# block 1

**Block 1: routed metal, one color a layer**

Scale: 1 px per um.
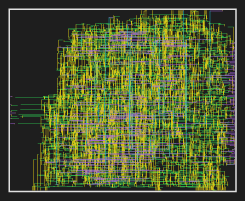

<file path="src/rtl/conv3x3_window_gen.sv">
// -----------------------------------------------------------------------------
// conv3x3_window_gen
//   Turns a raster-order pixel stream into 3x3 sliding windows for a MAC array.
//   Two line buffers hold the previous two rows; a 3x3 register window shifts
//   left by one column on every accepted pixel. A window is offered only once
//   it lies fully inside the current frame (row >= 2 and col >= 2).
//
// Ports
//   clk         single clock, rising edge
//   arst_in     asynchronous active-high reset
//   clear       synchronous frame abort (priority over accept)
//   in_valid    input pixel valid
//   in_ready    block can accept a pixel this cycle
//   in_pixel    signed pixel, raster order
//   w0..w8      3x3 window taps, row-major, w0 = top-left, w8 = bottom-right
//   out_valid   window taps valid
//   out_ready   downstream accepts window
//   frame_done  one-cycle pulse after the last pixel of a frame is accepted
// -----------------------------------------------------------------------------
module conv3x3_window_gen #(
  parameter int DATA_WIDTH = 16,
  parameter int IMG_WIDTH  = 8,
  parameter int IMG_HEIGHT = 8
) (
  input  logic                  clk,
  input  logic                  arst_in,
  input  logic                  clear,
  input  logic                  in_valid,
  output logic                  in_ready,
  input  logic [DATA_WIDTH-1:0] in_pixel,
  output logic [DATA_WIDTH-1:0] w0,
  output logic [DATA_WIDTH-1:0] w1,
  output logic [DATA_WIDTH-1:0] w2,
  output logic [DATA_WIDTH-1:0] w3,
  output logic [DATA_WIDTH-1:0] w4,
  output logic [DATA_WIDTH-1:0] w5,
  output logic [DATA_WIDTH-1:0] w6,
  output logic [DATA_WIDTH-1:0] w7,
  output logic [DATA_WIDTH-1:0] w8,
  output logic                  out_valid,
  input  logic                  out_ready,
  output logic                  frame_done
);

  localparam int CW = (IMG_WIDTH  > 2) ? $clog2(IMG_WIDTH)  : 2;
  localparam int RW = (IMG_HEIGHT > 2) ? $clog2(IMG_HEIGHT) : 2;

  localparam logic [CW-1:0] COL_LAST = CW'(IMG_WIDTH - 1);
  localparam logic [RW-1:0] ROW_LAST = RW'(IMG_HEIGHT - 1);
  localparam logic [CW-1:0] COL_MIN  = CW'(2);
  localparam logic [RW-1:0] ROW_MIN  = RW'(2);

  // Stage p0: position of the incoming pixel, handshake
  logic [CW-1:0] col_p0;
  logic [RW-1:0] row_p0;
  logic          accept_p0;
  logic          qualify_p0;
  logic          last_p0;
  logic signed [DATA_WIDTH-1:0] pix_p0;

  // Stage p1: line buffers, window registers, output flags
  logic signed [DATA_WIDTH-1:0] lb0_p1 [IMG_WIDTH];
  logic signed [DATA_WIDTH-1:0] lb1_p1 [IMG_WIDTH];
  logic signed [DATA_WIDTH-1:0] win_p1 [3][3];
  logic                         vld_p1;
  logic                         fd_p1;

  assign pix_p0     = in_pixel;
  assign in_ready   = !vld_p1 || out_ready;
  assign accept_p0  = in_valid && in_ready;
  assign qualify_p0 = (row_p0 >= ROW_MIN) && (col_p0 >= COL_MIN);
  assign last_p0    = (row_p0 == ROW_LAST) && (col_p0 == COL_LAST);

  // Control: counters and output flags. clear wins over an accept in the
  // same cycle, so the pixel presented alongside clear is dropped.
  always_ff @(posedge clk or posedge arst_in) begin
    if (arst_in) begin
      col_p0 <= '0;
      row_p0 <= '0;
      vld_p1 <= 1'b0;
      fd_p1  <= 1'b0;
    end else if (clear) begin
      col_p0 <= '0;
      row_p0 <= '0;
      vld_p1 <= 1'b0;
      fd_p1  <= 1'b0;
    end else if (accept_p0) begin
      if (col_p0 == COL_LAST) begin
        col_p0 <= '0;
        row_p0 <= (row_p0 == ROW_LAST) ? '0 : row_p0 + 1'b1;
      end else begin
        col_p0 <= col_p0 + 1'b1;
      end
      // An accept implies any pending window is being consumed now, so the
      // flag simply follows whether this pixel completes a full window.
      vld_p1 <= qualify_p0;
      fd_p1  <= last_p0;
    end else begin
      if (out_ready) vld_p1 <= 1'b0;
      fd_p1 <= 1'b0;
    end
  end

  // Data: line buffers and shifting window, updated only on a real accept.
  always_ff @(posedge clk or posedge arst_in) begin
    if (arst_in) begin
      for (int i = 0; i < IMG_WIDTH; i++) begin
        lb0_p1[i] <= '0;
        lb1_p1[i] <= '0;
      end
      for (int r = 0; r < 3; r++) begin
        for (int k = 0; k < 3; k++) begin
          win_p1[r][k] <= '0;
        end
      end
    end else if (accept_p0 && !clear) begin
      lb1_p1[col_p0] <= lb0_p1[col_p0];
      lb0_p1[col_p0] <= pix_p0;
      for (int r = 0; r < 3; r++) begin
        win_p1[r][0] <= win_p1[r][1];
        win_p1[r][1] <= win_p1[r][2];
      end
      win_p1[0][2] <= lb1_p1[col_p0];
      win_p1[1][2] <= lb0_p1[col_p0];
      win_p1[2][2] <= pix_p0;
    end
  end

  assign w0 = win_p1[0][0];
  assign w1 = win_p1[0][1];
  assign w2 = win_p1[0][2];
  assign w3 = win_p1[1][0];
  assign w4 = win_p1[1][1];
  assign w5 = win_p1[1][2];
  assign w6 = win_p1[2][0];
  assign w7 = win_p1[2][1];
  assign w8 = win_p1[2][2];

  assign out_valid  = vld_p1;
  assign frame_done = fd_p1;

endmodule

</file>
<file path="config.mk">
export PLATFORM = sky130hd
export DESIGN_NAME = conv3x3_window_gen
export DESIGN_NICKNAME = d
export VERILOG_FILES = /design/src/rtl/conv3x3_window_gen.sv
export SDC_FILE = /design/constraint.sdc
export NUM_CORES = 1
export LEC_CHECK = 0
export ABC_AREA = 1
export CAP_MARGIN = 0
export CORE_ASPECT_RATIO = 0.8
export CORE_MARGIN = 1.5
export CORE_UTILIZATION = 45
export DETAILED_ROUTE_END_ITERATION = 8
export GPL_ROUTABILITY_DRIVEN = 0
export PLACE_DENSITY_LB_ADDON = 0.3
export SYNTH_ARGS = -nofsm -noshare
export SYNTH_HDL_FRONTEND = slang
export SYNTH_SLANG_ARGS = --single-unit
</file>
<file path="constraint.sdc">
create_clock -name clk -period 37.7 [get_ports clk]
set_input_delay 11.31 -clock clk [delete_from_list [all_inputs] [get_ports clk]]
set_output_delay 11.31 -clock clk [all_outputs]
set_load 0.02 [all_outputs]
</file>
# block 2

===== src/rtl/serial_alu_pkg.sv =====
// serial_alu_pkg: op and state encodings plus a width helper shared by the serial ALU path.
package serial_alu_pkg;
    localparam logic [1:0] OP_ADD = 2'b00;
    localparam logic [1:0] OP_SUB = 2'b01;
    localparam logic [1:0] OP_SLT = 2'b10;

    typedef enum logic [1:0] {ST_IDLE = 2'b00, ST_RUN = 2'b01, ST_DONE = 2'b10} state_t;

    function automatic int clog2(input int v);
        int r;
        r = 0;
        while ((1 << r) < v) r = r + 1;
        return r;
    endfunction
endpackage


===== src/rtl/serial_add_sub_bit.sv =====
// serial_add_sub_bit: 1-bit full-adder slice; overflow is meaningful only on the MSB slice.
module serial_add_sub_bit (
    input  logic a,
    input  logic b,
    input  logic carryin,
    output logic sum,
    output logic carryout,
    output logic overflow
);
    assign sum      = a ^ b ^ carryin;
    assign carryout = (a & b) | (a & carryin) | (b & carryin);
    assign overflow = carryin ^ carryout;
endmodule


===== src/rtl/serial_add_sub_ctrl.sv =====
// serial_add_sub_ctrl: bit-serial WIDTH-bit add/sub through one slice, LSB first.
// Optional SERIAL_SLT_EN turns op 2'b10 into set-less-than.
module serial_add_sub_ctrl
    import serial_alu_pkg::*;
#(
    parameter int WIDTH = 32
) (
    input  logic             clk,
    input  logic             reset,
    input  logic             start,
    input  logic [1:0]       op,
    input  logic [WIDTH-1:0] a,
    input  logic [WIDTH-1:0] b,
    output logic             busy,
    output logic             done,
    output logic [WIDTH-1:0] result,
    output logic             carryout,
    output logic             overflow,
    output logic             zero
);
    localparam int CW = clog2(WIDTH);

    state_t           state;
    logic [WIDTH-1:0] sa, sb, res_n, res_last;
    logic [CW-1:0]    cnt;
    logic             carry, sum, cout, ovf, sub, accept, last;

    serial_add_sub_bit u_bit (
        .a        (sa[0]),
        .b        (sb[0]),
        .carryin  (carry),
        .sum      (sum),
        .carryout (cout),
        .overflow (ovf)
    );

    assign accept = start && state != ST_RUN;
    assign last   = cnt == CW'(WIDTH - 1);
    assign res_n  = {sum, result[WIDTH-1:1]};

`ifdef SERIAL_SLT_EN
    logic slt;
    assign sub      = op == OP_SUB || op == OP_SLT;
    // true sign of a-b is the raw sign corrected by overflow
    assign res_last = slt ? {{(WIDTH-1){1'b0}}, sum ^ ovf} : res_n;
    always_ff @(posedge clk or posedge reset)
        if (reset) slt <= 1'b0;
        else if (accept) slt <= op == OP_SLT;
`else
    assign sub      = op == OP_SUB;
    assign res_last = res_n;
`endif

    always_ff @(posedge clk or posedge reset) begin
        if (reset) begin
            state    <= ST_IDLE;
            sa       <= '0;
            sb       <= '0;
            cnt      <= '0;
            carry    <= 1'b0;
            busy     <= 1'b0;
            done     <= 1'b0;
            result   <= '0;
            carryout <= 1'b0;
            overflow <= 1'b0;
            zero     <= 1'b0;
        end else begin
            done <= 1'b0;
            if (accept) begin
                state  <= ST_RUN;
                busy   <= 1'b1;
                sa     <= a;
                sb     <= sub ? ~b : b;
                carry  <= sub;
                cnt    <= '0;
                result <= '0;
            end else if (state == ST_RUN) begin
                sa     <= sa >> 1;
                sb     <= sb >> 1;
                carry  <= cout;
                cnt    <= cnt + 1'b1;
                result <= res_n;
                if (last) begin
                    state    <= ST_DONE;
                    busy     <= 1'b0;
                    done     <= 1'b1;
                    result   <= res_last;
                    carryout <= cout;
                    overflow <= ovf;
                    zero     <= res_last == '0;
                end
            end else begin
                state <= ST_IDLE;
            end
        end
    end
endmodule


===== config.mk =====
export PLATFORM = sky130hd
export DESIGN_NAME = serial_add_sub_ctrl
export DESIGN_NICKNAME = d
export VERILOG_FILES = /design/src/rtl/serial_alu_pkg.sv /design/src/rtl/serial_add_sub_bit.sv /design/src/rtl/serial_add_sub_ctrl.sv
export SDC_FILE = /design/constraint.sdc
export NUM_CORES = 1
export LEC_CHECK = 0
export CORE_MARGIN = 2
export CORE_UTILIZATION = 55
export CTS_BUF_LIST = sky130_fd_sc_hd__clkbuf_2 sky130_fd_sc_hd__clkbuf_4 sky130_fd_sc_hd__clkbuf_8
export DETAILED_ROUTE_END_ITERATION = 8
export GPL_TIMING_DRIVEN = 0
export MAX_ROUTING_LAYER = met4
export PLACE_DENSITY_LB_ADDON = 0.05
export SLEW_MARGIN = 20
export SYNTH_ARGS = -nofsm -noshare
export SYNTH_HDL_FRONTEND = slang
export SYNTH_SLANG_ARGS = --single-unit

===== constraint.sdc =====
create_clock -name clk -period 5.5 [get_ports clk]
set_clock_uncertainty 0.15 [all_clocks]
set_input_delay 0.55 -clock clk [delete_from_list [all_inputs] [get_ports clk]]
set_output_delay 0.55 -clock clk [all_outputs]
set_load 0.02 [all_outputs]

# block 3

**src/rtl/math_pkg.sv**
```systemverilog
// math_pkg: elaboration-time math helpers shared across the codebase
package math_pkg;
  function automatic int log2(input int n);
    int r = 0;
    while ((1 << r) < n) r++;
    return r;
  endfunction
endpackage

```
**src/rtl/rr_arbiter.sv**
```systemverilog
// rr_arbiter: round-robin one-hot grant over req, searching from last_grant+1
module rr_arbiter
  import math_pkg::*;
#(
  parameter int N = 8
) (
  input  logic                 i_clk,
  input  logic                 i_rst_n,
  input  logic [N-1:0]         req,
  input  logic                 advance,
  output logic [N-1:0]         grant,
  output logic [log2(N)-1:0]   index
);
  localparam int W = log2(N);
  logic [W-1:0] last_grant;
  logic found;
  always_comb begin
    index = '0;
    found = 1'b0;
    for (int i = 1; i <= N; i++) begin
      if (!found && req[W'((int'(last_grant) + i) % N)]) begin
        found = 1'b1;
        index = W'((int'(last_grant) + i) % N);
      end
    end
    grant = found ? N'(1) << index : '0;
  end
  always_ff @(posedge i_clk or negedge i_rst_n)
    if (!i_rst_n) last_grant <= W'(N - 1);
    else if (advance && found) last_grant <= index;
endmodule

```
**src/rtl/stream_merger.sv**
```systemverilog
// stream_merger: N_CHS valid/ready streams merged and channel-tagged; STREAM_MERGER_CNT_EN adds o_word_cnt
module stream_merger
  import math_pkg::*;
#(
  parameter  int DATA_WIDTH = 32,
  parameter  int N_CHS      = 8,
  localparam int CH_W       = log2(N_CHS)
) (
  input  logic                        i_clk,
  input  logic                        i_rst_n,
  input  logic [DATA_WIDTH*N_CHS-1:0] i_data,
  input  logic [N_CHS-1:0]            i_valid,
  output logic [N_CHS-1:0]            o_ready,
  output logic [DATA_WIDTH-1:0]       o_data,
  output logic [CH_W-1:0]             o_ch_id,
  output logic                        o_valid,
  input  logic                        i_ready
`ifdef STREAM_MERGER_CNT_EN
  ,
  output logic [31:0]                 o_word_cnt
`endif
);
  logic [DATA_WIDTH-1:0] hold_data [N_CHS];
  logic [N_CHS-1:0] hold_full, grant, drain, take;
  logic [CH_W-1:0] g_idx;
  logic load;
  assign load = |hold_full & (~o_valid | i_ready);
  assign drain = grant & {N_CHS{load}};
  // i_ready feeds o_ready combinationally so a draining hold can refill in the same cycle
  assign o_ready = ~hold_full | drain;
  assign take = i_valid & o_ready;
  rr_arbiter #(.N(N_CHS)) u_arb (
    .i_clk   (i_clk),
    .i_rst_n (i_rst_n),
    .req     (hold_full),
    .advance (load),
    .grant   (grant),
    .index   (g_idx)
  );
  always_ff @(posedge i_clk or negedge i_rst_n)
    if (!i_rst_n) begin
      hold_full <= '0;
      for (int c = 0; c < N_CHS; c++) hold_data[c] <= '0;
    end else begin
      hold_full <= take | (hold_full & ~drain);
      for (int c = 0; c < N_CHS; c++)
        if (take[c]) hold_data[c] <= i_data[DATA_WIDTH*c +: DATA_WIDTH];
    end
  always_ff @(posedge i_clk or negedge i_rst_n)
    if (!i_rst_n) begin
      o_valid <= 1'b0;
      o_data  <= '0;
      o_ch_id <= '0;
    end else if (load) begin
      o_valid <= 1'b1;
      o_data  <= hold_data[g_idx];
      o_ch_id <= g_idx;
    end else if (i_ready) begin
      o_valid <= 1'b0;
    end
`ifdef STREAM_MERGER_CNT_EN
  always_ff @(posedge i_clk or negedge i_rst_n)
    if (!i_rst_n) o_word_cnt <= '0;
    else if (o_valid && i_ready) o_word_cnt <= o_word_cnt + 32'd1;
`endif
endmodule

```
**config.mk**
```make
export PLATFORM = sky130hd
export DESIGN_NAME = stream_merger
export DESIGN_NICKNAME = d
export VERILOG_FILES = /design/src/rtl/math_pkg.sv /design/src/rtl/rr_arbiter.sv /design/src/rtl/stream_merger.sv
export SDC_FILE = /design/constraint.sdc
export NUM_CORES = 1
export LEC_CHECK = 0
export CAP_MARGIN = 20
export CORE_ASPECT_RATIO = 1.25
export CORE_MARGIN = 3
export CORE_UTILIZATION = 40
export DETAILED_ROUTE_END_ITERATION = 10
export HOLD_SLACK_MARGIN = 0.03
export PLACE_DENSITY = 0.64
export SLEW_MARGIN = 0
export SYNTH_ARGS = -nofsm -noshare
export SYNTH_HDL_FRONTEND = slang
export SYNTH_SLANG_ARGS = --single-unit
```
**constraint.sdc**
```tcl
create_clock -name i_clk -period 6.4 [get_ports i_clk]
set_input_delay 1.28 -clock i_clk [delete_from_list [all_inputs] [get_ports i_clk]]
set_output_delay 1.28 -clock i_clk [all_outputs]
set_load 0.02 [all_outputs]
```
# block 4

`config.mk`:
```
export PLATFORM = sky130hd
export DESIGN_NAME = stream_mux_nx1
export DESIGN_NICKNAME = d
export VERILOG_FILES = /design/src/rtl/stream_mux_pkg.sv /design/src/rtl/stream_mux_nx1_rr_arbiter.sv /design/src/rtl/stream_mux_nx1.sv
export SDC_FILE = /design/constraint.sdc
export NUM_CORES = 1
export LEC_CHECK = 0
export CAP_MARGIN = 15
export CORE_UTILIZATION = 40
export CTS_CLUSTER_DIAMETER = 120
export CTS_CLUSTER_SIZE = 12
export DETAILED_ROUTE_END_ITERATION = 7
export GPL_ROUTABILITY_DRIVEN = 0
export PLACE_DENSITY = 0.86
export SLEW_MARGIN = 20
export SYNTH_ARGS = -nofsm -noshare
export SYNTH_HDL_FRONTEND = slang
export SYNTH_SLANG_ARGS = --single-unit
```
`constraint.sdc`:
```
create_clock -name clk -period 3.95 [get_ports clk]
set_input_delay 0.79 -clock clk [delete_from_list [all_inputs] [get_ports clk]]
set_output_delay 0.79 -clock clk [all_outputs]
set_load 0.05 [all_outputs]
```
`src/rtl/stream_mux_pkg.sv`:
```
// Shared constants and helpers for the stream block family.
package stream_mux_pkg;

    localparam logic MODE_FIXED = 1'b0;
    localparam logic MODE_RR    = 1'b1;

    // Output register occupancy states
    localparam logic [0:0] ST_EMPTY = 1'b0;
    localparam logic [0:0] ST_FULL  = 1'b1;

    // Channel-index width; at least one bit so a 2-channel mux still has a select
    function automatic int unsigned sel_width(input int unsigned n);
        return (n <= 2) ? 1 : $clog2(n);
    endfunction

endpackage

```
`src/rtl/stream_mux_nx1_rr_arbiter.sv`:
```
// Combinational rotate-priority arbiter: first requester at or after ptr, wrapping.
module rr_arbiter #(
    parameter int unsigned CHANNELS = 4,
    parameter int unsigned SEL_W    = 2
) (
    input  logic [CHANNELS-1:0] req,
    input  logic [SEL_W-1:0]    ptr,
    output logic                grant_valid,
    output logic [SEL_W-1:0]    grant_idx
);

    logic [2*CHANNELS-1:0] req_dbl;
    logic [CHANNELS-1:0]   req_rot;
    logic [SEL_W-1:0]      off;
    logic [SEL_W:0]        sum;

    // Rotate requests so bit 0 is the channel at ptr, then pick the lowest offset
    always_comb begin
        grant_valid = 1'b0;
        off         = '0;
        req_dbl     = {req, req} >> ptr;
        req_rot     = req_dbl[CHANNELS-1:0];
        for (int k = int'(CHANNELS) - 1; k >= 0; k--) begin
            if (req_rot[k]) begin
                grant_valid = 1'b1;
                off         = SEL_W'(k);
            end
        end
        sum = {1'b0, ptr} + {1'b0, off};
        if (sum >= (SEL_W+1)'(CHANNELS)) begin
            sum = sum - (SEL_W+1)'(CHANNELS);
        end
        grant_idx = sum[SEL_W-1:0];
    end

endmodule

```
`src/rtl/stream_mux_nx1.sv`:
```
// N-to-1 stream mux with fixed or round-robin selection and one output register stage.
module stream_mux_nx1
    import stream_mux_pkg::*;
#(
    parameter  int unsigned WIDTH    = 4,
    parameter  int unsigned CHANNELS = 4,
    localparam int unsigned SEL_W    = sel_width(CHANNELS)
) (
    input  logic                      clk,
    input  logic                      rst_n,
    input  logic                      mode,
    input  logic [SEL_W-1:0]          sel,
    input  logic [CHANNELS-1:0]       in_valid,
    input  logic [CHANNELS*WIDTH-1:0] in_data,
    output logic [CHANNELS-1:0]       in_ready,
    output logic                      out_valid,
    output logic [WIDTH-1:0]          out_data,
    output logic [SEL_W-1:0]          out_ch,
    input  logic                      out_ready
);

    logic [0:0]       state_q, state_d;
    logic [WIDTH-1:0] data_q, data_d;
    logic [SEL_W-1:0] ch_q, ch_d;
    logic [SEL_W-1:0] ptr_q, ptr_d;

    logic             fix_valid;
    logic             rr_valid;
    logic [SEL_W-1:0] rr_idx;
    logic             grant_valid;
    logic [SEL_W-1:0] grant_idx;
    logic             load_en;
    logic             xfer;
    logic [WIDTH-1:0] sel_data;

    rr_arbiter #(
        .CHANNELS (CHANNELS),
        .SEL_W    (SEL_W)
    ) u_rr_arbiter (
        .req         (in_valid),
        .ptr         (ptr_q),
        .grant_valid (rr_valid),
        .grant_idx   (rr_idx)
    );

    // Fixed-mode grant; a select beyond the channel count simply never matches
    always_comb begin
        fix_valid = 1'b0;
        for (int i = 0; i < int'(CHANNELS); i++) begin
            if (sel == SEL_W'(i) && in_valid[i]) begin
                fix_valid = 1'b1;
            end
        end
    end

    // Grant mux, accept strobes and data select
    always_comb begin
        grant_valid = (mode == MODE_RR) ? rr_valid : fix_valid;
        grant_idx   = (mode == MODE_RR) ? rr_idx   : sel;
        load_en     = (state_q == ST_EMPTY) || out_ready;
        xfer        = load_en && grant_valid;
        in_ready    = '0;
        sel_data    = '0;
        for (int i = 0; i < int'(CHANNELS); i++) begin
            if (grant_idx == SEL_W'(i)) begin
                in_ready[i] = xfer;
                sel_data    = in_data[i*WIDTH +: WIDTH];
            end
        end
    end

    // Next-state: reload on transfer (even while draining), empty on drain-only
    always_comb begin
        state_d = state_q;
        data_d  = data_q;
        ch_d    = ch_q;
        ptr_d   = ptr_q;
        if (xfer) begin
            state_d = ST_FULL;
            data_d  = sel_data;
            ch_d    = grant_idx;
            if (mode == MODE_RR) begin
                ptr_d = (grant_idx == SEL_W'(CHANNELS - 1)) ? '0 : grant_idx + SEL_W'(1);
            end
        end else if (state_q == ST_FULL && out_ready) begin
            state_d = ST_EMPTY;
        end
    end

    // Output register and round-robin pointer
    always_ff @(posedge clk or negedge rst_n) begin
        if (!rst_n) begin
            state_q <= ST_EMPTY;
            data_q  <= '0;
            ch_q    <= '0;
            ptr_q   <= '0;
        end else begin
            state_q <= state_d;
            data_q  <= data_d;
            ch_q    <= ch_d;
            ptr_q   <= ptr_d;
        end
    end

    assign out_valid = (state_q == ST_FULL);
    assign out_data  = data_q;
    assign out_ch    = ch_q;

endmodule

```
# block 5

`src/rtl/decode_hazard_control.sv`:
```
// decode_hazard_control
// Register-read stage control for a five-stage pipeline (IF, RF, EX, MEM, WB).
// It decides each cycle whether the instruction in IR1 may advance into IR2.
// When it cannot, it stalls fetch and puts a bubble into IR2.
// It also owns the IR2..IR5 instruction/valid registers and a saturating
// count of stall cycles.
//
// Ports:
//   clock, reset        rising-edge clock, synchronous active-low reset
//   ir1, ir1_valid      fetched instruction {R2[7:6], R1[5:4], opcode[3:0]}
//   flush               taken branch resolved in EX; squashes IR1 into IR2
//   stall               combinational hold request to fetch
//   ir2..ir5, v2..v5    stage instruction registers and valid bits
//   rf_raddr1/2         register-file read addresses, taken from IR2
//   rf_we, rf_waddr     register-file write port, taken from IR5
//   stall_count         saturating number of stalled cycles
module decode_hazard_control #(
   parameter  int unsigned CNT_W = 16,
   localparam int unsigned IR_W  = 8,
   localparam int unsigned RA_W  = 2,
   localparam int unsigned OP_W  = 4
) (
   input  logic             clock,
   input  logic             reset,
   input  logic [IR_W-1:0]  ir1,
   input  logic             ir1_valid,
   input  logic             flush,
   output logic             stall,
   output logic [IR_W-1:0]  ir2,
   output logic [IR_W-1:0]  ir3,
   output logic [IR_W-1:0]  ir4,
   output logic [IR_W-1:0]  ir5,
   output logic             v2,
   output logic             v3,
   output logic             v4,
   output logic             v5,
   output logic [RA_W-1:0]  rf_raddr1,
   output logic [RA_W-1:0]  rf_raddr2,
   output logic             rf_we,
   output logic [RA_W-1:0]  rf_waddr,
   output logic [CNT_W-1:0] stall_count
);

   localparam logic [OP_W-1:0]  OP_LOAD  = 4'b0000;
   localparam logic [OP_W-1:0]  OP_STORE = 4'b0010;
   localparam logic [OP_W-1:0]  OP_ADD   = 4'b0100;
   localparam logic [OP_W-1:0]  OP_SUB   = 4'b0110;
   localparam logic [OP_W-1:0]  OP_NAND  = 4'b1000;
   localparam logic [CNT_W-1:0] CNT_MAX  = '1;

   // Opcode class decoders; every unlisted opcode reads and writes nothing
   function automatic logic is_writer(input logic [OP_W-1:0] op);
      return (op == OP_LOAD) || (op == OP_ADD) || (op == OP_SUB) || (op == OP_NAND);
   endfunction

   function automatic logic reads_r1(input logic [OP_W-1:0] op);
      return (op == OP_STORE) || (op == OP_ADD) || (op == OP_SUB) || (op == OP_NAND);
   endfunction

   function automatic logic reads_r2(input logic [OP_W-1:0] op);
      return (op == OP_LOAD) || (op == OP_STORE) || (op == OP_ADD) ||
             (op == OP_SUB) || (op == OP_NAND);
   endfunction

   logic            wr2;
   logic            wr3;
   logic [RA_W-1:0] src1;
   logic [RA_W-1:0] src2;
   logic            hit1;
   logic            hit2;
   logic            hazard;

   // Producers still in RF or EX. A writer in MEM (IR4) has already written
   // back by the time the dependent instruction reaches IR2, because the
   // register file writes in the first half of the cycle.
   assign wr2  = v2 && is_writer(ir2[OP_W-1:0]);
   assign wr3  = v3 && is_writer(ir3[OP_W-1:0]);
   assign src1 = ir1[5:4];
   assign src2 = ir1[7:6];
   assign hit1 = (wr2 && (ir2[5:4] == src1)) || (wr3 && (ir3[5:4] == src1));
   assign hit2 = (wr2 && (ir2[5:4] == src2)) || (wr3 && (ir3[5:4] == src2));

   // A double read of one register is still a single hazard
   assign hazard = ir1_valid &&
                   ((reads_r1(ir1[OP_W-1:0]) && hit1) || (reads_r2(ir1[OP_W-1:0]) && hit2));

   // A flush squashes IR1 anyway, so holding it would be pointless
   assign stall = hazard && !flush;

   // Register-file ports
   assign rf_raddr1 = ir2[5:4];
   assign rf_raddr2 = ir2[7:6];
   assign rf_we     = v5 && is_writer(ir5[OP_W-1:0]);
   assign rf_waddr  = ir5[5:4];

   // Pipeline registers and stall counter
   always_ff @(posedge clock) begin
      if (!reset) begin
         ir2         <= '0;
         ir3         <= '0;
         ir4         <= '0;
         ir5         <= '0;
         v2          <= 1'b0;
         v3          <= 1'b0;
         v4          <= 1'b0;
         v5          <= 1'b0;
         stall_count <= '0;
      end else begin
         // Downstream stages never hold
         ir3 <= ir2;
         ir4 <= ir3;
         ir5 <= ir4;
         v3  <= v2;
         v4  <= v3;
         v5  <= v4;

         // On flush or stall only the valid bit drops; ir2 keeps stale contents
         if (flush || stall) begin
            v2 <= 1'b0;
         end else begin
            ir2 <= ir1;
            v2  <= ir1_valid;
         end

         if (stall && (stall_count != CNT_MAX))
            stall_count <= stall_count + CNT_W'(1);
      end
   end

endmodule

```
`config.mk`:
```
export PLATFORM = sky130hd
export DESIGN_NAME = decode_hazard_control
export DESIGN_NICKNAME = d
export VERILOG_FILES = /design/src/rtl/decode_hazard_control.sv
export SDC_FILE = /design/constraint.sdc
export NUM_CORES = 1
export LEC_CHECK = 0
export CAP_MARGIN = 5
export CELL_PAD_IN_SITES_DETAIL_PLACEMENT = 2
export CELL_PAD_IN_SITES_GLOBAL_PLACEMENT = 2
export CORE_MARGIN = 3
export CORE_UTILIZATION = 28
export DETAILED_ROUTE_END_ITERATION = 16
export PLACE_DENSITY_LB_ADDON = 0.1
export REMOVE_ABC_BUFFERS = 1
export SYNTH_ARGS = -nofsm -noshare
export SYNTH_HDL_FRONTEND = slang
export SYNTH_SLANG_ARGS = --single-unit
```
`constraint.sdc`:
```
create_clock -name clock -period 3.6 [get_ports clock]
set_input_delay 0.72 -clock clock [delete_from_list [all_inputs] [get_ports clock]]
set_output_delay 0.72 -clock clock [all_outputs]
set_load 0.01 [all_outputs]
```
**Block 5: routed metal, one color a layer**

Scale: 3 px per um.
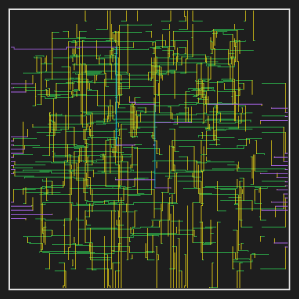
layer	color	wire length
metal 2	yellow	2600 um
metal 1	green	2670 um
metal 4	cyan	60.5 um
metal 3	purple	235 um
wire length per cell after detailed routing: 14.3 um
Global Route Usage Sum: 13.2%
via total after detailed routing: 1829

==> results_tabular.tex, block 5 <==
% Yosys + OpenROAD metrics
\begin{tabular}{lr}
\hline
Metric & Value \\
\hline
\multicolumn{2}{l}{\textbf{Hold path}} \\
\quad Worst Hold Launch & ir4[5] \\
\multicolumn{2}{l}{\textbf{Cells and area}} \\
\quad Repair and plain buffers & about 73 \\
\quad Tally of filler cells in the layout & about 840 \\
\multicolumn{2}{l}{\textbf{Timing}} \\
\quad Slew Limit Headroom & 57.9\% \\
\quad Pin slew with the least headroom to its limit & around 0.63 ns \\
\multicolumn{2}{l}{\textbf{Synthesis}} \\
\quad Mean instance size in the synthesized netlist & roughly 9.4 um\^{}2 \\
\quad Netlist Area Pre-Place & $\sim$2100 um\^{}2 \\
\quad Compound Share, Synth & a little over a tenth \\
\quad Multiplexer area fraction after synthesis & approximately 5.7\% \\
\multicolumn{2}{l}{\textbf{Worst setup path}} \\
\quad Arr. time, crit path & $\sim$2.5 ns \\
\multicolumn{2}{l}{\textbf{Global routing}} \\
\quad Global route overflow & 0 \\
\quad Pin count of the biggest net entering global routing & between 40 and 50 \\
\multicolumn{2}{l}{\textbf{Run status}} \\
\quad Run status & finished, final reports clean \\
\multicolumn{2}{l}{\textbf{Placement}} \\
\quad Detailed placement HPWL & 4240 um \\
\multicolumn{2}{l}{\textbf{Detailed routing}} \\
\quad Wire length reported by the detailed router & $\sim$5600 um \\
\hline
\end{tabular}
==> block 5: cell families after synthesis <==
| kind of cell | after synthesis |
|---|---|
| xor+xnor | 9 |
| compound gates | 34 |
| fa+ha+maj | 1 |
| buf+inv | 26 |
| simple gates | 91 |
| mux | 12 |
| flops | 52 |
==> block 5: where the power goes <==
part / switching (mW) / total, mW / leakage (nW) / internal (mW)
combinational: 0.0478 / 0.105 / 0.643 / 0.0573
clock: 0.206 / 0.345 / 0.0445 / 0.139
sequential: 0.0118 / 0.601 / 0.422 / 0.589
==> block 5: worst max-delay path, stage by stage <==
cell	delay, ns
sky130_fd_sc_hd__clkdlybuf4s50_1	0.47
sky130_fd_sc_hd__xor2_1	0.18
sky130_fd_sc_hd__o32ai_1	0.39
sky130_fd_sc_hd__a32oi_1	0.16
sky130_fd_sc_hd__inv_1	0.09
sky130_fd_sc_hd__clkdlybuf4s50_1	0.53
==> block 5: per-stage QoR <==
stage	total power, mW	setup slack (ns)	cells	area (um^2)
floorplan	0.653	0.575	210	2020
global placement	0.719	0.301	382	2870
detailed placement	0.722	0.304	382	2870
CTS	1.07	0.301	390	2960
global route	1.10	0.227	390	2960
finish	1.05	0.338	390	2960
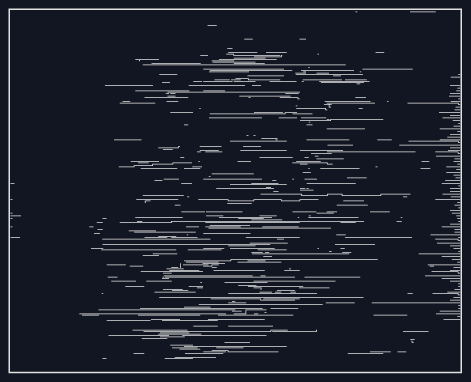
**Above:** block 1 (M3 wires).
Scale: 2 px per um.
wire length on this layer	5690 um
longest straight run	102 um
nets with wire on the layer	254

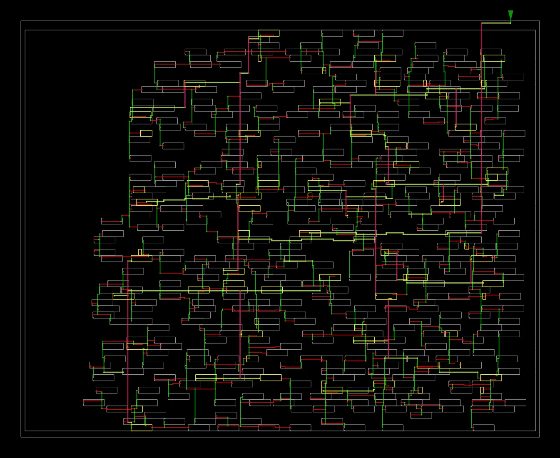
**Above:** block 1 (clock routing).
power dissipated in the clock network: 0.413 mW
sequential cells: 408

About 'routed metal, one color a layer' of block 1:
layer	color	wire length
metal 1	green	23.1 mm
metal 3	purple	5690 um
metal 4	cyan	1280 um
metal 2	yellow	22.8 mm

==> results_tabular.tex, block 1 <==
% Yosys + OpenROAD metrics
\begin{tabular}{lr}
\hline
Metric & Value \\
\hline
\multicolumn{2}{l}{\textbf{Run status}} \\
\quad Run status & finished, final reports clean \\
\multicolumn{2}{l}{\textbf{Timing}} \\
\quad RSZ-0062 raised after global routing & no \\
\quad Final tally of hold violations & 0 \\
\multicolumn{2}{l}{\textbf{Worst setup path}} \\
\quad Source of the critical timing path & out\_ready \\
\quad Launch instance of the worst register-to-register path & col\_p0[1] \\
\quad End point of the critical path & in\_ready \\
\quad Max stage delay on crit path & 0.65 ns \\
\multicolumn{2}{l}{\textbf{Synthesis}} \\
\quad Multiplexer area fraction after synthesis & 0\% \\
\quad Parity-gate share of the synthesized area counting xor and xnor cells & 0\% \\
\quad Top area cell types & sky130\_fd\_sc\_hd\_\_dfrtp\_1 57\%, sky130\_fd\_sc\_hd\_\_nand2\_1 26\%, sky130\_fd\_sc\_hd\_\_o21ai\_0 3.2\% \\
\quad Syn Inst Count & between 2000 and 2500 \\
\multicolumn{2}{l}{\textbf{Power and ir drop}} \\
\quad Total Power & 1.25 mW \\
\quad Internal power component & a little under 0.9 mW \\
\multicolumn{2}{l}{\textbf{Placement}} \\
\quad Count of placed standard cells including taps & 2846 \\
\multicolumn{2}{l}{\textbf{Cells and area}} \\
\quad Layout overhead on the synthesized area & 18.8\% \\
\multicolumn{2}{l}{\textbf{Clock tree}} \\
\quad Post-cts repair resize count & 0 \\
\multicolumn{2}{l}{\textbf{Detailed routing}} \\
\quad Wire length per cell after detailed routing & 18.1 um \\
\multicolumn{2}{l}{\textbf{Floorplanning}} \\
\quad Fp\_density & between 40\% and 50\% \\
\hline
\end{tabular}
==> block 1: final cells by class <==
cell class,count,area (um^2),area share [%]
Antenna cell,1,2.50,0.0118
Clock buffer,62,1260,5.96
Clock inverter,9,110,0.521
Inverter,117,452,2.14
Timing Repair Buffer,188,1830,8.65
Tap cell,528,661,3.13
Multi-Input combinational cell,1605,6610,31.3
Sequential cell,408,10200,48.3
==> block 1: metal layers <==
layer / part of all wire [%] / up-vias / global-route usage, %
li1: - / 7186 / -
met1: 44 / 7310 / 38.7
met2: 43 / 748 / 38.9
met3: 11 / 90 / 6.13
met4: 2.4 / 0 / 7.54
met5: 0 / - / 0
==> block 1: worst reg2reg max path: cells and delay by family (launching register included) <==
family	cells	cell delay, ns
AOI/OAI and AO/OA	1	0.08
DFF	1	0.33
and+or+nand+nor	4	1.63
buffers and inverters	3	1.41
==> block 1: power groups by stage <==
| stage | Clock (mW) | Combinational (mW) | Sequential (mW) |
|---|---|---|---|
| floorplan | 0 | 0.117 | 0.600 |
| global placement | 0 | 0.270 | 0.567 |
| detailed placement | 0 | 0.275 | 0.570 |
| CTS | 0.418 | 0.278 | 0.563 |
| global route | 0.436 | 0.304 | 0.573 |
| finish | 0.413 | 0.277 | 0.563 |
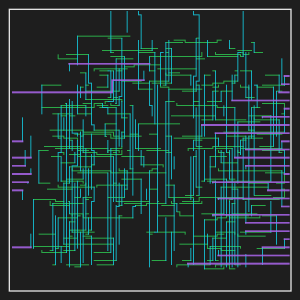
**Above:** block 4 (routed metal, one color a layer).
Scale: 6 px per um.
layer	color	wire length
metal 1	green	810 um
metal 2	cyan	1150 um
metal 3	purple	213 um
via total after detailed routing: 853
wire length reported by the detailed router: 2170 um
Global Route Usage Sum: 20.9%
wire length per cell after detailed routing: 13.5 um

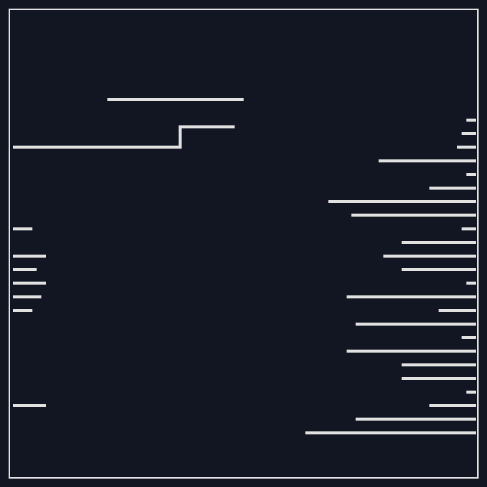
**Above:** block 4 (M3 wires).
Scale: 10 px per um.
share of all routed wire	9.8%
wire length on this layer	213 um
main direction	horizontal
nets with wire on the layer	33
global-route track usage on met3: 9.41%

==> results_tabular.tex, block 4 <==
% Yosys + OpenROAD metrics
\begin{tabular}{lr}
\hline
Metric & Value \\
\hline
\multicolumn{2}{l}{\textbf{Detailed routing}} \\
\quad Via-to-Cell Ratio & 5.30 \\
\multicolumn{2}{l}{\textbf{Timing}} \\
\quad Pin slew with the least headroom to its limit & approximately 0.6 ns \\
\quad Timing-limited maximum frequency & 261 MHz \\
\multicolumn{2}{l}{\textbf{Cells and area}} \\
\quad Non-filler cells in the finished layout & 161 \\
\quad Non-clock inverter count in the final layout & 4 \\
\quad Total number of nets in the final design & approximately 170 \\
\quad Sequential cells & 9 \\
\multicolumn{2}{l}{\textbf{Floorplanning}} \\
\quad Overall die height & about 47 um \\
\quad Floorplan core area & about 1800 um\^{}2 \\
\quad Die area & $\sim$2200 um\^{}2 \\
\multicolumn{2}{l}{\textbf{Worst setup path}} \\
\quad Classification of the worst setup path & in -> out \\
\quad Max stage delay on crit path & 0.58 ns \\
\quad CP max stage cell & sky130\_fd\_sc\_hd\_\_clkdlybuf4s50\_1 \\
\multicolumn{2}{l}{\textbf{Clock tree}} \\
\quad Master cell of the clock root buffer & sky130\_fd\_sc\_hd\_\_clkbuf\_4 \\
\quad Latest clock arrival within the worst-skew pair & 0.25 ns \\
\multicolumn{2}{l}{\textbf{Placement}} \\
\quad Count of input and output buffers & 36 \\
\multicolumn{2}{l}{\textbf{Run status}} \\
\quad Run status & finished, final reports clean \\
\multicolumn{2}{l}{\textbf{Job}} \\
\quad Number of OpenROAD warnings & 29 \\
\multicolumn{2}{l}{\textbf{Global routing}} \\
\quad Pin count of the biggest net entering global routing & 16 \\
\multicolumn{2}{l}{\textbf{Synthesis}} \\
\quad Number of synthesized register bits & 9 \\
\hline
\end{tabular}
block 4: worst paths after layout:
| kind | startpoint | to |
|---|---|---|
| setup reg to reg | ptr_q[1] | out_data[2] |
| max in group asynchronous | rst_n | out_data[3] |
| setup / recovery | in_valid[1] | in_ready[1] |
| hold reg to reg | out_data[1] | out_data[1] |
| min in group asynchronous | rst_n | out_ch[0] |
| hold / removal | out_data[1] | out_data[1] |
block 4: kinds of logic after synthesis:
kind of cell | synth area share (%)
AND-OR/OR-AND | 22.1
flip-flops | 28.2
multiplexers | 10.3
XOR/XNOR | 1.10
adder cells (fa/ha/maj) | 7.82
buffers and inverters | 6.26
AND/OR/NAND/NOR | 24.3
block 4: power groups by stage:
stage / Combinational [mW] / Clock [mW] / Sequential (mW)
6_report: 0.642 / 0.0679 / 0.178
4_1_cts: 0.636 / 0.0707 / 0.175
3_5_place_dp: 0.621 / 0 / 0.176
2_1_floorplan: 0.296 / 0 / 0.273
3_3_place_gp: 0.599 / 0 / 0.174
5_1_grt: 0.690 / 0.0730 / 0.184
block 4: per-layer routing:
layer | part of all wire (%) | GRT usage [%]
met3 | 9.8 | 9.41
met4 | 0 | 2.86
met5 | 0 | 0
met2 | 53 | 43.6
met1 | 37 | 17.9
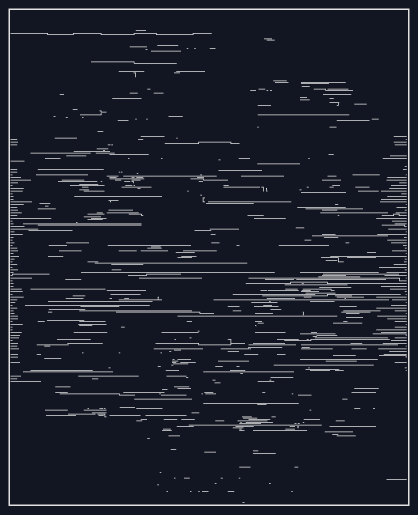
**Above:** block 3 (M3 wires).
Scale: 2 px per um.
wire length on this layer	5890 um
main direction	horizontal
share of all routed wire	7.9%
nets with wire on the layer	399
longest straight run	96.6 um
via total after detailed routing: 18791
wire length reported by the detailed router: 74200 um
global-route track usage on met3: 5.26%

==> results_tabular.tex, block 3 <==
% Yosys + OpenROAD metrics
\begin{tabular}{lr}
\hline
Metric & Value \\
\hline
\multicolumn{2}{l}{\textbf{Timing}} \\
\quad Slew Limit Headroom & a little under a quarter \\
\multicolumn{2}{l}{\textbf{Placement}} \\
\quad Count of placed standard cells including taps & approximately 3000 \\
\multicolumn{2}{l}{\textbf{Worst setup path}} \\
\quad Kind of launch point of the worst setup path & flop \\
\quad Top fanout value on the critical path & 12 \\
\quad Endpoint kind of the worst setup timing path & primary output \\
\quad Source of the critical timing path & u\_arb.last\_grant[1] \\
\quad Launch instance of the worst register-to-register path & u\_arb.last\_grant[1] \\
\multicolumn{2}{l}{\textbf{Detailed routing}} \\
\quad Post-route ant nets & 0 \\
\multicolumn{2}{l}{\textbf{Power and ir drop}} \\
\quad Part of the power in the clock network & 14.9\% \\
\quad Internal power component & 6.91 mW \\
\multicolumn{2}{l}{\textbf{Run status}} \\
\quad Run status & finished, final reports clean \\
\multicolumn{2}{l}{\textbf{Synthesis}} \\
\quad Syn Inst Count & between 2000 and 2500 \\
\quad Post-synthesis cell type with the largest instance count & sky130\_fd\_sc\_hd\_\_nand2\_1 \\
\quad Mean instance size in the synthesized netlist & 8.37 um\^{}2 \\
\quad Floorplan Nets & 2496 \\
\quad Parity-gate share of the synthesized area counting xor and xnor cells & 0.141\% \\
\multicolumn{2}{l}{\textbf{Cells and area}} \\
\quad Total number of nets in the final design & 2662 \\
\quad Non-clock inverter count in the final layout & roughly 80 \\
\quad Tally of filler cells in the layout & roughly 4300 \\
\quad Number of antenna repair diodes & 2 \\
\multicolumn{2}{l}{\textbf{Clock tree}} \\
\quad Post-CTS Setup Repair Bufs & 0 \\
\hline
\end{tabular}
## block 3: power by group through the flow
stage	combinational, mW	sequential, mW	clock, mW
after floorplan	5.36	3.31	0
after global placement	8.01	3.46	0
after detailed placement	8.15	3.48	0
after CTS	8.19	3.46	2.10
after global routing	8.97	3.56	2.19
final	8.33	3.47	2.07
## block 3: flip-flops by register name, indices dropped and copies added, names as in the netlist
| register | flops |
|---|---|
| hold_data | 256 |
| o_data | 32 |
| hold_full | 8 |
| o_ch_id | 3 |
| u_arb.last_grant | 3 |
| o_valid | 1 |
## block 3: worst max-delay path: stages (launching register included)
cell,delay [ns]
sky130_fd_sc_hd__dfstp_2,0.52
sky130_fd_sc_hd__inv_1,0.15
sky130_fd_sc_hd__ha_2,0.57
sky130_fd_sc_hd__mux4_2,0.43
sky130_fd_sc_hd__mux2i_2,0.37
sky130_fd_sc_hd__o221ai_1,0.29
sky130_fd_sc_hd__a211o_1,0.42
sky130_fd_sc_hd__o21a_4,0.28
sky130_fd_sc_hd__o21ai_2,0.39
sky130_fd_sc_hd__o21a_1,0.28
sky130_fd_sc_hd__inv_1,0.06
sky130_fd_sc_hd__clkdlybuf4s50_1,0.54
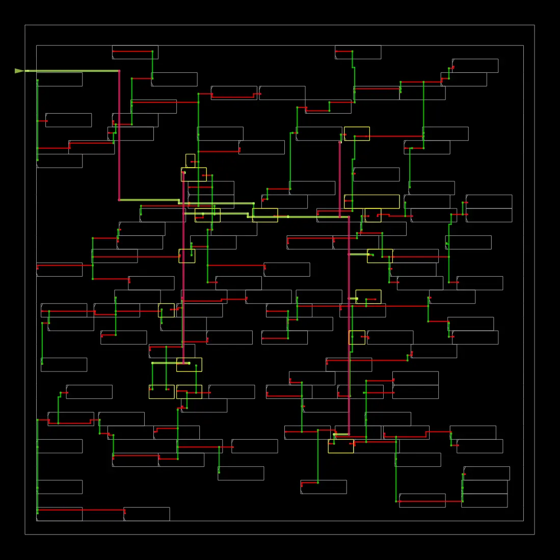
**Above:** block 2 (clock routing).
sequential cells: 109
latest clock arrival within the worst-skew pair: 0.37 ns
power dissipated in the clock network: 0.508 mW

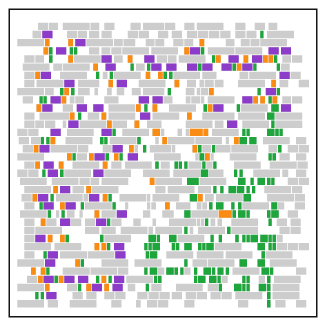
**Above:** block 2 (logic cells by family).
Scale: 3 px per um.
family	color	cells	most used	where
aoi and oai cells	orange	74	o21ai_0	spread over the die
nand cells	green	176	nand2_1	spread over the die
mux cells	purple	63	mux2i_1	spread over the die
non-filler cells in the finished layout: 769
most instantiated logic cell after routing: sky130_fd_sc_hd__nand2_1

==> results_tabular.tex, block 2 <==
% Yosys + OpenROAD metrics
\begin{tabular}{lr}
\hline
Metric & Value \\
\hline
\multicolumn{2}{l}{\textbf{Run status}} \\
\quad Run status & finished, final reports clean \\
\multicolumn{2}{l}{\textbf{Synthesis}} \\
\quad Adder Area Share & 0.852\% \\
\quad Share of flip-flops with an asynchronous set or reset after synthesis & 100\% \\
\quad Syn Inst Count & 519 \\
\multicolumn{2}{l}{\textbf{Global routing}} \\
\quad Global route overflow & 0 \\
\multicolumn{2}{l}{\textbf{Timing}} \\
\quad Hold slack final & 0.340 ns \\
\quad Minimum clock period & around 2.1 ns \\
\multicolumn{2}{l}{\textbf{Detailed routing}} \\
\quad Top layer reached by signal wires & met4 \\
\quad Via-to-Cell Ratio & 5.31 \\
\quad Number of DRC violations after detailed routing & 0 \\
\quad Via total after detailed routing & 4082 \\
\multicolumn{2}{l}{\textbf{Worst setup path}} \\
\quad Arr. time, crit path & around 1.4 ns \\
\quad Register-to-register path setup slack & $\sim$3.5 ns \\
\quad Launch instance of the worst register-to-register path & carry \\
\quad Series of cell instances along the critical path & clkdlybuf4s50\_1 \\
\multicolumn{2}{l}{\textbf{Placement}} \\
\quad Count of placed standard cells including taps & 753 \\
\quad Detailed placement HPWL & between 8000 and 9000 um \\
\multicolumn{2}{l}{\textbf{Power and ir drop}} \\
\quad Leakage power & approximately 3.2 nW \\
\quad Peak VDD IR & 0.000205 V \\
\multicolumn{2}{l}{\textbf{Cells and area}} \\
\quad Top flop regs & result: 32 flops, sa: 32 flops, sb: 32 flops \\
\quad Ratio of cells with drive above 1 in the final layout & under 10\% \\
\quad Number of antenna repair diodes & 0 \\
\multicolumn{2}{l}{\textbf{Job}} \\
\quad Number of OpenROAD warnings & 26 \\
\hline
\end{tabular}
-- block 2: power by group --
group          internal, mW  switching (mW)  total, mW
clock                 0.227           0.282      0.508
combinational         0.501           0.589       1.09
sequential             1.11           0.237       1.35
total                  1.84            1.11       2.95
-- block 2: area by class of cell --
| type | instances | area, um^2 |
|---|---|---|
| buffer | 38 | 268 |
| clock buffer | 10 | 138 |
| clock inverter | 6 | 70.1 |
| fill | 735 | 2560 |
| inverter | 6 | 27.5 |
| multi-input combinational | 366 | 2270 |
| sequential | 109 | 2730 |
| tap | 129 | 161 |
| timing repair buffer | 105 | 1070 |
-- block 2: metal layers --
layer	global-route usage (%)	up-vias
met5	-	-
met4	6.97	0
met3	3.63	15
met2	38.0	103
met1	32.7	1995
li1	-	1969
-- block 2: how the worst max path moves through the flow --
| stage | startpoint | end | slack (ns) | cells after the start |
|---|---|---|---|---|
| 6_report | result[4] | result[4] | 3.36 | 1 |
| 5_1_grt | result[4] | result[4] | 3.31 | 1 |
| 4_1_cts | result[4] | result[4] | 3.35 | 1 |
| 3_5_place_dp | op[0] | sb[24] | 3.43 | 7 |
| 3_3_place_gp | reset | result[18] | 0.33 | 2 |
| 2_1_floorplan | reset | busy | 1.93 | 1 |

==> gallery <==
Clock distribution.
image #1
Scale: 4 px per um.
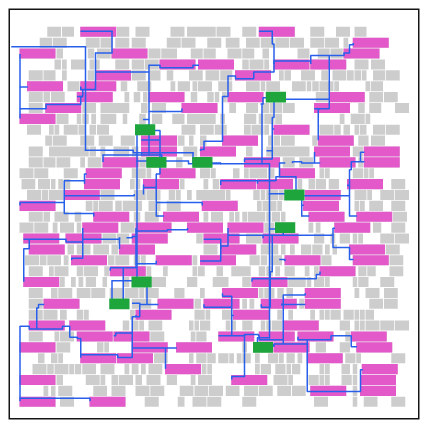
image #2
Scale: 2 px per um.
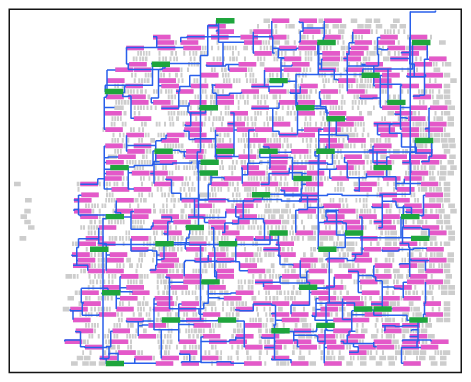
image #3
Scale: 2 px per um.
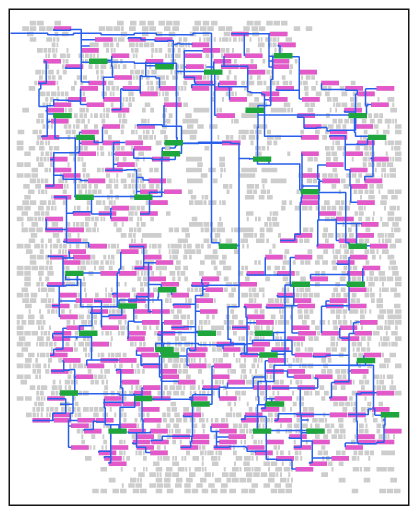
image #4
Scale: 10 px per um.
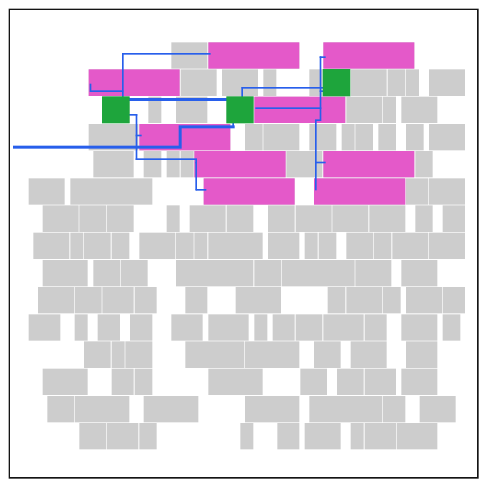
image #5
Scale: 4 px per um.
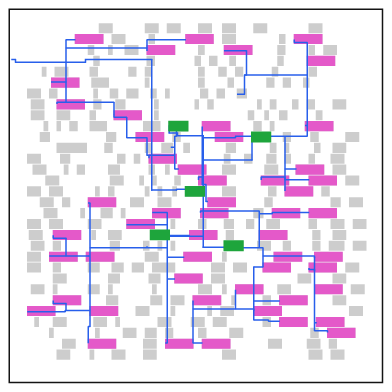
Of these, largest die: image #3
Of these, most sequential cells: image #2
- image #4 = block 4
- image #5 = block 5
- image #3 = block 3
- image #2 = block 1
- image #1 = block 2


# block 6

File: config.mk
export PLATFORM = sky130hd
export DESIGN_NAME = osd_scaled_overlay
export DESIGN_NICKNAME = d
export VERILOG_FILES = /design/src/rtl/osd_scaled_overlay.sv
export SDC_FILE = /design/constraint.sdc
export NUM_CORES = 1
export LEC_CHECK = 0
export ABC_AREA = 1
export CORE_MARGIN = 4
export CORE_UTILIZATION = 61
export DETAILED_ROUTE_END_ITERATION = 8
export PLACE_DENSITY = 0.86
export SYNTH_ARGS = -nofsm -noshare
export SYNTH_HDL_FRONTEND = slang
export SYNTH_SLANG_ARGS = --single-unit
File: constraint.sdc
create_clock -name pclk -period 8.69 [get_ports pclk]
set_input_delay 1.738 -clock pclk [delete_from_list [all_inputs] [get_ports pclk]]
set_output_delay 1.738 -clock pclk [all_outputs]
set_load 0.05 [all_outputs]
File: src/rtl/osd_scaled_overlay.sv
// Scaled on-screen-display overlay: tracks raster position, fetches upsampled overlay
// pixels from an external RAM and mixes them into the video stream with fixed 3-cycle latency.
module osd_scaled_overlay #(
    parameter int unsigned OSD_WIDTH  = 64,
    parameter int unsigned OSD_HEIGHT = 64,
    parameter int unsigned SCALE_LOG2 = 1,
    parameter int unsigned PIX_W      = 8
) (
    input  logic             pclk,
    input  logic             rst,
    input  logic             i_hs,
    input  logic             i_vs,
    input  logic             i_de,
    input  logic [23:0]      i_data,
    input  logic [11:0]      i_pos_x,
    input  logic [11:0]      i_pos_y,
    input  logic [1:0]       i_mode,
    input  logic             i_enable,
    output logic             o_ram_rd,
    output logic [15:0]      o_ram_addr,
    input  logic [PIX_W-1:0] i_ram_data,
    output logic             o_hs,
    output logic             o_vs,
    output logic             o_de,
    output logic [23:0]      o_data,
    output logic             o_frame_start
);

    localparam int unsigned CW    = 12;
    localparam int unsigned AW    = 16;
    localparam int unsigned ROW_W = OSD_WIDTH >> SCALE_LOG2;
    localparam logic [CW-1:0] CNT_MAX = '1;

    typedef enum logic [1:0] {
        MODE_BYPASS  = 2'd0,
        MODE_REPLACE = 2'd1,
        MODE_BLEND   = 2'd2,
        MODE_KEY     = 2'd3
    } mode_e;

    typedef struct packed {
        logic        hs;
        logic        vs;
        logic        de;
        logic [23:0] data;
    } vid_t;

    logic [CW-1:0] x_cnt, y_cnt;
    logic          de_d, vs_d;
    logic [CW-1:0] sh_pos_x, sh_pos_y;
    logic [1:0]    sh_mode;
    logic          sh_en;

    logic          vs_rise, de_fall;
    logic [CW-1:0] pos_x_e, pos_y_e, cur_y;
    logic [1:0]    mode_e_c;
    logic          en_e;
    logic [CW:0]   x_ext, y_ext, px_ext, py_ext;
    logic          in_x, in_y, hit_c;
    logic [CW-1:0] sx, sy;
    logic [AW-1:0] addr_c;

    vid_t          v1, v2;
    logic [1:0]    mode1, mode2;
    logic          hit2;
    logic [7:0]    d8;
    logic [23:0]   pix_c;

    // The pixel that coincides with a vsync rise belongs to the new frame: it sees y=0
    // and the freshly latched overlay controls.
    always_comb begin
        vs_rise  = i_vs & ~vs_d;
        de_fall  = ~i_de & de_d;
        pos_x_e  = vs_rise ? i_pos_x  : sh_pos_x;
        pos_y_e  = vs_rise ? i_pos_y  : sh_pos_y;
        mode_e_c = vs_rise ? i_mode   : sh_mode;
        en_e     = vs_rise ? i_enable : sh_en;
        cur_y    = vs_rise ? '0 : y_cnt;
    end

    // Region test in 13 bits so a region running past 4095 is clipped rather than wrapped.
    always_comb begin
        x_ext  = {1'b0, x_cnt};
        y_ext  = {1'b0, cur_y};
        px_ext = {1'b0, pos_x_e};
        py_ext = {1'b0, pos_y_e};
        in_x   = (x_ext >= px_ext) && (x_ext < px_ext + (CW+1)'(OSD_WIDTH));
        in_y   = (y_ext >= py_ext) && (y_ext < py_ext + (CW+1)'(OSD_HEIGHT));
        hit_c  = i_de & en_e & in_x & in_y;
        sx     = (x_cnt - pos_x_e) >> SCALE_LOG2;
        sy     = (cur_y - pos_y_e) >> SCALE_LOG2;
        addr_c = AW'(32'(sy) * ROW_W + 32'(sx));
    end

    // Raster position counters and per-frame shadow controls.
    always_ff @(posedge pclk or posedge rst) begin
        if (rst) begin
            x_cnt    <= '0;
            y_cnt    <= '0;
            de_d     <= 1'b0;
            vs_d     <= 1'b0;
            sh_pos_x <= '0;
            sh_pos_y <= '0;
            sh_mode  <= '0;
            sh_en    <= 1'b0;
        end else begin
            de_d <= i_de;
            vs_d <= i_vs;
            if (i_de) begin
                x_cnt <= (x_cnt == CNT_MAX) ? x_cnt : x_cnt + 12'd1;
            end else begin
                x_cnt <= '0;
            end
            if (vs_rise) begin
                y_cnt <= '0;
            end else if (de_fall && (y_cnt != CNT_MAX)) begin
                y_cnt <= y_cnt + 12'd1;
            end
            if (vs_rise) begin
                sh_pos_x <= i_pos_x;
                sh_pos_y <= i_pos_y;
                sh_mode  <= i_mode;
                sh_en    <= i_enable;
            end
        end
    end

    // Stage 1 issues the RAM read; stage 2 waits for the RAM's one-cycle read latency.
    always_ff @(posedge pclk or posedge rst) begin
        if (rst) begin
            o_ram_rd      <= 1'b0;
            o_ram_addr    <= '0;
            o_frame_start <= 1'b0;
            v1            <= '0;
            v2            <= '0;
            mode1         <= '0;
            mode2         <= '0;
            hit2          <= 1'b0;
        end else begin
            o_ram_rd      <= hit_c;
            o_frame_start <= vs_rise;
            if (hit_c) begin
                o_ram_addr <= addr_c;
            end
            v1    <= '{hs: i_hs, vs: i_vs, de: i_de, data: i_data};
            mode1 <= mode_e_c;
            v2    <= v1;
            mode2 <= mode1;
            hit2  <= o_ram_rd;
        end
    end

    generate
        if (PIX_W >= 8) begin : g_d_trunc
            assign d8 = i_ram_data[PIX_W-1 -: 8];
        end else begin : g_d_pad
            assign d8 = {i_ram_data, {(8-PIX_W){1'b0}}};
        end
    endgenerate

    function automatic logic [7:0] avg8(input logic [7:0] a, input logic [7:0] b);
        logic [8:0] s;
        s = 9'(a) + 9'(b);
        return s[8:1];
    endfunction

    // Overlay mixer; non-hit pixels always pass through untouched.
    always_comb begin
        pix_c = v2.data;
        if (hit2) begin
            unique case (mode_e'(mode2))
                MODE_REPLACE: pix_c = {d8, d8, d8};
                MODE_BLEND:   pix_c = {avg8(v2.data[23:16], d8),
                                       avg8(v2.data[15:8],  d8),
                                       avg8(v2.data[7:0],   d8)};
                MODE_KEY:     pix_c = (d8 != 8'd0) ? {d8, d8, d8} : v2.data;
                default:      pix_c = v2.data;
            endcase
        end
    end

    // Stage 3: registered video outputs.
    always_ff @(posedge pclk or posedge rst) begin
        if (rst) begin
            o_hs   <= 1'b0;
            o_vs   <= 1'b0;
            o_de   <= 1'b0;
            o_data <= '0;
        end else begin
            o_hs   <= v2.hs;
            o_vs   <= v2.vs;
            o_de   <= v2.de;
            o_data <= pix_c;
        end
    end

endmodule

# block 7

**src/rtl/mem_copy_engine_if.sv**
```systemverilog
// Scratch-memory port between the copy engine (master) and the 16x8 synchronous-read memory (slave).
interface mem_copy_engine_if #(
   parameter int AW = 4,
   parameter int DW = 8
) ();
   logic [AW-1:0] mem_adr;
   logic [DW-1:0] mem_dat_w;
   logic          mem_we;
   logic [DW-1:0] mem_dat_r;

   modport master (output mem_adr, output mem_dat_w, output mem_we, input mem_dat_r);
   modport slave  (input mem_adr, input mem_dat_w, input mem_we, output mem_dat_r);
endinterface

```
**src/rtl/mem_copy_engine.sv**
```systemverilog
// Block copy / block fill sequencer for the single-port scratch memory, with a running write checksum.
//
// state | meaning
// IDLE  | waiting for start, memory port quiet
// RD    | copy: present source address, word arrives next cycle
// WR    | copy: write the word read in RD to the destination
// FILL  | fill: write fill pattern to destination, one word per cycle
// FIN   | one-cycle done pulse, then back to IDLE
module mem_copy_engine #(
   parameter int AW = 4,
   parameter int DW = 8
) (
   input  logic          clk,
   input  logic          rst,
   input  logic          start,
   input  logic          op,
   input  logic [AW-1:0] src,
   input  logic [AW-1:0] dst,
   input  logic [AW:0]   len,
   input  logic [DW-1:0] fill_val,
   output logic          busy,
   output logic          done,
   output logic [DW-1:0] sum,
   mem_copy_engine_if.master mem
);

   typedef enum logic [2:0] {S_IDLE, S_RD, S_WR, S_FILL, S_FIN} state_t;

   state_t        state, state_nxt;
   logic          op_q;
   logic [AW-1:0] src_q, dst_q;
   logic [AW:0]   len_q, idx, idx_inc;
   logic [DW-1:0] fill_q, sum_q;
   logic          last_word;

   assign idx_inc   = idx + {{AW{1'b0}}, 1'b1};
   assign last_word = (idx_inc == len_q);
   assign sum       = sum_q;

   always_ff @(posedge clk or negedge rst) begin
      if (!rst) state <= S_IDLE;
      else      state <= state_nxt;
   end

   always_comb begin
      state_nxt = state;
      case (state)
         S_IDLE: if (start) begin
            if (len == '0) state_nxt = S_FIN;
            else if (op)   state_nxt = S_FILL;
            else           state_nxt = S_RD;
         end
         S_RD:   state_nxt = S_WR;
         S_WR:   state_nxt = last_word ? S_FIN : S_RD;
         S_FILL: state_nxt = last_word ? S_FIN : S_FILL;
         S_FIN:  state_nxt = S_IDLE;
         default: state_nxt = S_IDLE;
      endcase
   end

   // Address, write data and enable are decoded straight from state so a reset kills mem_we at once.
   always_comb begin
      mem.mem_adr   = '0;
      mem.mem_dat_w = '0;
      mem.mem_we    = 1'b0;
      case (state)
         S_RD: mem.mem_adr = src_q + idx[AW-1:0];
         S_WR: begin
            mem.mem_adr   = dst_q + idx[AW-1:0];
            mem.mem_dat_w = mem.mem_dat_r;
            mem.mem_we    = 1'b1;
         end
         S_FILL: begin
            mem.mem_adr   = dst_q + idx[AW-1:0];
            mem.mem_dat_w = fill_q;
            mem.mem_we    = 1'b1;
         end
         default: ;
      endcase
   end

   assign busy = (state == S_RD) || (state == S_WR) || (state == S_FILL);
   assign done = (state == S_FIN);

   always_ff @(posedge clk or negedge rst) begin
      if (!rst) begin
         op_q   <= 1'b0;
         src_q  <= '0;
         dst_q  <= '0;
         len_q  <= '0;
         fill_q <= '0;
         idx    <= '0;
         sum_q  <= '0;
      end else begin
         case (state)
            S_IDLE: if (start) begin
               op_q   <= op;
               src_q  <= src;
               dst_q  <= dst;
               len_q  <= len;
               fill_q <= fill_val;
               idx    <= '0;
               sum_q  <= '0;
            end
            S_WR: begin
               sum_q <= sum_q + mem.mem_dat_r;
               idx   <= idx_inc;
            end
            S_FILL: begin
               sum_q <= sum_q + fill_q;
               idx   <= idx_inc;
            end
            default: ;
         endcase
      end
   end

endmodule

```
**src/flat_wrapper.sv**
```systemverilog
// flat-port wrapper written by rule: the top's interface ports become plain ports
module mem_copy_engine_flat 
#(
   parameter int AW = 4,
   parameter int DW = 8
)
  (clk, rst, start, op, src, dst, len, fill_val, busy, done, sum, mem_mem_adr, mem_mem_dat_w, mem_mem_we, mem_mem_dat_r);
  mem_copy_engine_if #(.AW(AW), .DW(DW)) mem_i ();
  input  logic clk;
  input  logic rst;
  input  logic start;
  input  logic op;
  input  logic [AW-1:0] src;
  input  logic [AW-1:0] dst;
  input  logic [AW:0] len;
  input  logic [DW-1:0] fill_val;
  output logic busy;
  output logic done;
  output logic [DW-1:0] sum;
  output wire logic [$bits(mem_i.mem_adr)-1:0] mem_mem_adr;
  output wire logic [$bits(mem_i.mem_dat_w)-1:0] mem_mem_dat_w;
  output wire logic [$bits(mem_i.mem_we)-1:0] mem_mem_we;
  input wire logic [$bits(mem_i.mem_dat_r)-1:0] mem_mem_dat_r;
  assign mem_mem_adr = mem_i.mem_adr;
  assign mem_mem_dat_w = mem_i.mem_dat_w;
  assign mem_mem_we = mem_i.mem_we;
  assign mem_i.mem_dat_r = mem_mem_dat_r;
  mem_copy_engine #(.AW(AW), .DW(DW)) u_core (.clk(clk), .rst(rst), .start(start), .op(op), .src(src), .dst(dst), .len(len), .fill_val(fill_val), .busy(busy), .done(done), .sum(sum), .mem(mem_i));
endmodule
```
**config.mk**
```make
export PLATFORM = sky130hd
export DESIGN_NAME = mem_copy_engine_flat
export DESIGN_NICKNAME = d
export VERILOG_FILES = /design/src/rtl/mem_copy_engine_if.sv /design/src/rtl/mem_copy_engine.sv /design/src/flat_wrapper.sv
export SDC_FILE = /design/constraint.sdc
export NUM_CORES = 1
export LEC_CHECK = 0
export CAP_MARGIN = 20
export CORE_MARGIN = 1
export CORE_UTILIZATION = 45
export DETAILED_ROUTE_END_ITERATION = 8
export GPL_TIMING_DRIVEN = 1
export PLACE_DENSITY_LB_ADDON = 0.15
export RECOVER_POWER = 25
export SYNTH_ARGS = -nofsm -noshare
export SYNTH_HDL_FRONTEND = slang
export SYNTH_SLANG_ARGS = --single-unit
```
**constraint.sdc**
```tcl
create_clock -name clk -period 2.2 [get_ports clk]
set_input_delay 0.44 -clock clk [delete_from_list [all_inputs] [get_ports clk]]
set_output_delay 0.44 -clock clk [all_outputs]
set_load 0.1 [all_outputs]
```
# block 8

`src/rtl/mem_byte_sequencer.sv`:
```
// Load/store sequencer that moves 1, 2 or 4 bytes little-endian over a byte-wide memory port,
// assembling and extending load results and rejecting illegal or out-of-range requests.
module mem_byte_sequencer #(
  parameter int unsigned MEM_BYTES = 128
) (
  input  logic        clk,
  input  logic        rst,
  input  logic        req_valid,
  input  logic        req_write,
  input  logic [2:0]  req_funct3,
  input  logic [31:0] req_addr,
  input  logic [31:0] req_wdata,
  output logic        busy,
  output logic        done,
  output logic        err,
  output logic [31:0] rdata,
  output logic        mem_read,
  output logic        mem_write,
  output logic [31:0] mem_addr,
  output logic [31:0] mem_wdata,
  input  logic [31:0] mem_rdata
);

  typedef enum logic [1:0] {StIdle, StAccess, StDone} state_e;

  state_e      state_q, state_d;
  logic [31:0] base_q;
  logic        wr_q;
  logic [2:0]  f3_q;
  logic [1:0]  cnt_q;
  logic [2:0]  n_q;
  logic [31:0] buf_q, buf_d;
  logic [31:0] wdata_q;
  logic        err_q;
  logic [31:0] rdata_q, rdata_ext;

  logic [2:0]  req_n;
  logic        f3_bad, store_bad, align_bad, range_bad, req_illegal;
  logic [32:0] end_addr;
  logic        last;

  logic unused_rdata;
  assign unused_rdata = ^mem_rdata[31:8];

  // Request legality; the end address is 33 bits wide so a wrapping sum reads as out of range.
  always_comb begin
    req_n  = 3'd1;
    f3_bad = 1'b0;
    case (req_funct3)
      3'd0, 3'd4: req_n = 3'd1;
      3'd1, 3'd5: req_n = 3'd2;
      3'd2:       req_n = 3'd4;
      default:    f3_bad = 1'b1;
    endcase
    store_bad   = req_write && req_funct3[2];
    align_bad   = ((req_n == 3'd2) && req_addr[0]) ||
                  ((req_n == 3'd4) && (req_addr[1:0] != 2'b00));
    end_addr    = {1'b0, req_addr} + {30'b0, req_n - 3'd1};
    range_bad   = end_addr >= 33'(MEM_BYTES);
    req_illegal = f3_bad || store_bad || align_bad || range_bad;
  end

  assign last = ({1'b0, cnt_q} == (n_q - 3'd1));

  always_comb begin
    buf_d = buf_q;
    buf_d[{cnt_q, 3'b000} +: 8] = mem_rdata[7:0];
  end

  always_comb begin
    case (f3_q)
      3'd0:    rdata_ext = {{24{buf_d[7]}}, buf_d[7:0]};
      3'd4:    rdata_ext = {24'b0, buf_d[7:0]};
      3'd1:    rdata_ext = {{16{buf_d[15]}}, buf_d[15:0]};
      3'd5:    rdata_ext = {16'b0, buf_d[15:0]};
      default: rdata_ext = buf_d;
    endcase
  end

  always_ff @(posedge clk) begin
    if (rst) begin
      state_q <= StIdle;
    end else begin
      state_q <= state_d;
    end
  end

  always_comb begin
    state_d = state_q;
    unique case (state_q)
      StIdle: begin
        if (req_valid) begin
          state_d = req_illegal ? StDone : StAccess;
        end
      end
      StAccess: begin
        if (last) begin
          state_d = StDone;
        end
      end
      StDone:  state_d = StIdle;
      default: state_d = StIdle;
    endcase
  end

  always_ff @(posedge clk) begin
    if (rst) begin
      base_q  <= 32'h0;
      wr_q    <= 1'b0;
      f3_q    <= 3'd0;
      cnt_q   <= 2'd0;
      n_q     <= 3'd0;
      buf_q   <= 32'h0;
      wdata_q <= 32'h0;
      err_q   <= 1'b0;
      rdata_q <= 32'h0;
    end else begin
      unique case (state_q)
        StIdle: begin
          if (req_valid) begin
            base_q  <= req_addr;
            wr_q    <= req_write;
            f3_q    <= req_funct3;
            wdata_q <= req_wdata;
            cnt_q   <= 2'd0;
            n_q     <= req_n;
            err_q   <= req_illegal;
          end
        end
        StAccess: begin
          if (!wr_q) begin
            buf_q <= buf_d;
          end
          if (last) begin
            if (!wr_q) begin
              rdata_q <= rdata_ext;
            end
          end else begin
            cnt_q <= cnt_q + 2'd1;
          end
        end
        default: ;
      endcase
    end
  end

  // Memory strobes are also held off while rst is high so an abandoned store writes no more bytes.
  always_comb begin
    busy      = (state_q == StAccess);
    done      = (state_q == StDone);
    err       = done && err_q;
    rdata     = rdata_q;
    mem_read  = 1'b0;
    mem_write = 1'b0;
    mem_addr  = 32'h0;
    mem_wdata = 32'h0;
    if ((state_q == StAccess) && !rst) begin
      mem_read  = !wr_q;
      mem_write = wr_q;
      mem_addr  = base_q + {30'b0, cnt_q};
      mem_wdata = wr_q ? {24'b0, wdata_q[{cnt_q, 3'b000} +: 8]} : 32'h0;
    end
  end

endmodule
```
`config.mk`:
```
export PLATFORM = sky130hd
export DESIGN_NAME = mem_byte_sequencer
export DESIGN_NICKNAME = d
export VERILOG_FILES = /design/src/rtl/mem_byte_sequencer.sv
export SDC_FILE = /design/constraint.sdc
export NUM_CORES = 1
export LEC_CHECK = 0
export CORE_MARGIN = 4
export CORE_UTILIZATION = 50
export DETAILED_ROUTE_END_ITERATION = 6
export PLACE_DENSITY_LB_ADDON = 0.12
export SYNTH_ARGS = -nofsm -noshare
export SYNTH_HDL_FRONTEND = slang
export SYNTH_SLANG_ARGS = --single-unit
```
`constraint.sdc`:
```
create_clock -name clk -period 6.3 [get_ports clk]
set_input_delay 0.63 -clock clk [delete_from_list [all_inputs] [get_ports clk]]
set_output_delay 0.63 -clock clk [all_outputs]
set_load 0.05 [all_outputs]
```
**Block 6: clock routing**

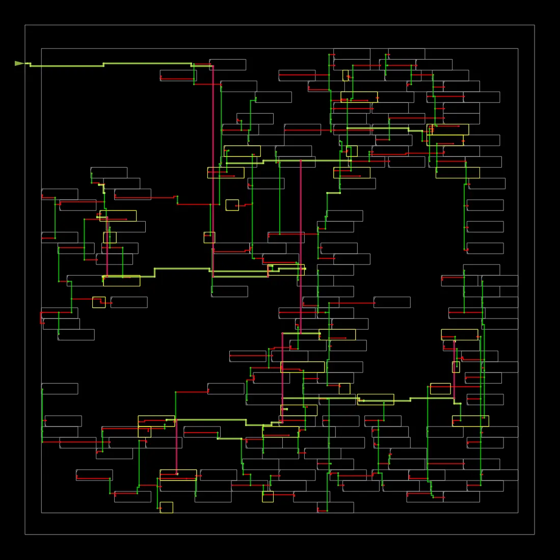
setup clock skew after layout: 0.00880 ns
CTS Buf Count: 17
sequential cells: 153

==> results_tabular.tex, block 6 <==
% Yosys + OpenROAD metrics
\begin{tabular}{lr}
\hline
Metric & Value \\
\hline
\multicolumn{2}{l}{\textbf{Worst setup path}} \\
\quad WP data required & 9.01 ns \\
\quad Launch instance of the worst register-to-register path & v1[25] \\
\multicolumn{2}{l}{\textbf{Run status}} \\
\quad Run status & finished, final reports clean \\
\multicolumn{2}{l}{\textbf{Cells and area}} \\
\quad Ratio of cells with drive above 1 in the final layout & 6.09\% \\
\quad Most frequently placed logic cells in the final layout & 268 x sky130\_fd\_sc\_hd\_\_nand2\_1, 153 x sky130\_fd\_sc\_hd\_\_dfrtp\_1, 135 x sky130\_fd\_sc\_hd\_\_inv\_1 \\
\multicolumn{2}{l}{\textbf{Placement}} \\
\quad Detailed placement HPWL & $\sim$16000 um \\
\quad Gp weighted congestion & 0.937 \\
\multicolumn{2}{l}{\textbf{Clock tree}} \\
\quad Post-cts hold buffer count & 0 \\
\multicolumn{2}{l}{\textbf{Synthesis}} \\
\quad Syn Inst Count & between 1000 and 1500 \\
\quad Chip Area, Yosys & 8830 um\^{}2 \\
\quad Tally of yosys warning messages & 0 \\
\multicolumn{2}{l}{\textbf{Floorplanning}} \\
\quad Overall die height & roughly 130 um \\
\quad Row count & 43 \\
\multicolumn{2}{l}{\textbf{Detailed routing}} \\
\quad Iteration count of the initial detailed-routing pass & 6 \\
\quad Number of DRC violations after detailed routing & 0 \\
\multicolumn{2}{l}{\textbf{Timing}} \\
\quad Post-route setup slack & around 2.4 ns \\
\hline
\end{tabular}
block 6: layer usage:
layer,part of all wire [%],routed length (um),global-route usage (%)
met1,42,9090,35.2
met5,0,0,0
met2,50,11000,47.1
met3,6.0,1310,4.73
met4,2.3,497,8.74
block 6: registers in the layout (all words and copies together), names as in the netlist, 2 cells and up:
name	count
mode1	2
mode2	2
o_data	24
o_ram_addr	16
sh_pos_x	12
sh_pos_y	12
v1	27
v2	27
x_cnt	12
y_cnt	12
block 6: kinds of logic (layout without fill, tap and decap cells):
family                   Yosys count  in the layout  synth area share [%]
AND-OR/OR-AND                    153            153                  9.72
XOR/XNOR                          36             36                  3.57
adder cells (fa/ha/maj)           69             69                  10.3
buffers and inverters            159            281                  7.24
flip-flops                       153            153                  43.3
AND/OR/NAND/NOR                  523            523                  25.9
block 6: final cells by class:
cell class,instances,area (um^2),area share [%]
Clock buffer,20,447,4.20
Clock inverter,12,139,1.31
Inverter,139,527,4.96
Multi-Input combinational cell,781,4370,41.1
Sequential cell,153,3830,36.0
Tap cell,180,225,2.12
Timing Repair Buffer,110,1100,10.3
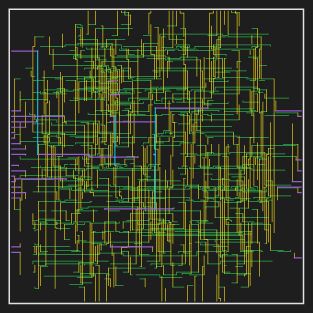
**Above:** block 7 (routed metal, one color a layer).
Scale: 4 px per um.
layer	color	wire length
metal 3	purple	178 um
metal 4	cyan	63.2 um
metal 1	green	2480 um
metal 2	yellow	2900 um

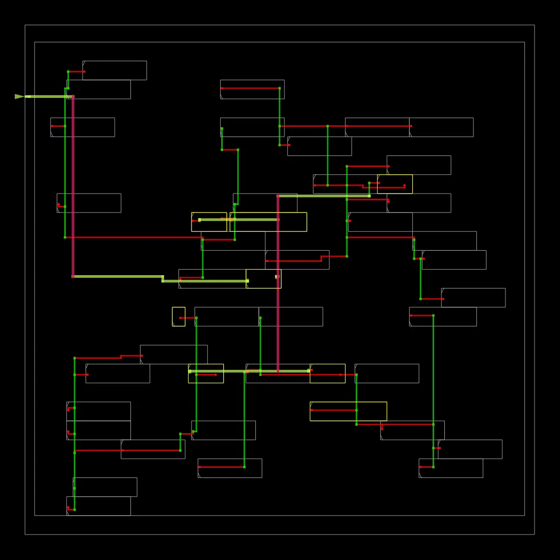
**Above:** block 7 (clock routing).
setup clock skew after layout: 0.00908 ns
latest clock arrival within the worst-skew pair: 0.29 ns

==> results_tabular.tex, block 7 <==
% Yosys + OpenROAD metrics
\begin{tabular}{lr}
\hline
Metric & Value \\
\hline
\multicolumn{2}{l}{\textbf{Run status}} \\
\quad Failing checks & setup timing \\
\quad Run status & complete, but fails checks \\
\multicolumn{2}{l}{\textbf{Timing}} \\
\quad Post-route setup slack & -0.371 ns \\
\quad RSZ-0062 raised after global routing & yes \\
\quad Count of endpoints failing setup in the final report & 8 \\
\quad Minimum clock period & between 2 and 3 ns \\
\quad Slew Limit Headroom & roughly 41\% \\
\multicolumn{2}{l}{\textbf{Global routing}} \\
\quad Global Route Usage Sum & a little under a quarter \\
\multicolumn{2}{l}{\textbf{Worst setup path}} \\
\quad Capture point of the worst reg-to-reg path & u\_core.sum[6] \\
\quad Arr. time, crit path & 2.13 ns \\
\quad Max stage delay on crit path & 0.45 ns \\
\multicolumn{2}{l}{\textbf{Synthesis}} \\
\quad Cell Type Count & 38 \\
\quad Netlist Area Pre-Place & about 2300 um\^{}2 \\
\quad Dominant flop cell & sky130\_fd\_sc\_hd\_\_dfrtp\_1 \\
\multicolumn{2}{l}{\textbf{Cells and area}} \\
\quad Non-filler cells in the finished layout & 370 \\
\quad Number of antenna repair diodes & 0 \\
\quad Util after Layout & 77.4\% \\
\multicolumn{2}{l}{\textbf{Clock tree}} \\
\quad Master cell of the clock root buffer & sky130\_fd\_sc\_hd\_\_clkbuf\_8 \\
\multicolumn{2}{l}{\textbf{Job}} \\
\quad Number of OpenROAD warnings & 29 \\
\multicolumn{2}{l}{\textbf{Detailed routing}} \\
\quad Iteration count of the initial detailed-routing pass & 4 \\
\hline
\end{tabular}
## block 7: cell type report
cell class | instances | area (um^2)
timing repair buffer | 92 | 983
sequential | 37 | 930
clock buffer | 5 | 68.8
inverter | 10 | 50.0
clock inverter | 3 | 65.1
multi-input combinational | 156 | 1520
tap | 67 | 83.8
fill | 315 | 1080
## block 7: sequential cells by signal, summed over array words and instances (netlist names)
register / flops
u_core.src_q: 4
u_core.idx: 5
u_core.dst_q: 4
u_core.sum: 8
u_core.state: 3
u_core.len_q: 5
u_core.fill_q: 8
## block 7: metal layers
metal / track usage, % / routed length, um / vias up
li1: - / - / 912
met1: 29.2 / 2480 / 932
met2: 39.1 / 2900 / 40
met3: 4.70 / 177 / 8
met4: 5.45 / 63 / 0
met5: 0 / 0 / -
## block 7: kinds of logic (layout without fill, tap and decap cells)
family / after synthesis / in the layout / synth area share (%)
AND-OR/OR-AND: 30 / 30 / 7.96
XOR/XNOR: 16 / 16 / 6.15
adder cells (fa/ha/maj): 13 / 13 / 7.79
buffers and inverters: 19 / 110 / 4.39
flip-flops: 37 / 37 / 40.6
multiplexers: 38 / 38 / 19.9
AND/OR/NAND/NOR: 59 / 59 / 13.2
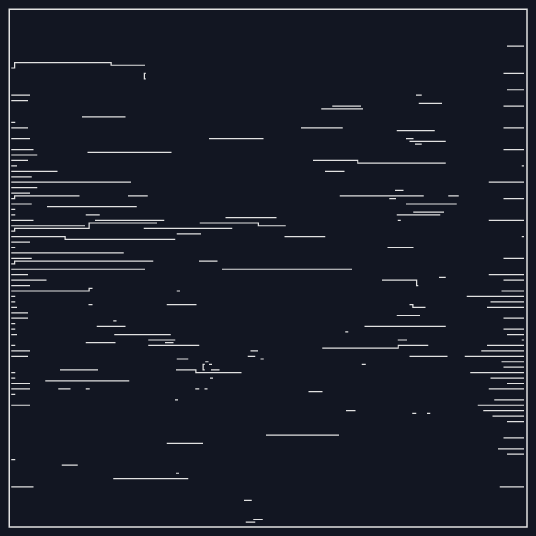
**Above:** block 8 (M3 wires).
Scale: 4 px per um.
wire length on this layer	1310 um
main direction	horizontal
longest straight run	34.5 um
nets with wire on the layer	138
share of all routed wire	6.8%

==> results_tabular.tex, block 8 <==
% Yosys + OpenROAD metrics
\begin{tabular}{lr}
\hline
Metric & Value \\
\hline
\multicolumn{2}{l}{\textbf{Run status}} \\
\quad Run status & finished, final reports clean \\
\multicolumn{2}{l}{\textbf{Synthesis}} \\
\quad Multiplexer area fraction after synthesis & between 2 and 3\% \\
\quad Mean instance size in the synthesized netlist & between 8 and 9 um\^{}2 \\
\quad Syn Inst Count & 916 \\
\quad Chip Area, Yosys & 7330 um\^{}2 \\
\quad Post-synthesis cell type with the largest instance count & sky130\_fd\_sc\_hd\_\_nand2\_1 \\
\multicolumn{2}{l}{\textbf{Cells and area}} \\
\quad Data buffer area share & 16.8\% \\
\multicolumn{2}{l}{\textbf{Floorplanning}} \\
\quad N\_taps & between 150 and 200 \\
\multicolumn{2}{l}{\textbf{Worst setup path}} \\
\quad Top fanout value on the critical path & 15 \\
\quad Max stage delay on crit path & just over 0.8 ns \\
\quad Cell count of the worst reg-to-reg path & 7 \\
\quad Capture point of the worst reg-to-reg path & rdata[24] \\
\multicolumn{2}{l}{\textbf{Clock tree}} \\
\quad Master cell of the clock root buffer & sky130\_fd\_sc\_hd\_\_clkbuf\_16 \\
\quad Clock slew at reported path FFs & $\sim$0.06 ns \\
\multicolumn{2}{l}{\textbf{Timing}} \\
\quad Post-route fraction of the period consumed by the critical path & 79.3\% \\
\quad Number of max-slew violations in the final report & 0 \\
\hline
\end{tabular}
-- block 8: flip-flops by register name, indices dropped and copies added, names as in the netlist, 2 cells and up --
| name | cells |
|---|---|
| base_q | 32 |
| wdata_q | 32 |
| rdata | 32 |
| buf_q | 32 |
| cnt_q | 2 |
| state_q | 2 |
| n_q | 3 |
| f3_q | 3 |
-- block 8: worst max-delay path, delay by kind of cell (launching register included) --
kind          cells  cell delay (ns)
xor+xnor          1             0.15
simple gates      6             1.75
fa+ha+maj         1             0.38
flops             1             0.83
buf+inv           1             0.83
-- block 8: worst max-delay path by stage --
| stage | endpoint | slack [ns] | cells after the start |
|---|---|---|---|
| after global placement | mem_addr[28] | 1.79 | 9 |
| final | mem_addr[28] | 1.30 | 9 |
| after detailed placement | mem_addr[30] | 1.77 | 9 |
| after global routing | mem_addr[28] | 1.04 | 9 |
| after CTS | mem_addr[30] | 1.29 | 9 |
| after floorplan | mem_addr[22] | 2.60 | 7 |

==> notes/layouts.md <==
Pictures saved along the way, in no particular order.

Clock distribution.
shot_01.png
Scale: 4 px per um.
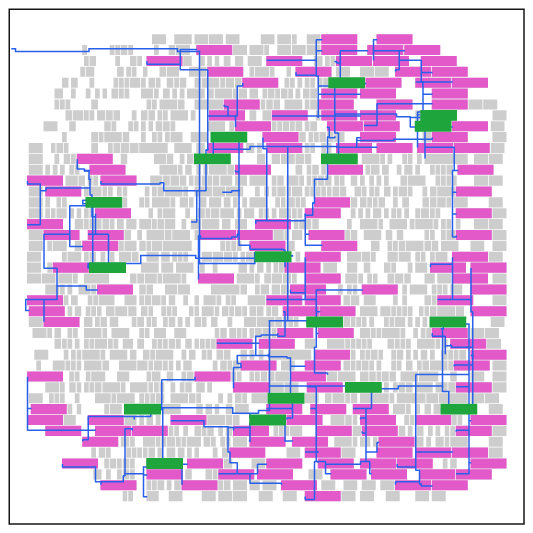
shot_02.png
Scale: 6 px per um.
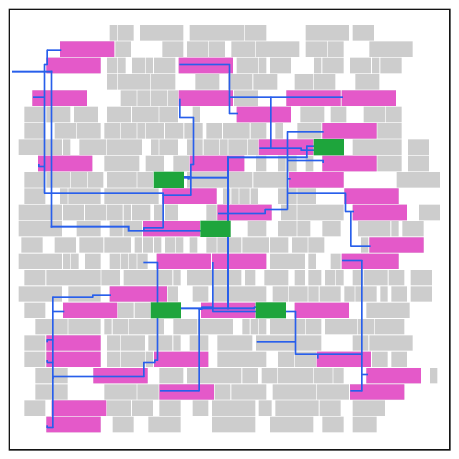
shot_03.png
Scale: 4 px per um.
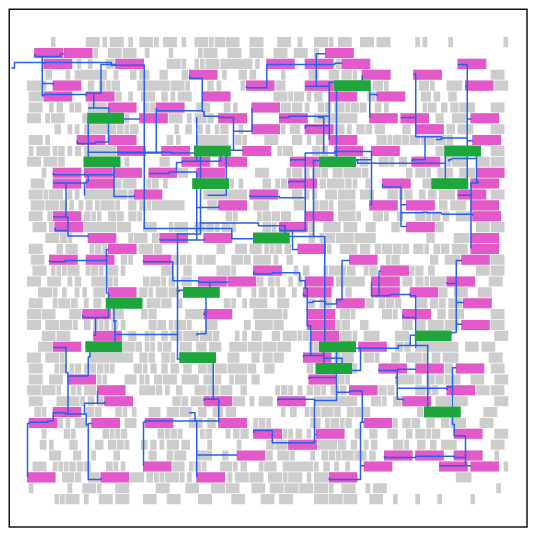
shot_02.png comes from block 7.
shot_03.png comes from block 8.
shot_01.png comes from block 6.

Key to shot_01.png:
[flip-flops] magenta | count: 153
[clock wires] blue | length: 1870 um
[clock drivers] green | count: 17
flops lie	spread over the die


# block 9

**Block 9: routed metal, one color a layer**

Scale: 2 px per um.
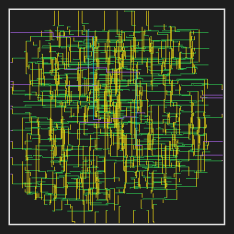

`config.mk`:
```
export PLATFORM = sky130hd
export DESIGN_NAME = spi_master_engine
export DESIGN_NICKNAME = d
export VERILOG_FILES = /design/src/rtl/spi_pkg.sv /design/src/rtl/spi_clk_tick.sv /design/src/rtl/spi_master_engine.sv
export SDC_FILE = /design/constraint.sdc
export NUM_CORES = 1
export LEC_CHECK = 0
export ABC_AREA = 1
export CELL_PAD_IN_SITES_DETAIL_PLACEMENT = 2
export CELL_PAD_IN_SITES_GLOBAL_PLACEMENT = 2
export CORE_MARGIN = 5
export CORE_UTILIZATION = 33
export DETAILED_ROUTE_END_ITERATION = 10
export GPL_ROUTABILITY_DRIVEN = 0
export PLACE_DENSITY = 0.75
export REMOVE_ABC_BUFFERS = 1
export SLEW_MARGIN = 10
export SYNTH_ARGS = -nofsm -noshare
export SYNTH_HDL_FRONTEND = slang
export SYNTH_HIERARCHICAL = 1
export SYNTH_SLANG_ARGS = --single-unit
export TNS_END_PERCENT = 5
```
`constraint.sdc`:
```
create_clock -name clk_i -period 2.4 [get_ports clk_i]
set_clock_uncertainty 0.15 [all_clocks]
set_input_delay 0.48 -clock clk_i [delete_from_list [all_inputs] [get_ports clk_i]]
set_output_delay 0.48 -clock clk_i [all_outputs]
set_load 0.01 [all_outputs]
```
`src/rtl/spi_pkg.sv`:
```
// Shared types and constants for the SPI master engine.
package spi_pkg;

  typedef enum logic [2:0] {
    StIdle,
    StSetup,
    StXfer,
    StHold,
    StGap
  } spi_state_e;

  // Mode encoding is {cpol, cpha}.
  localparam logic [1:0] Mode0 = 2'b00;
  localparam logic [1:0] Mode1 = 2'b01;
  localparam logic [1:0] Mode2 = 2'b10;
  localparam logic [1:0] Mode3 = 2'b11;

  localparam int unsigned ByteEdges = 16;

endpackage

```
`src/rtl/spi_clk_tick.sv`:
```
// sck half-period divider: tick fires when the count reaches div_i, then wraps.
module spi_clk_tick #(
  parameter int unsigned DIV_WIDTH = 8
) (
  input  logic                 clk_i,
  input  logic                 rst_i,
  input  logic                 clr_i,
  input  logic [DIV_WIDTH-1:0] div_i,
  output logic                 tick_o
);

  logic [DIV_WIDTH-1:0] cnt_q, cnt_d;

  assign tick_o = (cnt_q == div_i);

  always_comb begin
    cnt_d = cnt_q + 1'b1;
    if (clr_i || tick_o) cnt_d = '0;
  end

  always_ff @(posedge clk_i or posedge rst_i) begin
    if (rst_i) cnt_q <= '0;
    else       cnt_q <= cnt_d;
  end

endmodule

```
`src/rtl/spi_master_engine.sv`:
```
// Byte-oriented SPI master, all four CPOL/CPHA modes, MSB first, with a
// one-byte holding register so consecutive bytes share one ssn-low burst.
module spi_master_engine
  import spi_pkg::*;
#(
  parameter int unsigned DIV_WIDTH = 8,
  parameter int unsigned GAP_HALF  = 1
) (
  input  logic                 clk_i,
  input  logic                 rst_i,
  input  logic                 cpol_i,
  input  logic                 cpha_i,
  input  logic [DIV_WIDTH-1:0] clk_div_i,
  input  logic                 tx_valid,
  input  logic [7:0]           tx_data,
  output logic                 tx_ready,
  output logic                 rx_valid,
  output logic [7:0]           rx_data,
  output logic                 busy,
  output logic                 sck_o,
  output logic                 ssn_o,
  output logic                 mosi_o,
  input  logic                 miso_i
);

  localparam int unsigned     GapW     = (GAP_HALF > 1) ? $clog2(GAP_HALF) : 1;
  localparam logic [GapW-1:0] GapLast  = GapW'(GAP_HALF - 1);
  localparam logic [3:0]      LastEdge = 4'(ByteEdges - 1);

  spi_state_e           state_q, state_d;
  logic [7:0]           hold_q, hold_d;
  logic                 hold_full_q, hold_full_d;
  logic [7:0]           shift_q, shift_d;
  logic [7:0]           rx_shift_q, rx_shift_d;
  logic [7:0]           rx_data_q, rx_data_d;
  logic                 rx_valid_q, rx_valid_d;
  logic                 sck_q, sck_d;
  logic                 ssn_q, ssn_d;
  logic                 mosi_q, mosi_d;
  logic [3:0]           edge_q, edge_d;
  logic [GapW-1:0]      gap_q, gap_d;
  logic                 cpol_q, cpol_d;
  logic                 cpha_q, cpha_d;
  logic [DIV_WIDTH-1:0] div_q, div_d;
  logic                 tick, tick_clr, consume, tx_load;

  assign tx_ready = ~hold_full_q;
  assign tx_load  = tx_valid & ~hold_full_q;
  assign busy     = (state_q != StIdle);
  assign rx_valid = rx_valid_q;
  assign rx_data  = rx_data_q;
  assign sck_o    = sck_q;
  assign ssn_o    = ssn_q;
  assign mosi_o   = mosi_q;

  // Every state starts its tick interval from zero.
  assign tick_clr = (state_d != state_q) || (state_q == StIdle);

  spi_clk_tick #(
    .DIV_WIDTH(DIV_WIDTH)
  ) u_tick (
    .clk_i (clk_i),
    .rst_i (rst_i),
    .clr_i (tick_clr),
    .div_i (div_q),
    .tick_o(tick)
  );

  always_comb begin
    state_d    = state_q;
    shift_d    = shift_q;
    rx_shift_d = rx_shift_q;
    rx_data_d  = rx_data_q;
    rx_valid_d = 1'b0;
    sck_d      = sck_q;
    ssn_d      = ssn_q;
    mosi_d     = mosi_q;
    edge_d     = edge_q;
    gap_d      = gap_q;
    cpol_d     = cpol_q;
    cpha_d     = cpha_q;
    div_d      = div_q;
    consume    = 1'b0;

    unique case (state_q)
      StIdle: begin
        sck_d = cpol_i;
        if (hold_full_q) begin
          cpol_d  = cpol_i;
          cpha_d  = cpha_i;
          div_d   = clk_div_i;
          shift_d = hold_q;
          mosi_d  = hold_q[7];
          ssn_d   = 1'b0;
          consume = 1'b1;
          state_d = StSetup;
        end
      end
      StSetup: begin
        if (tick) begin
          edge_d  = '0;
          state_d = StXfer;
        end
      end
      StXfer: begin
        if (tick) begin
          sck_d  = ~sck_q;
          edge_d = edge_q + 4'd1;
          // Even edge index is leading; CPHA selects which parity samples.
          if (edge_q[0] == cpha_q) rx_shift_d = {rx_shift_q[6:0], miso_i};
          if (cpha_q ? !edge_q[0] : (edge_q[0] && (edge_q != LastEdge))) begin
            mosi_d  = cpha_q ? shift_q[7] : shift_q[6];
            shift_d = {shift_q[6:0], 1'b0};
          end
          if (edge_q == LastEdge) begin
            rx_valid_d = 1'b1;
            rx_data_d  = rx_shift_d;
            state_d    = StHold;
          end
        end
      end
      StHold: begin
        if (tick) begin
          if (hold_full_q) begin
            shift_d = hold_q;
            mosi_d  = hold_q[7];
            edge_d  = '0;
            consume = 1'b1;
            state_d = StXfer;
          end else begin
            ssn_d   = 1'b1;
            mosi_d  = 1'b0;
            gap_d   = '0;
            state_d = StGap;
          end
        end
      end
      StGap: begin
        if (tick) begin
          if (gap_q == GapLast) state_d = StIdle;
          else                  gap_d   = gap_q + 1'b1;
        end
      end
      default: state_d = StIdle;
    endcase

    hold_d      = tx_load ? tx_data : hold_q;
    hold_full_d = hold_full_q;
    if (consume) hold_full_d = 1'b0;
    if (tx_load) hold_full_d = 1'b1;
  end

  always_ff @(posedge clk_i or posedge rst_i) begin
    if (rst_i) begin
      state_q     <= StIdle;
      hold_q      <= '0;
      hold_full_q <= 1'b0;
      shift_q     <= '0;
      rx_shift_q  <= '0;
      rx_data_q   <= '0;
      rx_valid_q  <= 1'b0;
      sck_q       <= 1'b0;
      ssn_q       <= 1'b1;
      mosi_q      <= 1'b0;
      edge_q      <= '0;
      gap_q       <= '0;
      cpol_q      <= 1'b0;
      cpha_q      <= 1'b0;
      div_q       <= '0;
    end else begin
      state_q     <= state_d;
      hold_q      <= hold_d;
      hold_full_q <= hold_full_d;
      shift_q     <= shift_d;
      rx_shift_q  <= rx_shift_d;
      rx_data_q   <= rx_data_d;
      rx_valid_q  <= rx_valid_d;
      sck_q       <= sck_d;
      ssn_q       <= ssn_d;
      mosi_q      <= mosi_d;
      edge_q      <= edge_d;
      gap_q       <= gap_d;
      cpol_q      <= cpol_d;
      cpha_q      <= cpha_d;
      div_q       <= div_d;
    end
  end

endmodule

```
# block 10

### src/rtl/otter_mem2_arbiter.sv
`timescale 1ns/1ps
`default_nettype none
// ============================================================================
//  Module   : otter_mem2_arbiter
//  Purpose  : Owner selection and sequencing for OTTER memory port 2 (data
//             port). Shares the port between the serial programmer, the CPU
//             load/store path and a DMA requester. Holds the CPU and DMA off
//             while a programming session is active and for a drain interval
//             afterwards. Bounds DMA starvation behind the CPU.
//  Ports    : CLK, RESET (async, active high)
//             PROG_ACTIVE/PROG_WE/PROG_ADDR/PROG_DATA  - programmer writes
//             CPU_REQ/WE/ADDR/DIN/SIZE/SIGN -> CPU_GNT - CPU data access
//             DMA_REQ/WE/ADDR/DIN -> DMA_GNT, DMA_RVALID - DMA word access
//             MEM_ADDR2/DIN2/WE2/RD2/SIZE/SIGN           - memory / IOBUS side
//  Revision : 1.0 - initial release
// ============================================================================
module otter_mem2_arbiter #(
   parameter int STARVE_LIMIT = 8,
   parameter int DRAIN_CYCLES = 4
) (
   input  logic        CLK,
   input  logic        RESET,
   input  logic        PROG_ACTIVE,
   input  logic        PROG_WE,
   input  logic [31:0] PROG_ADDR,
   input  logic [31:0] PROG_DATA,
   input  logic        CPU_REQ,
   input  logic        CPU_WE,
   input  logic [31:0] CPU_ADDR,
   input  logic [31:0] CPU_DIN,
   input  logic [1:0]  CPU_SIZE,
   input  logic        CPU_SIGN,
   output logic        CPU_GNT,
   input  logic        DMA_REQ,
   input  logic        DMA_WE,
   input  logic [31:0] DMA_ADDR,
   input  logic [31:0] DMA_DIN,
   output logic        DMA_GNT,
   output logic        DMA_RVALID,
   output logic [31:0] MEM_ADDR2,
   output logic [31:0] MEM_DIN2,
   output logic        MEM_WE2,
   output logic        MEM_RD2,
   output logic [1:0]  MEM_SIZE,
   output logic        MEM_SIGN
);

   localparam int c_SW = $clog2(STARVE_LIMIT + 1);
   localparam int c_DW = $clog2(DRAIN_CYCLES + 1);
   localparam logic [c_SW-1:0] c_STARVE_MAX = c_SW'(STARVE_LIMIT);
   localparam logic [c_DW-1:0] c_DRAIN_LOAD = c_DW'(DRAIN_CYCLES);
   localparam logic [c_DW-1:0] c_DRAIN_ONE  = c_DW'(1);

   typedef enum logic [1:0] {
      ST_RUN   = 2'd0,
      ST_LOCK  = 2'd1,
      ST_DRAIN = 2'd2
   } mode_t;

   typedef enum logic [1:0] {
      OWN_NONE = 2'd0,
      OWN_PROG = 2'd1,
      OWN_CPU  = 2'd2,
      OWN_DMA  = 2'd3
   } owner_t;

   mode_t            r_mode, w_mode_nxt;
   logic [c_DW-1:0]  r_drain_cnt, w_drain_nxt;
   logic [c_SW-1:0]  r_starve_cnt;
   logic             r_dma_rvalid;
   owner_t           w_owner;
   logic             w_prog_any;
   logic             w_enter_lock;
   logic             w_we, w_rd;

   assign w_prog_any   = PROG_ACTIVE | PROG_WE;
   assign w_enter_lock = (w_mode_nxt == ST_LOCK) && (r_mode != ST_LOCK);

   // ---------------------------------------------------------------- mode FSM
   always_ff @(posedge CLK or posedge RESET) begin
      if (RESET) begin
         r_mode      <= ST_RUN;
         r_drain_cnt <= '0;
      end else begin
         r_mode      <= w_mode_nxt;
         r_drain_cnt <= w_drain_nxt;
      end
   end

   always_comb begin
      w_mode_nxt  = r_mode;
      w_drain_nxt = r_drain_cnt;
      case (r_mode)
         ST_RUN: begin
            if (w_prog_any) w_mode_nxt = ST_LOCK;
         end
         ST_LOCK: begin
            if (!w_prog_any) begin
               w_mode_nxt  = ST_DRAIN;
               w_drain_nxt = c_DRAIN_LOAD;
            end
         end
         ST_DRAIN: begin
            // Renewed programmer activity aborts the drain; the count is
            // reloaded when LOCK is next left.
            if (w_prog_any) begin
               w_mode_nxt = ST_LOCK;
            end else begin
               w_drain_nxt = r_drain_cnt - 1'b1;
               if (r_drain_cnt <= c_DRAIN_ONE) w_mode_nxt = ST_RUN;
            end
         end
         default: begin
            w_mode_nxt  = ST_RUN;
            w_drain_nxt = '0;
         end
      endcase
   end

   // ------------------------------------------------------- owner selection
   always_comb begin
      w_owner = OWN_NONE;
      if (PROG_WE) begin
         w_owner = OWN_PROG;
      end else if (r_mode == ST_RUN) begin
         // A DMA that has waited STARVE_LIMIT cycles jumps ahead of the CPU.
         if (DMA_REQ && (r_starve_cnt == c_STARVE_MAX)) w_owner = OWN_DMA;
         else if (CPU_REQ)                              w_owner = OWN_CPU;
         else if (DMA_REQ)                              w_owner = OWN_DMA;
      end
   end

   // ----------------------------------------------------------- port drive
   always_comb begin
      w_we      = 1'b0;
      w_rd      = 1'b0;
      MEM_ADDR2 = CPU_ADDR;
      MEM_DIN2  = CPU_DIN;
      MEM_SIZE  = CPU_SIZE;
      MEM_SIGN  = CPU_SIGN;
      case (w_owner)
         OWN_PROG: begin
            MEM_ADDR2 = PROG_ADDR;
            MEM_DIN2  = PROG_DATA;
            MEM_SIZE  = 2'b10;
            MEM_SIGN  = 1'b0;
            w_we      = 1'b1;
         end
         OWN_CPU: begin
            w_we = CPU_WE;
            w_rd = !CPU_WE;
         end
         OWN_DMA: begin
            MEM_ADDR2 = DMA_ADDR;
            MEM_DIN2  = DMA_DIN;
            MEM_SIZE  = 2'b10;
            MEM_SIGN  = 1'b0;
            w_we      = DMA_WE;
            w_rd      = !DMA_WE;
         end
         default: ;
      endcase
   end

   // Strobes are gated by RESET directly so they drop without waiting for
   // a clock edge.
   assign MEM_WE2    = w_we & ~RESET;
   assign MEM_RD2    = w_rd & ~RESET;
   assign CPU_GNT    = (w_owner == OWN_CPU) & ~RESET;
   assign DMA_GNT    = (w_owner == OWN_DMA) & ~RESET;
   assign DMA_RVALID = r_dma_rvalid;

   // ------------------------------------------------- starvation counter
   always_ff @(posedge CLK or posedge RESET) begin
      if (RESET) begin
         r_starve_cnt <= '0;
      end else if ((w_owner == OWN_DMA) || !DMA_REQ || w_enter_lock) begin
         r_starve_cnt <= '0;
      end else if ((r_mode == ST_RUN) && (r_starve_cnt != c_STARVE_MAX)) begin
         r_starve_cnt <= r_starve_cnt + 1'b1;
      end
   end

   // Memory read data for a DMA read is on MEM_DOUT2 the cycle after grant.
   always_ff @(posedge CLK or posedge RESET) begin
      if (RESET) r_dma_rvalid <= 1'b0;
      else       r_dma_rvalid <= (w_owner == OWN_DMA) && !DMA_WE;
   end

endmodule
`default_nettype wire

### config.mk
export PLATFORM = sky130hd
export DESIGN_NAME = otter_mem2_arbiter
export DESIGN_NICKNAME = d
export VERILOG_FILES = /design/src/rtl/otter_mem2_arbiter.sv
export SDC_FILE = /design/constraint.sdc
export NUM_CORES = 1
export LEC_CHECK = 0
export CAP_MARGIN = 10
export CORE_AREA = 2 2 105 107
export CTS_CLUSTER_DIAMETER = 40
export CTS_CLUSTER_SIZE = 8
export DETAILED_ROUTE_END_ITERATION = 16
export DIE_AREA = 0 0 107 109
export MAX_ROUTING_LAYER = met4
export PLACE_DENSITY = 0.67
export REMOVE_ABC_BUFFERS = 1
export SLEW_MARGIN = 20
export SYNTH_ARGS = -nofsm -noshare
export SYNTH_HDL_FRONTEND = slang
export SYNTH_SLANG_ARGS = --single-unit
### constraint.sdc
create_clock -name CLK -period 2.1 [get_ports CLK]
set_input_delay 0.21 -clock CLK [delete_from_list [all_inputs] [get_ports CLK]]
set_output_delay 0.21 -clock CLK [all_outputs]
set_load 0.005 [all_outputs]

==> screenshots <==
Clock routing.
Plate I
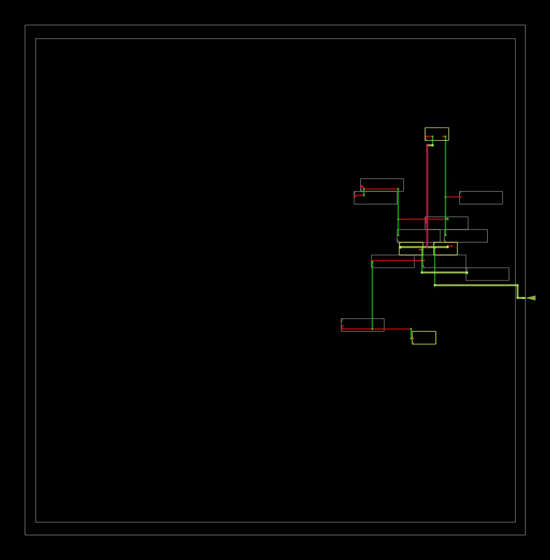
Plate II
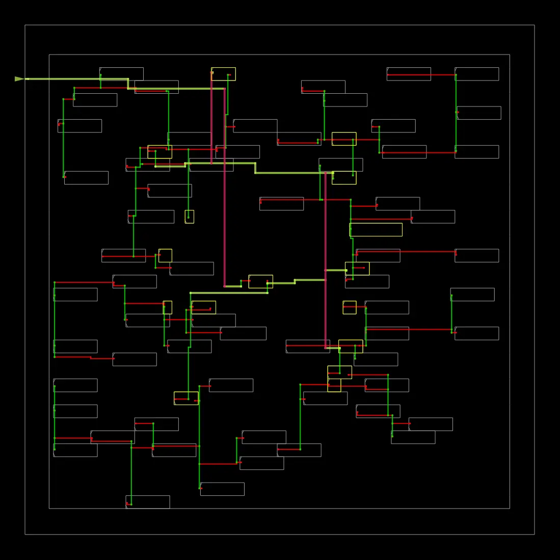
- most clock buffers: Plate II
- most sequential cells: Plate II
Plate I is block 10.
Plate II is block 9.

**Block 9: M3 wires**

Scale: 4 px per um.
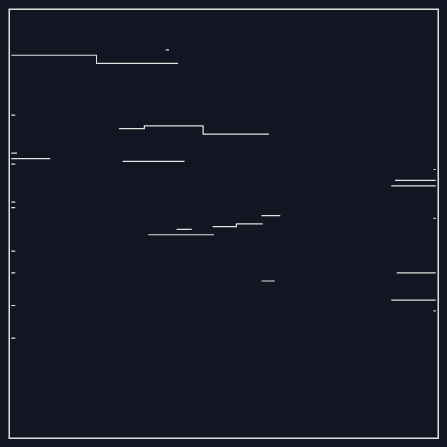
nets with wire on the layer	20
longest straight run	21.2 um

Notes on 'routed metal, one color a layer' of block 9 above:
layer	color	wire length
metal 2	yellow	3910 um
metal 3	purple	196 um
metal 4	cyan	97.2 um
metal 1	green	4100 um

==> results_tabular.tex, block 9 <==
% Yosys + OpenROAD metrics
\begin{tabular}{lr}
\hline
Metric & Value \\
\hline
\multicolumn{2}{l}{\textbf{Cells and area}} \\
\quad Most frequently placed logic cells in the final layout & 161 x sky130\_fd\_sc\_hd\_\_nand2\_1, 59 x sky130\_fd\_sc\_hd\_\_dfrtp\_1, 35 x sky130\_fd\_sc\_hd\_\_clkdlybuf4s50\_1 \\
\multicolumn{2}{l}{\textbf{Clock tree}} \\
\quad Clock slew at reported path FFs & 0.07 ns \\
\quad Clock tree from TritonCTS & built \\
\quad Latest clock arrival within the worst-skew pair & around 0.34 ns \\
\multicolumn{2}{l}{\textbf{Timing}} \\
\quad Number of max-slew violations in the final report & 0 \\
\quad Count of endpoints failing setup in the final report & 0 \\
\multicolumn{2}{l}{\textbf{Job}} \\
\quad Number of max-capacitance violations reported & 0 \\
\quad Number of OpenROAD warnings & 25 \\
\multicolumn{2}{l}{\textbf{Worst setup path}} \\
\quad Cell count of the worst reg-to-reg path & 15 \\
\quad CP max stage cell & sky130\_fd\_sc\_hd\_\_dfrtp\_2 \\
\multicolumn{2}{l}{\textbf{Power and ir drop}} \\
\quad Switching Power & between 1 and 1.5 mW \\
\quad Internal power component & 2.27 mW \\
\quad Leakage power & roughly 1.9 nW \\
\quad Logic power comb & $\sim$1.1 mW \\
\multicolumn{2}{l}{\textbf{Detailed routing}} \\
\quad Number of DRC violations after detailed routing & 0 \\
\multicolumn{2}{l}{\textbf{Run status}} \\
\quad Run status & finished, final reports clean \\
\multicolumn{2}{l}{\textbf{Global routing}} \\
\quad Vias in the first global route & approximately 3000 \\
\hline
\end{tabular}
## block 9: state kept, by name, summed over array words and instances, names as in the netlist
register and count:
div_q 8, hold_q 8, rx_data 8, rx_shift_q 8
shift_q 8, u_tick/cnt_q 8, edge_q 4, state_q 3
cpha_q 1, hold_full_q 1, mosi_o 1, rx_valid 1
sck_o 1, ssn_o 1
## block 9: layer usage
layer / vias to the layer above / share of wire, %
met3: 8 / 2.4
met5: - / 0
met1: 1306 / 49
li1: 1299 / -
met4: 0 / 1.2
met2: 28 / 47
## block 9: kinds of logic (layout without fill, tap and decap cells)
logic type	count (synthesis)	in the layout	synth area share (%)
XOR/XNOR	9	9	2.55
AND-OR/OR-AND	34	34	5.94
flip-flops	61	61	49.4
multiplexers	8	8	2.91
AND/OR/NAND/NOR	222	222	31.8
adder cells (fa/ha/maj)	2	2	0.808
buffers and inverters	48	101	6.67
## block 9: metrics by stage
| step | instance area, um^2 | instances |
|---|---|---|
| final | 3810 | 548 |
| after global routing | 3810 | 548 |
| after CTS | 3800 | 546 |
| after detailed placement | 3590 | 530 |
| after global placement | 3590 | 530 |
| after floorplan | 3050 | 378 |
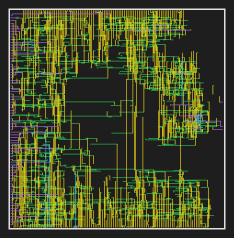
**Above:** block 10 (routed metal, one color a layer).
Scale: 2 px per um.
layer	color	wire length
metal 3	purple	545 um
metal 1	green	4470 um
metal 4	cyan	157 um
metal 2	yellow	6430 um

==> results_tabular.tex, block 10 <==
% Yosys + OpenROAD metrics
\begin{tabular}{lr}
\hline
Metric & Value \\
\hline
\multicolumn{2}{l}{\textbf{Run status}} \\
\quad Run status & complete, but fails checks \\
\quad Failing checks & setup timing \\
\multicolumn{2}{l}{\textbf{Synthesis}} \\
\quad Count of flip-flops with a built-in enable after synthesis & 0 \\
\quad Mean instance size in the synthesized netlist & between 6 and 7 um\^{}2 \\
\quad Post-synthesis simple-gate area fraction & between 10\% and 20\% \\
\quad Share of the synthesized area in the top cell type & between 30\% and 40\% \\
\multicolumn{2}{l}{\textbf{Detailed routing}} \\
\quad Routed wire length on met3 & between 500 and 600 um \\
\quad Via total after detailed routing & about 3300 \\
\multicolumn{2}{l}{\textbf{Timing}} \\
\quad Count of endpoints failing setup in the final report & 33 \\
\quad Post-route setup slack & -0.153 ns \\
\multicolumn{2}{l}{\textbf{Floorplanning}} \\
\quad Die area & between 10000 and 15000 um\^{}2 \\
\quad Fp\_density & between 20\% and 30\% \\
\quad Row count & 38 \\
\multicolumn{2}{l}{\textbf{Global routing}} \\
\quad Pin count of the biggest net entering global routing & between 40 and 50 \\
\quad Vias in the first global route & roughly 3200 \\
\quad Global Route Usage Sum & between 10\% and 20\% \\
\multicolumn{2}{l}{\textbf{Worst setup path}} \\
\quad Buffering stage count on the worst path with inverters included & 4 \\
\multicolumn{2}{l}{\textbf{Clock tree}} \\
\quad Post-cts repair resize count & 281 \\
\hline
\end{tabular}
==> block 10: power groups by stage <==
stage	Clock, mW	Combinational (mW)	Sequential, mW
CTS	0.258	2.05	0.281
floorplan	0	0.843	0.285
global placement	0	1.85	0.276
finish	0.252	2.07	0.281
detailed placement	0	1.88	0.282
global route	0.265	2.23	0.288
==> block 10: final timing paths <==
path | startpoint | endpoint | slack [ns]
setup / recovery | r_starve_cnt[1] | MEM_DIN2[24] | -0.15
hold / removal | RESET | r_starve_cnt[2] | 0.38
setup reg to reg | r_mode[0] | r_starve_cnt[2] | 0.14
hold reg to reg | r_drain_cnt[1] | r_drain_cnt[1] | 0.56
max in group asynchronous | RESET | DMA_RVALID | 1.57
min in group CLK | PROG_WE | r_starve_cnt[0] | 0.54
==> block 10: area by class of cell <==
cell class / instances / area [um^2] / share of cell area, %
repair buffers: 318 / 2920 / 56.2
multi-input cells: 263 / 1760 / 34.0
flip-flops and latches: 10 / 250 / 4.82
well taps: 140 / 175 / 3.37
clock buffers: 4 / 55.1 / 1.06
inverters: 9 / 33.8 / 0.650

# block 11

**Block 11: clock routing**

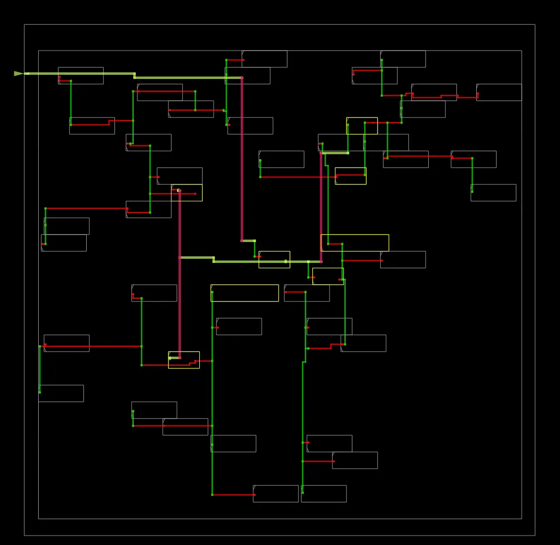
**Block 11: clock distribution**

Scale: 6 px per um.
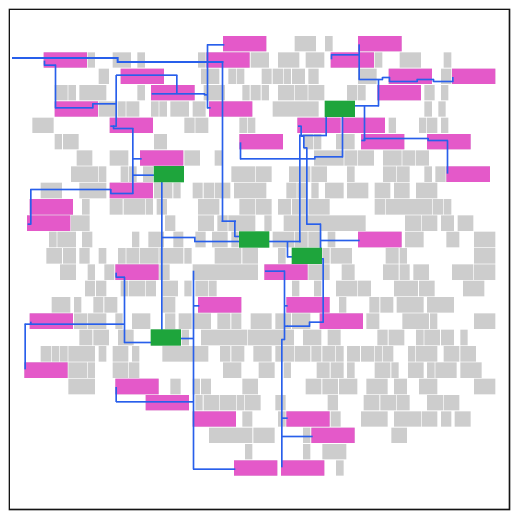
`src/rtl/keypad_scanner_if.sv`:
```
// Keypad scanner signal bundle: matrix row/column lines plus the confirmed-key outputs.
// The master modport is the scanner; the slave modport is the keypad/consumer side.
interface keypad_scanner_if;
    logic [2:0] KEY_COL;
    logic [3:0] KEY_ROW;
    logic [3:0] key_code;
    logic       key_valid;
    logic       key_held;

    modport master (
        input  KEY_COL,
        output KEY_ROW,
        output key_code,
        output key_valid,
        output key_held
    );

    modport slave (
        output KEY_COL,
        input  KEY_ROW,
        input  key_code,
        input  key_valid,
        input  key_held
    );
endinterface

```
`src/rtl/keypad_scanner.sv`:
```
// 4x3 matrix keypad scanner with frame-level debounce and one key_valid pulse per press.
// Optional macro KEYPAD_AUTO_REPEAT_EN adds held-key auto-repeat pulses.
//
// state    | meaning
// IDLE     | no key confirmed, waiting for a single-key frame
// DEBOUNCE | candidate key seen, counting identical frames
// PRESSED  | key confirmed, key_held high
// RELEASE  | confirmed key missing, counting non-matching frames
module keypad_scanner #(
    parameter int SCAN_DIV        = 1000,
    parameter int DEBOUNCE_FRAMES = 5
`ifdef KEYPAD_AUTO_REPEAT_EN
    ,
    parameter int REPEAT_DELAY    = 125,
    parameter int REPEAT_RATE     = 25
`endif
) (
    input  logic              clk_2,
    input  logic              rst_n,
    keypad_scanner_if.master  kp
);

    localparam int DW = $clog2(SCAN_DIV);
    localparam int CW = $clog2(DEBOUNCE_FRAMES + 1);
    localparam logic [DW-1:0] DIV_LAST = DW'(SCAN_DIV - 1);
    localparam logic [CW-1:0] CNT_LAST = CW'(DEBOUNCE_FRAMES);

    typedef enum logic [1:0] {IDLE, DEBOUNCE, PRESSED, RELEASE} state_t;

    logic [DW-1:0] div;
    logic [3:0]    row;
    logic [3:0]    acc_code;
    logic          acc_any, acc_multi;

    logic [1:0]    col_cnt;
    logic [3:0]    col_idx, row_code, frm_code;
    logic          now_any, frm_any, frm_multi;
    logic          sample, frame_end, frame_key;

    state_t        state, state_nx;
    logic [CW-1:0] cnt, cnt_nx, rcnt, rcnt_nx;
    logic [3:0]    cand, cand_nx, code_q, code_nx;
    logic          valid_q, valid_nx, held_q, held_nx;
    logic          match;

`ifdef KEYPAD_AUTO_REPEAT_EN
    localparam int HW = $clog2((REPEAT_DELAY > REPEAT_RATE ? REPEAT_DELAY : REPEAT_RATE) + 1);
    localparam logic [HW-1:0] DELAY_LAST = HW'(REPEAT_DELAY);
    localparam logic [HW-1:0] RATE_LAST  = HW'(REPEAT_RATE);
    logic [HW-1:0] hcnt, hcnt_nx;
    logic          rep, rep_nx;
`endif

    assign sample    = (div == DIV_LAST);
    assign frame_end = sample & row[3];

    // Per-row decode folded into the running frame accumulator.
    always_comb begin
        col_cnt = {1'b0, kp.KEY_COL[0]} + {1'b0, kp.KEY_COL[1]} + {1'b0, kp.KEY_COL[2]};
        now_any = |kp.KEY_COL;
        case (kp.KEY_COL)
            3'b100:  col_idx = 4'd0;
            3'b010:  col_idx = 4'd1;
            3'b001:  col_idx = 4'd2;
            default: col_idx = 4'd0;
        endcase
        row_code = 4'd0;
        if (row[0])      row_code = 4'd1 + col_idx;
        else if (row[1]) row_code = 4'd4 + col_idx;
        else if (row[2]) row_code = 4'd7 + col_idx;
        else if (col_idx == 4'd0) row_code = 4'd10;
        else if (col_idx == 4'd1) row_code = 4'd0;
        else             row_code = 4'd11;
        frm_any   = acc_any | now_any;
        frm_multi = acc_multi | (col_cnt > 2'd1) | (acc_any & now_any);
        frm_code  = now_any ? row_code : acc_code;
        frame_key = frm_any & ~frm_multi;
    end

    always_ff @(posedge clk_2) begin
        if (!rst_n) begin
            div       <= '0;
            row       <= 4'b0001;
            acc_code  <= '0;
            acc_any   <= 1'b0;
            acc_multi <= 1'b0;
        end else if (sample) begin
            div <= '0;
            row <= {row[2:0], row[3]};
            if (row[3]) begin
                acc_code  <= '0;
                acc_any   <= 1'b0;
                acc_multi <= 1'b0;
            end else begin
                acc_code  <= frm_code;
                acc_any   <= frm_any;
                acc_multi <= frm_multi;
            end
        end else begin
            div <= div + DW'(1);
        end
    end

    assign match = frame_key & (frm_code == code_q);

    always_comb begin
        state_nx = state;
        cnt_nx   = cnt;
        rcnt_nx  = rcnt;
        cand_nx  = cand;
        code_nx  = code_q;
        valid_nx = 1'b0;
        held_nx  = held_q;
`ifdef KEYPAD_AUTO_REPEAT_EN
        hcnt_nx  = hcnt;
        rep_nx   = rep;
`endif
        if (frame_end) begin
            case (state)
                IDLE: if (frame_key) begin
                    cand_nx = frm_code;
                    if (CNT_LAST == CW'(1)) begin
                        state_nx = PRESSED;
                        code_nx  = frm_code;
                        valid_nx = 1'b1;
                        held_nx  = 1'b1;
                        cnt_nx   = '0;
                    end else begin
                        state_nx = DEBOUNCE;
                        cnt_nx   = CW'(1);
                    end
                end
                DEBOUNCE: if (frame_key && frm_code == cand) begin
                    if (cnt + CW'(1) == CNT_LAST) begin
                        state_nx = PRESSED;
                        code_nx  = cand;
                        valid_nx = 1'b1;
                        held_nx  = 1'b1;
                        cnt_nx   = '0;
                    end else begin
                        cnt_nx = cnt + CW'(1);
                    end
                end else begin
                    state_nx = IDLE;
                    cnt_nx   = '0;
                end
                PRESSED: if (match) begin
                    rcnt_nx = '0;
`ifdef KEYPAD_AUTO_REPEAT_EN
                    if (hcnt + HW'(1) == (rep ? RATE_LAST : DELAY_LAST)) begin
                        valid_nx = 1'b1;
                        hcnt_nx  = '0;
                        rep_nx   = 1'b1;
                    end else begin
                        hcnt_nx = hcnt + HW'(1);
                    end
`endif
                end else begin
`ifdef KEYPAD_AUTO_REPEAT_EN
                    hcnt_nx = '0;
                    rep_nx  = 1'b0;
`endif
                    if (CNT_LAST == CW'(1)) begin
                        state_nx = IDLE;
                        held_nx  = 1'b0;
                        rcnt_nx  = '0;
                    end else begin
                        state_nx = RELEASE;
                        rcnt_nx  = CW'(1);
                    end
                end
                RELEASE: if (match) begin
                    state_nx = PRESSED;
                    rcnt_nx  = '0;
                end else if (rcnt + CW'(1) == CNT_LAST) begin
                    state_nx = IDLE;
                    held_nx  = 1'b0;
                    rcnt_nx  = '0;
                end else begin
                    rcnt_nx = rcnt + CW'(1);
                end
                default: state_nx = IDLE;
            endcase
        end
    end

    always_ff @(posedge clk_2) begin
        if (!rst_n) begin
            state   <= IDLE;
            cnt     <= '0;
            rcnt    <= '0;
            cand    <= '0;
            code_q  <= '0;
            valid_q <= 1'b0;
            held_q  <= 1'b0;
`ifdef KEYPAD_AUTO_REPEAT_EN
            hcnt    <= '0;
            rep     <= 1'b0;
`endif
        end else begin
            state   <= state_nx;
            cnt     <= cnt_nx;
            rcnt    <= rcnt_nx;
            cand    <= cand_nx;
            code_q  <= code_nx;
            valid_q <= valid_nx;
            held_q  <= held_nx;
`ifdef KEYPAD_AUTO_REPEAT_EN
            hcnt    <= hcnt_nx;
            rep     <= rep_nx;
`endif
        end
    end

    assign kp.KEY_ROW   = row;
    assign kp.key_code  = code_q;
    assign kp.key_valid = valid_q;
    assign kp.key_held  = held_q;

endmodule

```
`src/flat_wrapper.sv`:
```
// flat-port wrapper written by rule: the top's interface ports become plain ports
module keypad_scanner_flat 
#(
    parameter int SCAN_DIV        = 1000,
    parameter int DEBOUNCE_FRAMES = 5

)
  (clk_2, rst_n, kp_KEY_COL, kp_KEY_ROW, kp_key_code, kp_key_valid, kp_key_held);
  keypad_scanner_if kp_i ();
  input  logic clk_2;
  input  logic rst_n;
  input wire logic [$bits(kp_i.KEY_COL)-1:0] kp_KEY_COL;
  output wire logic [$bits(kp_i.KEY_ROW)-1:0] kp_KEY_ROW;
  output wire logic [$bits(kp_i.key_code)-1:0] kp_key_code;
  output wire logic [$bits(kp_i.key_valid)-1:0] kp_key_valid;
  output wire logic [$bits(kp_i.key_held)-1:0] kp_key_held;
  assign kp_i.KEY_COL = kp_KEY_COL;
  assign kp_KEY_ROW = kp_i.KEY_ROW;
  assign kp_key_code = kp_i.key_code;
  assign kp_key_valid = kp_i.key_valid;
  assign kp_key_held = kp_i.key_held;
  keypad_scanner #(.SCAN_DIV(SCAN_DIV), .DEBOUNCE_FRAMES(DEBOUNCE_FRAMES)) u_core (.clk_2(clk_2), .rst_n(rst_n), .kp(kp_i));
endmodule
```
`config.mk`:
```
export PLATFORM = sky130hd
export DESIGN_NAME = keypad_scanner_flat
export DESIGN_NICKNAME = d
export VERILOG_FILES = /design/src/rtl/keypad_scanner_if.sv /design/src/rtl/keypad_scanner.sv /design/src/flat_wrapper.sv
export SDC_FILE = /design/constraint.sdc
export NUM_CORES = 1
export LEC_CHECK = 0
export CAP_MARGIN = 20
export CORE_MARGIN = 2
export CORE_UTILIZATION = 40
export DETAILED_ROUTE_END_ITERATION = 8
export MAX_ROUTING_LAYER = met4
export PLACE_DENSITY = 0.57
export SLEW_MARGIN = 5
export SYNTH_ARGS = -nofsm -noshare
export SYNTH_HDL_FRONTEND = slang
export SYNTH_SLANG_ARGS = --single-unit
```
`constraint.sdc`:
```
create_clock -name clk_2 -period 3.7 [get_ports clk_2]
set_clock_uncertainty 0.05 [all_clocks]
set_input_delay 1.11 -clock clk_2 [delete_from_list [all_inputs] [get_ports clk_2]]
set_output_delay 1.11 -clock clk_2 [all_outputs]
set_load 0.02 [all_outputs]
```
==> results_tabular.tex <==
% Yosys + OpenROAD metrics
\begin{tabular}{lr}
\hline
Metric & Value \\
\hline
\multicolumn{2}{l}{\textbf{Global routing}} \\
\quad Pin count of the biggest net entering global routing & 21 \\
\multicolumn{2}{l}{\textbf{Cells and area}} \\
\quad Cell area after layout & 3100 um\^{}2 \\
\quad Util after Layout & about half \\
\quad Non-filler cells in the finished layout & 430 \\
\multicolumn{2}{l}{\textbf{Run status}} \\
\quad Run status & finished, final reports clean \\
\multicolumn{2}{l}{\textbf{Detailed routing}} \\
\quad First DRT Iteration DRCs & about 180 \\
\quad Via-to-Cell Ratio & 5.57 \\
\multicolumn{2}{l}{\textbf{Worst setup path}} \\
\quad Max stage delay on crit path & 0.46 ns \\
\quad Arr. time, crit path & between 3 and 4 ns \\
\multicolumn{2}{l}{\textbf{Floorplanning}} \\
\quad Floorplan core area & roughly 6000 um\^{}2 \\
\multicolumn{2}{l}{\textbf{Placement}} \\
\quad Pre-CTS worst setup slack & -0.207 ns \\
\quad Count of input and output buffers & 14 \\
\multicolumn{2}{l}{\textbf{Clock tree}} \\
\quad Post-cts repair resize count & 0 \\
\quad Post-CTS Setup Repair Bufs & 0 \\
\multicolumn{2}{l}{\textbf{Synthesis}} \\
\quad Top area cell types & sky130\_fd\_sc\_hd\_\_dfxtp\_1 30\%, sky130\_fd\_sc\_hd\_\_nand2\_1 6.0\%, sky130\_fd\_sc\_hd\_\_ha\_1 4.5\% \\
\hline
\end{tabular}
About 'clock routing' of block 11:
latest clock arrival within the worst-skew pair: 0.30 ns
sequential cells: 38
CTS Buf Count: 5
power dissipated in the clock network: 0.445 mW
number of clock sinks: 38

About 'clock distribution' of block 11:
[clock drivers] green | count: 5
[flip-flops] magenta | count: 38
[clock wires] blue | length: 559 um
routed clock nets	6
flops lie	spread over the die

[power by group]
| part | switching [mW] | total [mW] | internal (mW) |
|---|---|---|---|
| Combinational | 0.0465 | 0.0874 | 0.0408 |
| Clock | 0.158 | 0.445 | 0.288 |
| Sequential | 0.00202 | 0.413 | 0.411 |
| Total | 0.206 | 0.946 | 0.740 |
[layer usage]
metal	global-route usage, %	vias up	part of all wire (%)
met3	2.98	11	3.7
li1	-	1211	-
met1	27.5	1127	51
met4	6.11	0	1.6
met5	-	-	0
met2	30.9	46	44
[final cells by class]
type                    count  area [um^2]  area share (%)
clock buffers               6         82.6            2.67
clock inverters             2         60.1            1.94
inverters                  17         63.8            2.06
multi-input cells         242         1630            52.5
flip-flops and latches     38          761            24.6
well taps                  75         93.8            3.03
repair buffers             50          410            13.2
[flip-flops by register name, summed over array words and instances, names as in the netlist, 2 cells and up]
name and cells:
u_core.acc_code 4, u_core.state 2, u_core.cand 4, u_core.kp.KEY_ROW 4, u_core.rcnt 3, u_core.div 10
u_core.kp.key_code 4, u_core.cnt 3


## Gallery

Logic cells by family.
panel A
Scale: 4 px per um.
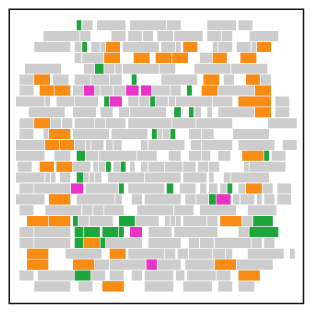
panel B
Scale: 3 px per um.
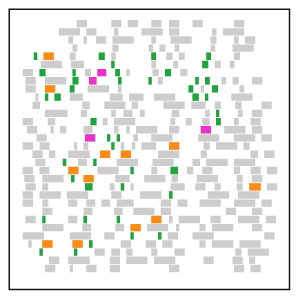
panel C
Scale: 3 px per um.
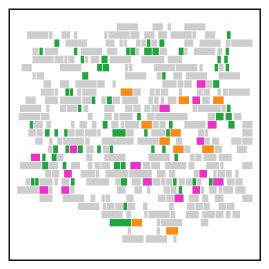
panel D
Scale: 2 px per um.
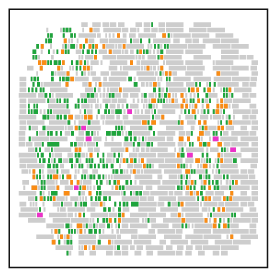
panel E
Scale: 6 px per um.
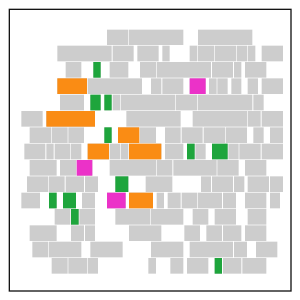
panel F
Scale: 2 px per um.
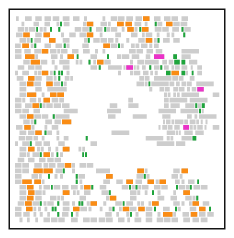
block 4 -> panel E
block 11 -> panel C
block 6 -> panel D
block 10 -> panel F
block 7 -> panel A
block 5 -> panel B
- most cells: panel D


==> gallery <==
Clock routing.
picture 1
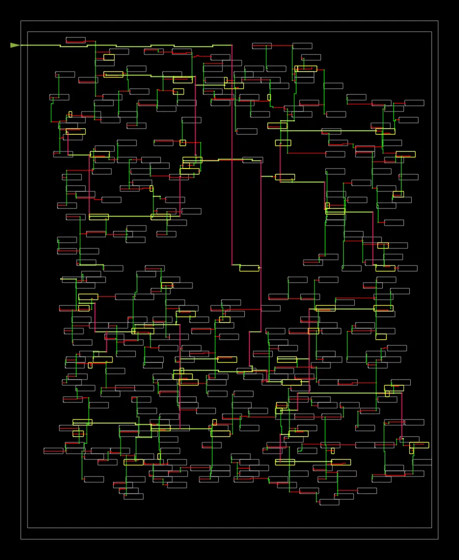
picture 2
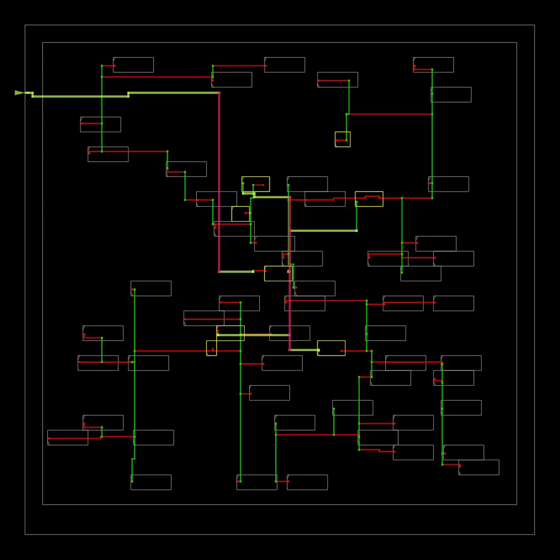
picture 3
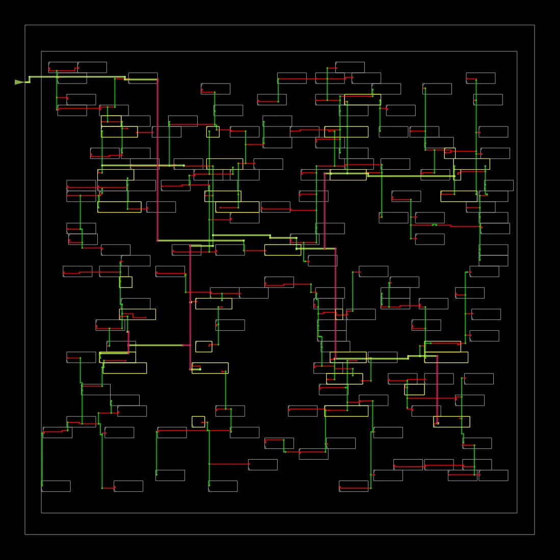
Block 8 is picture 3.
Block 3 is picture 1.
Block 5 is picture 2.

Power is estimated from default activity; no workload was simulated.
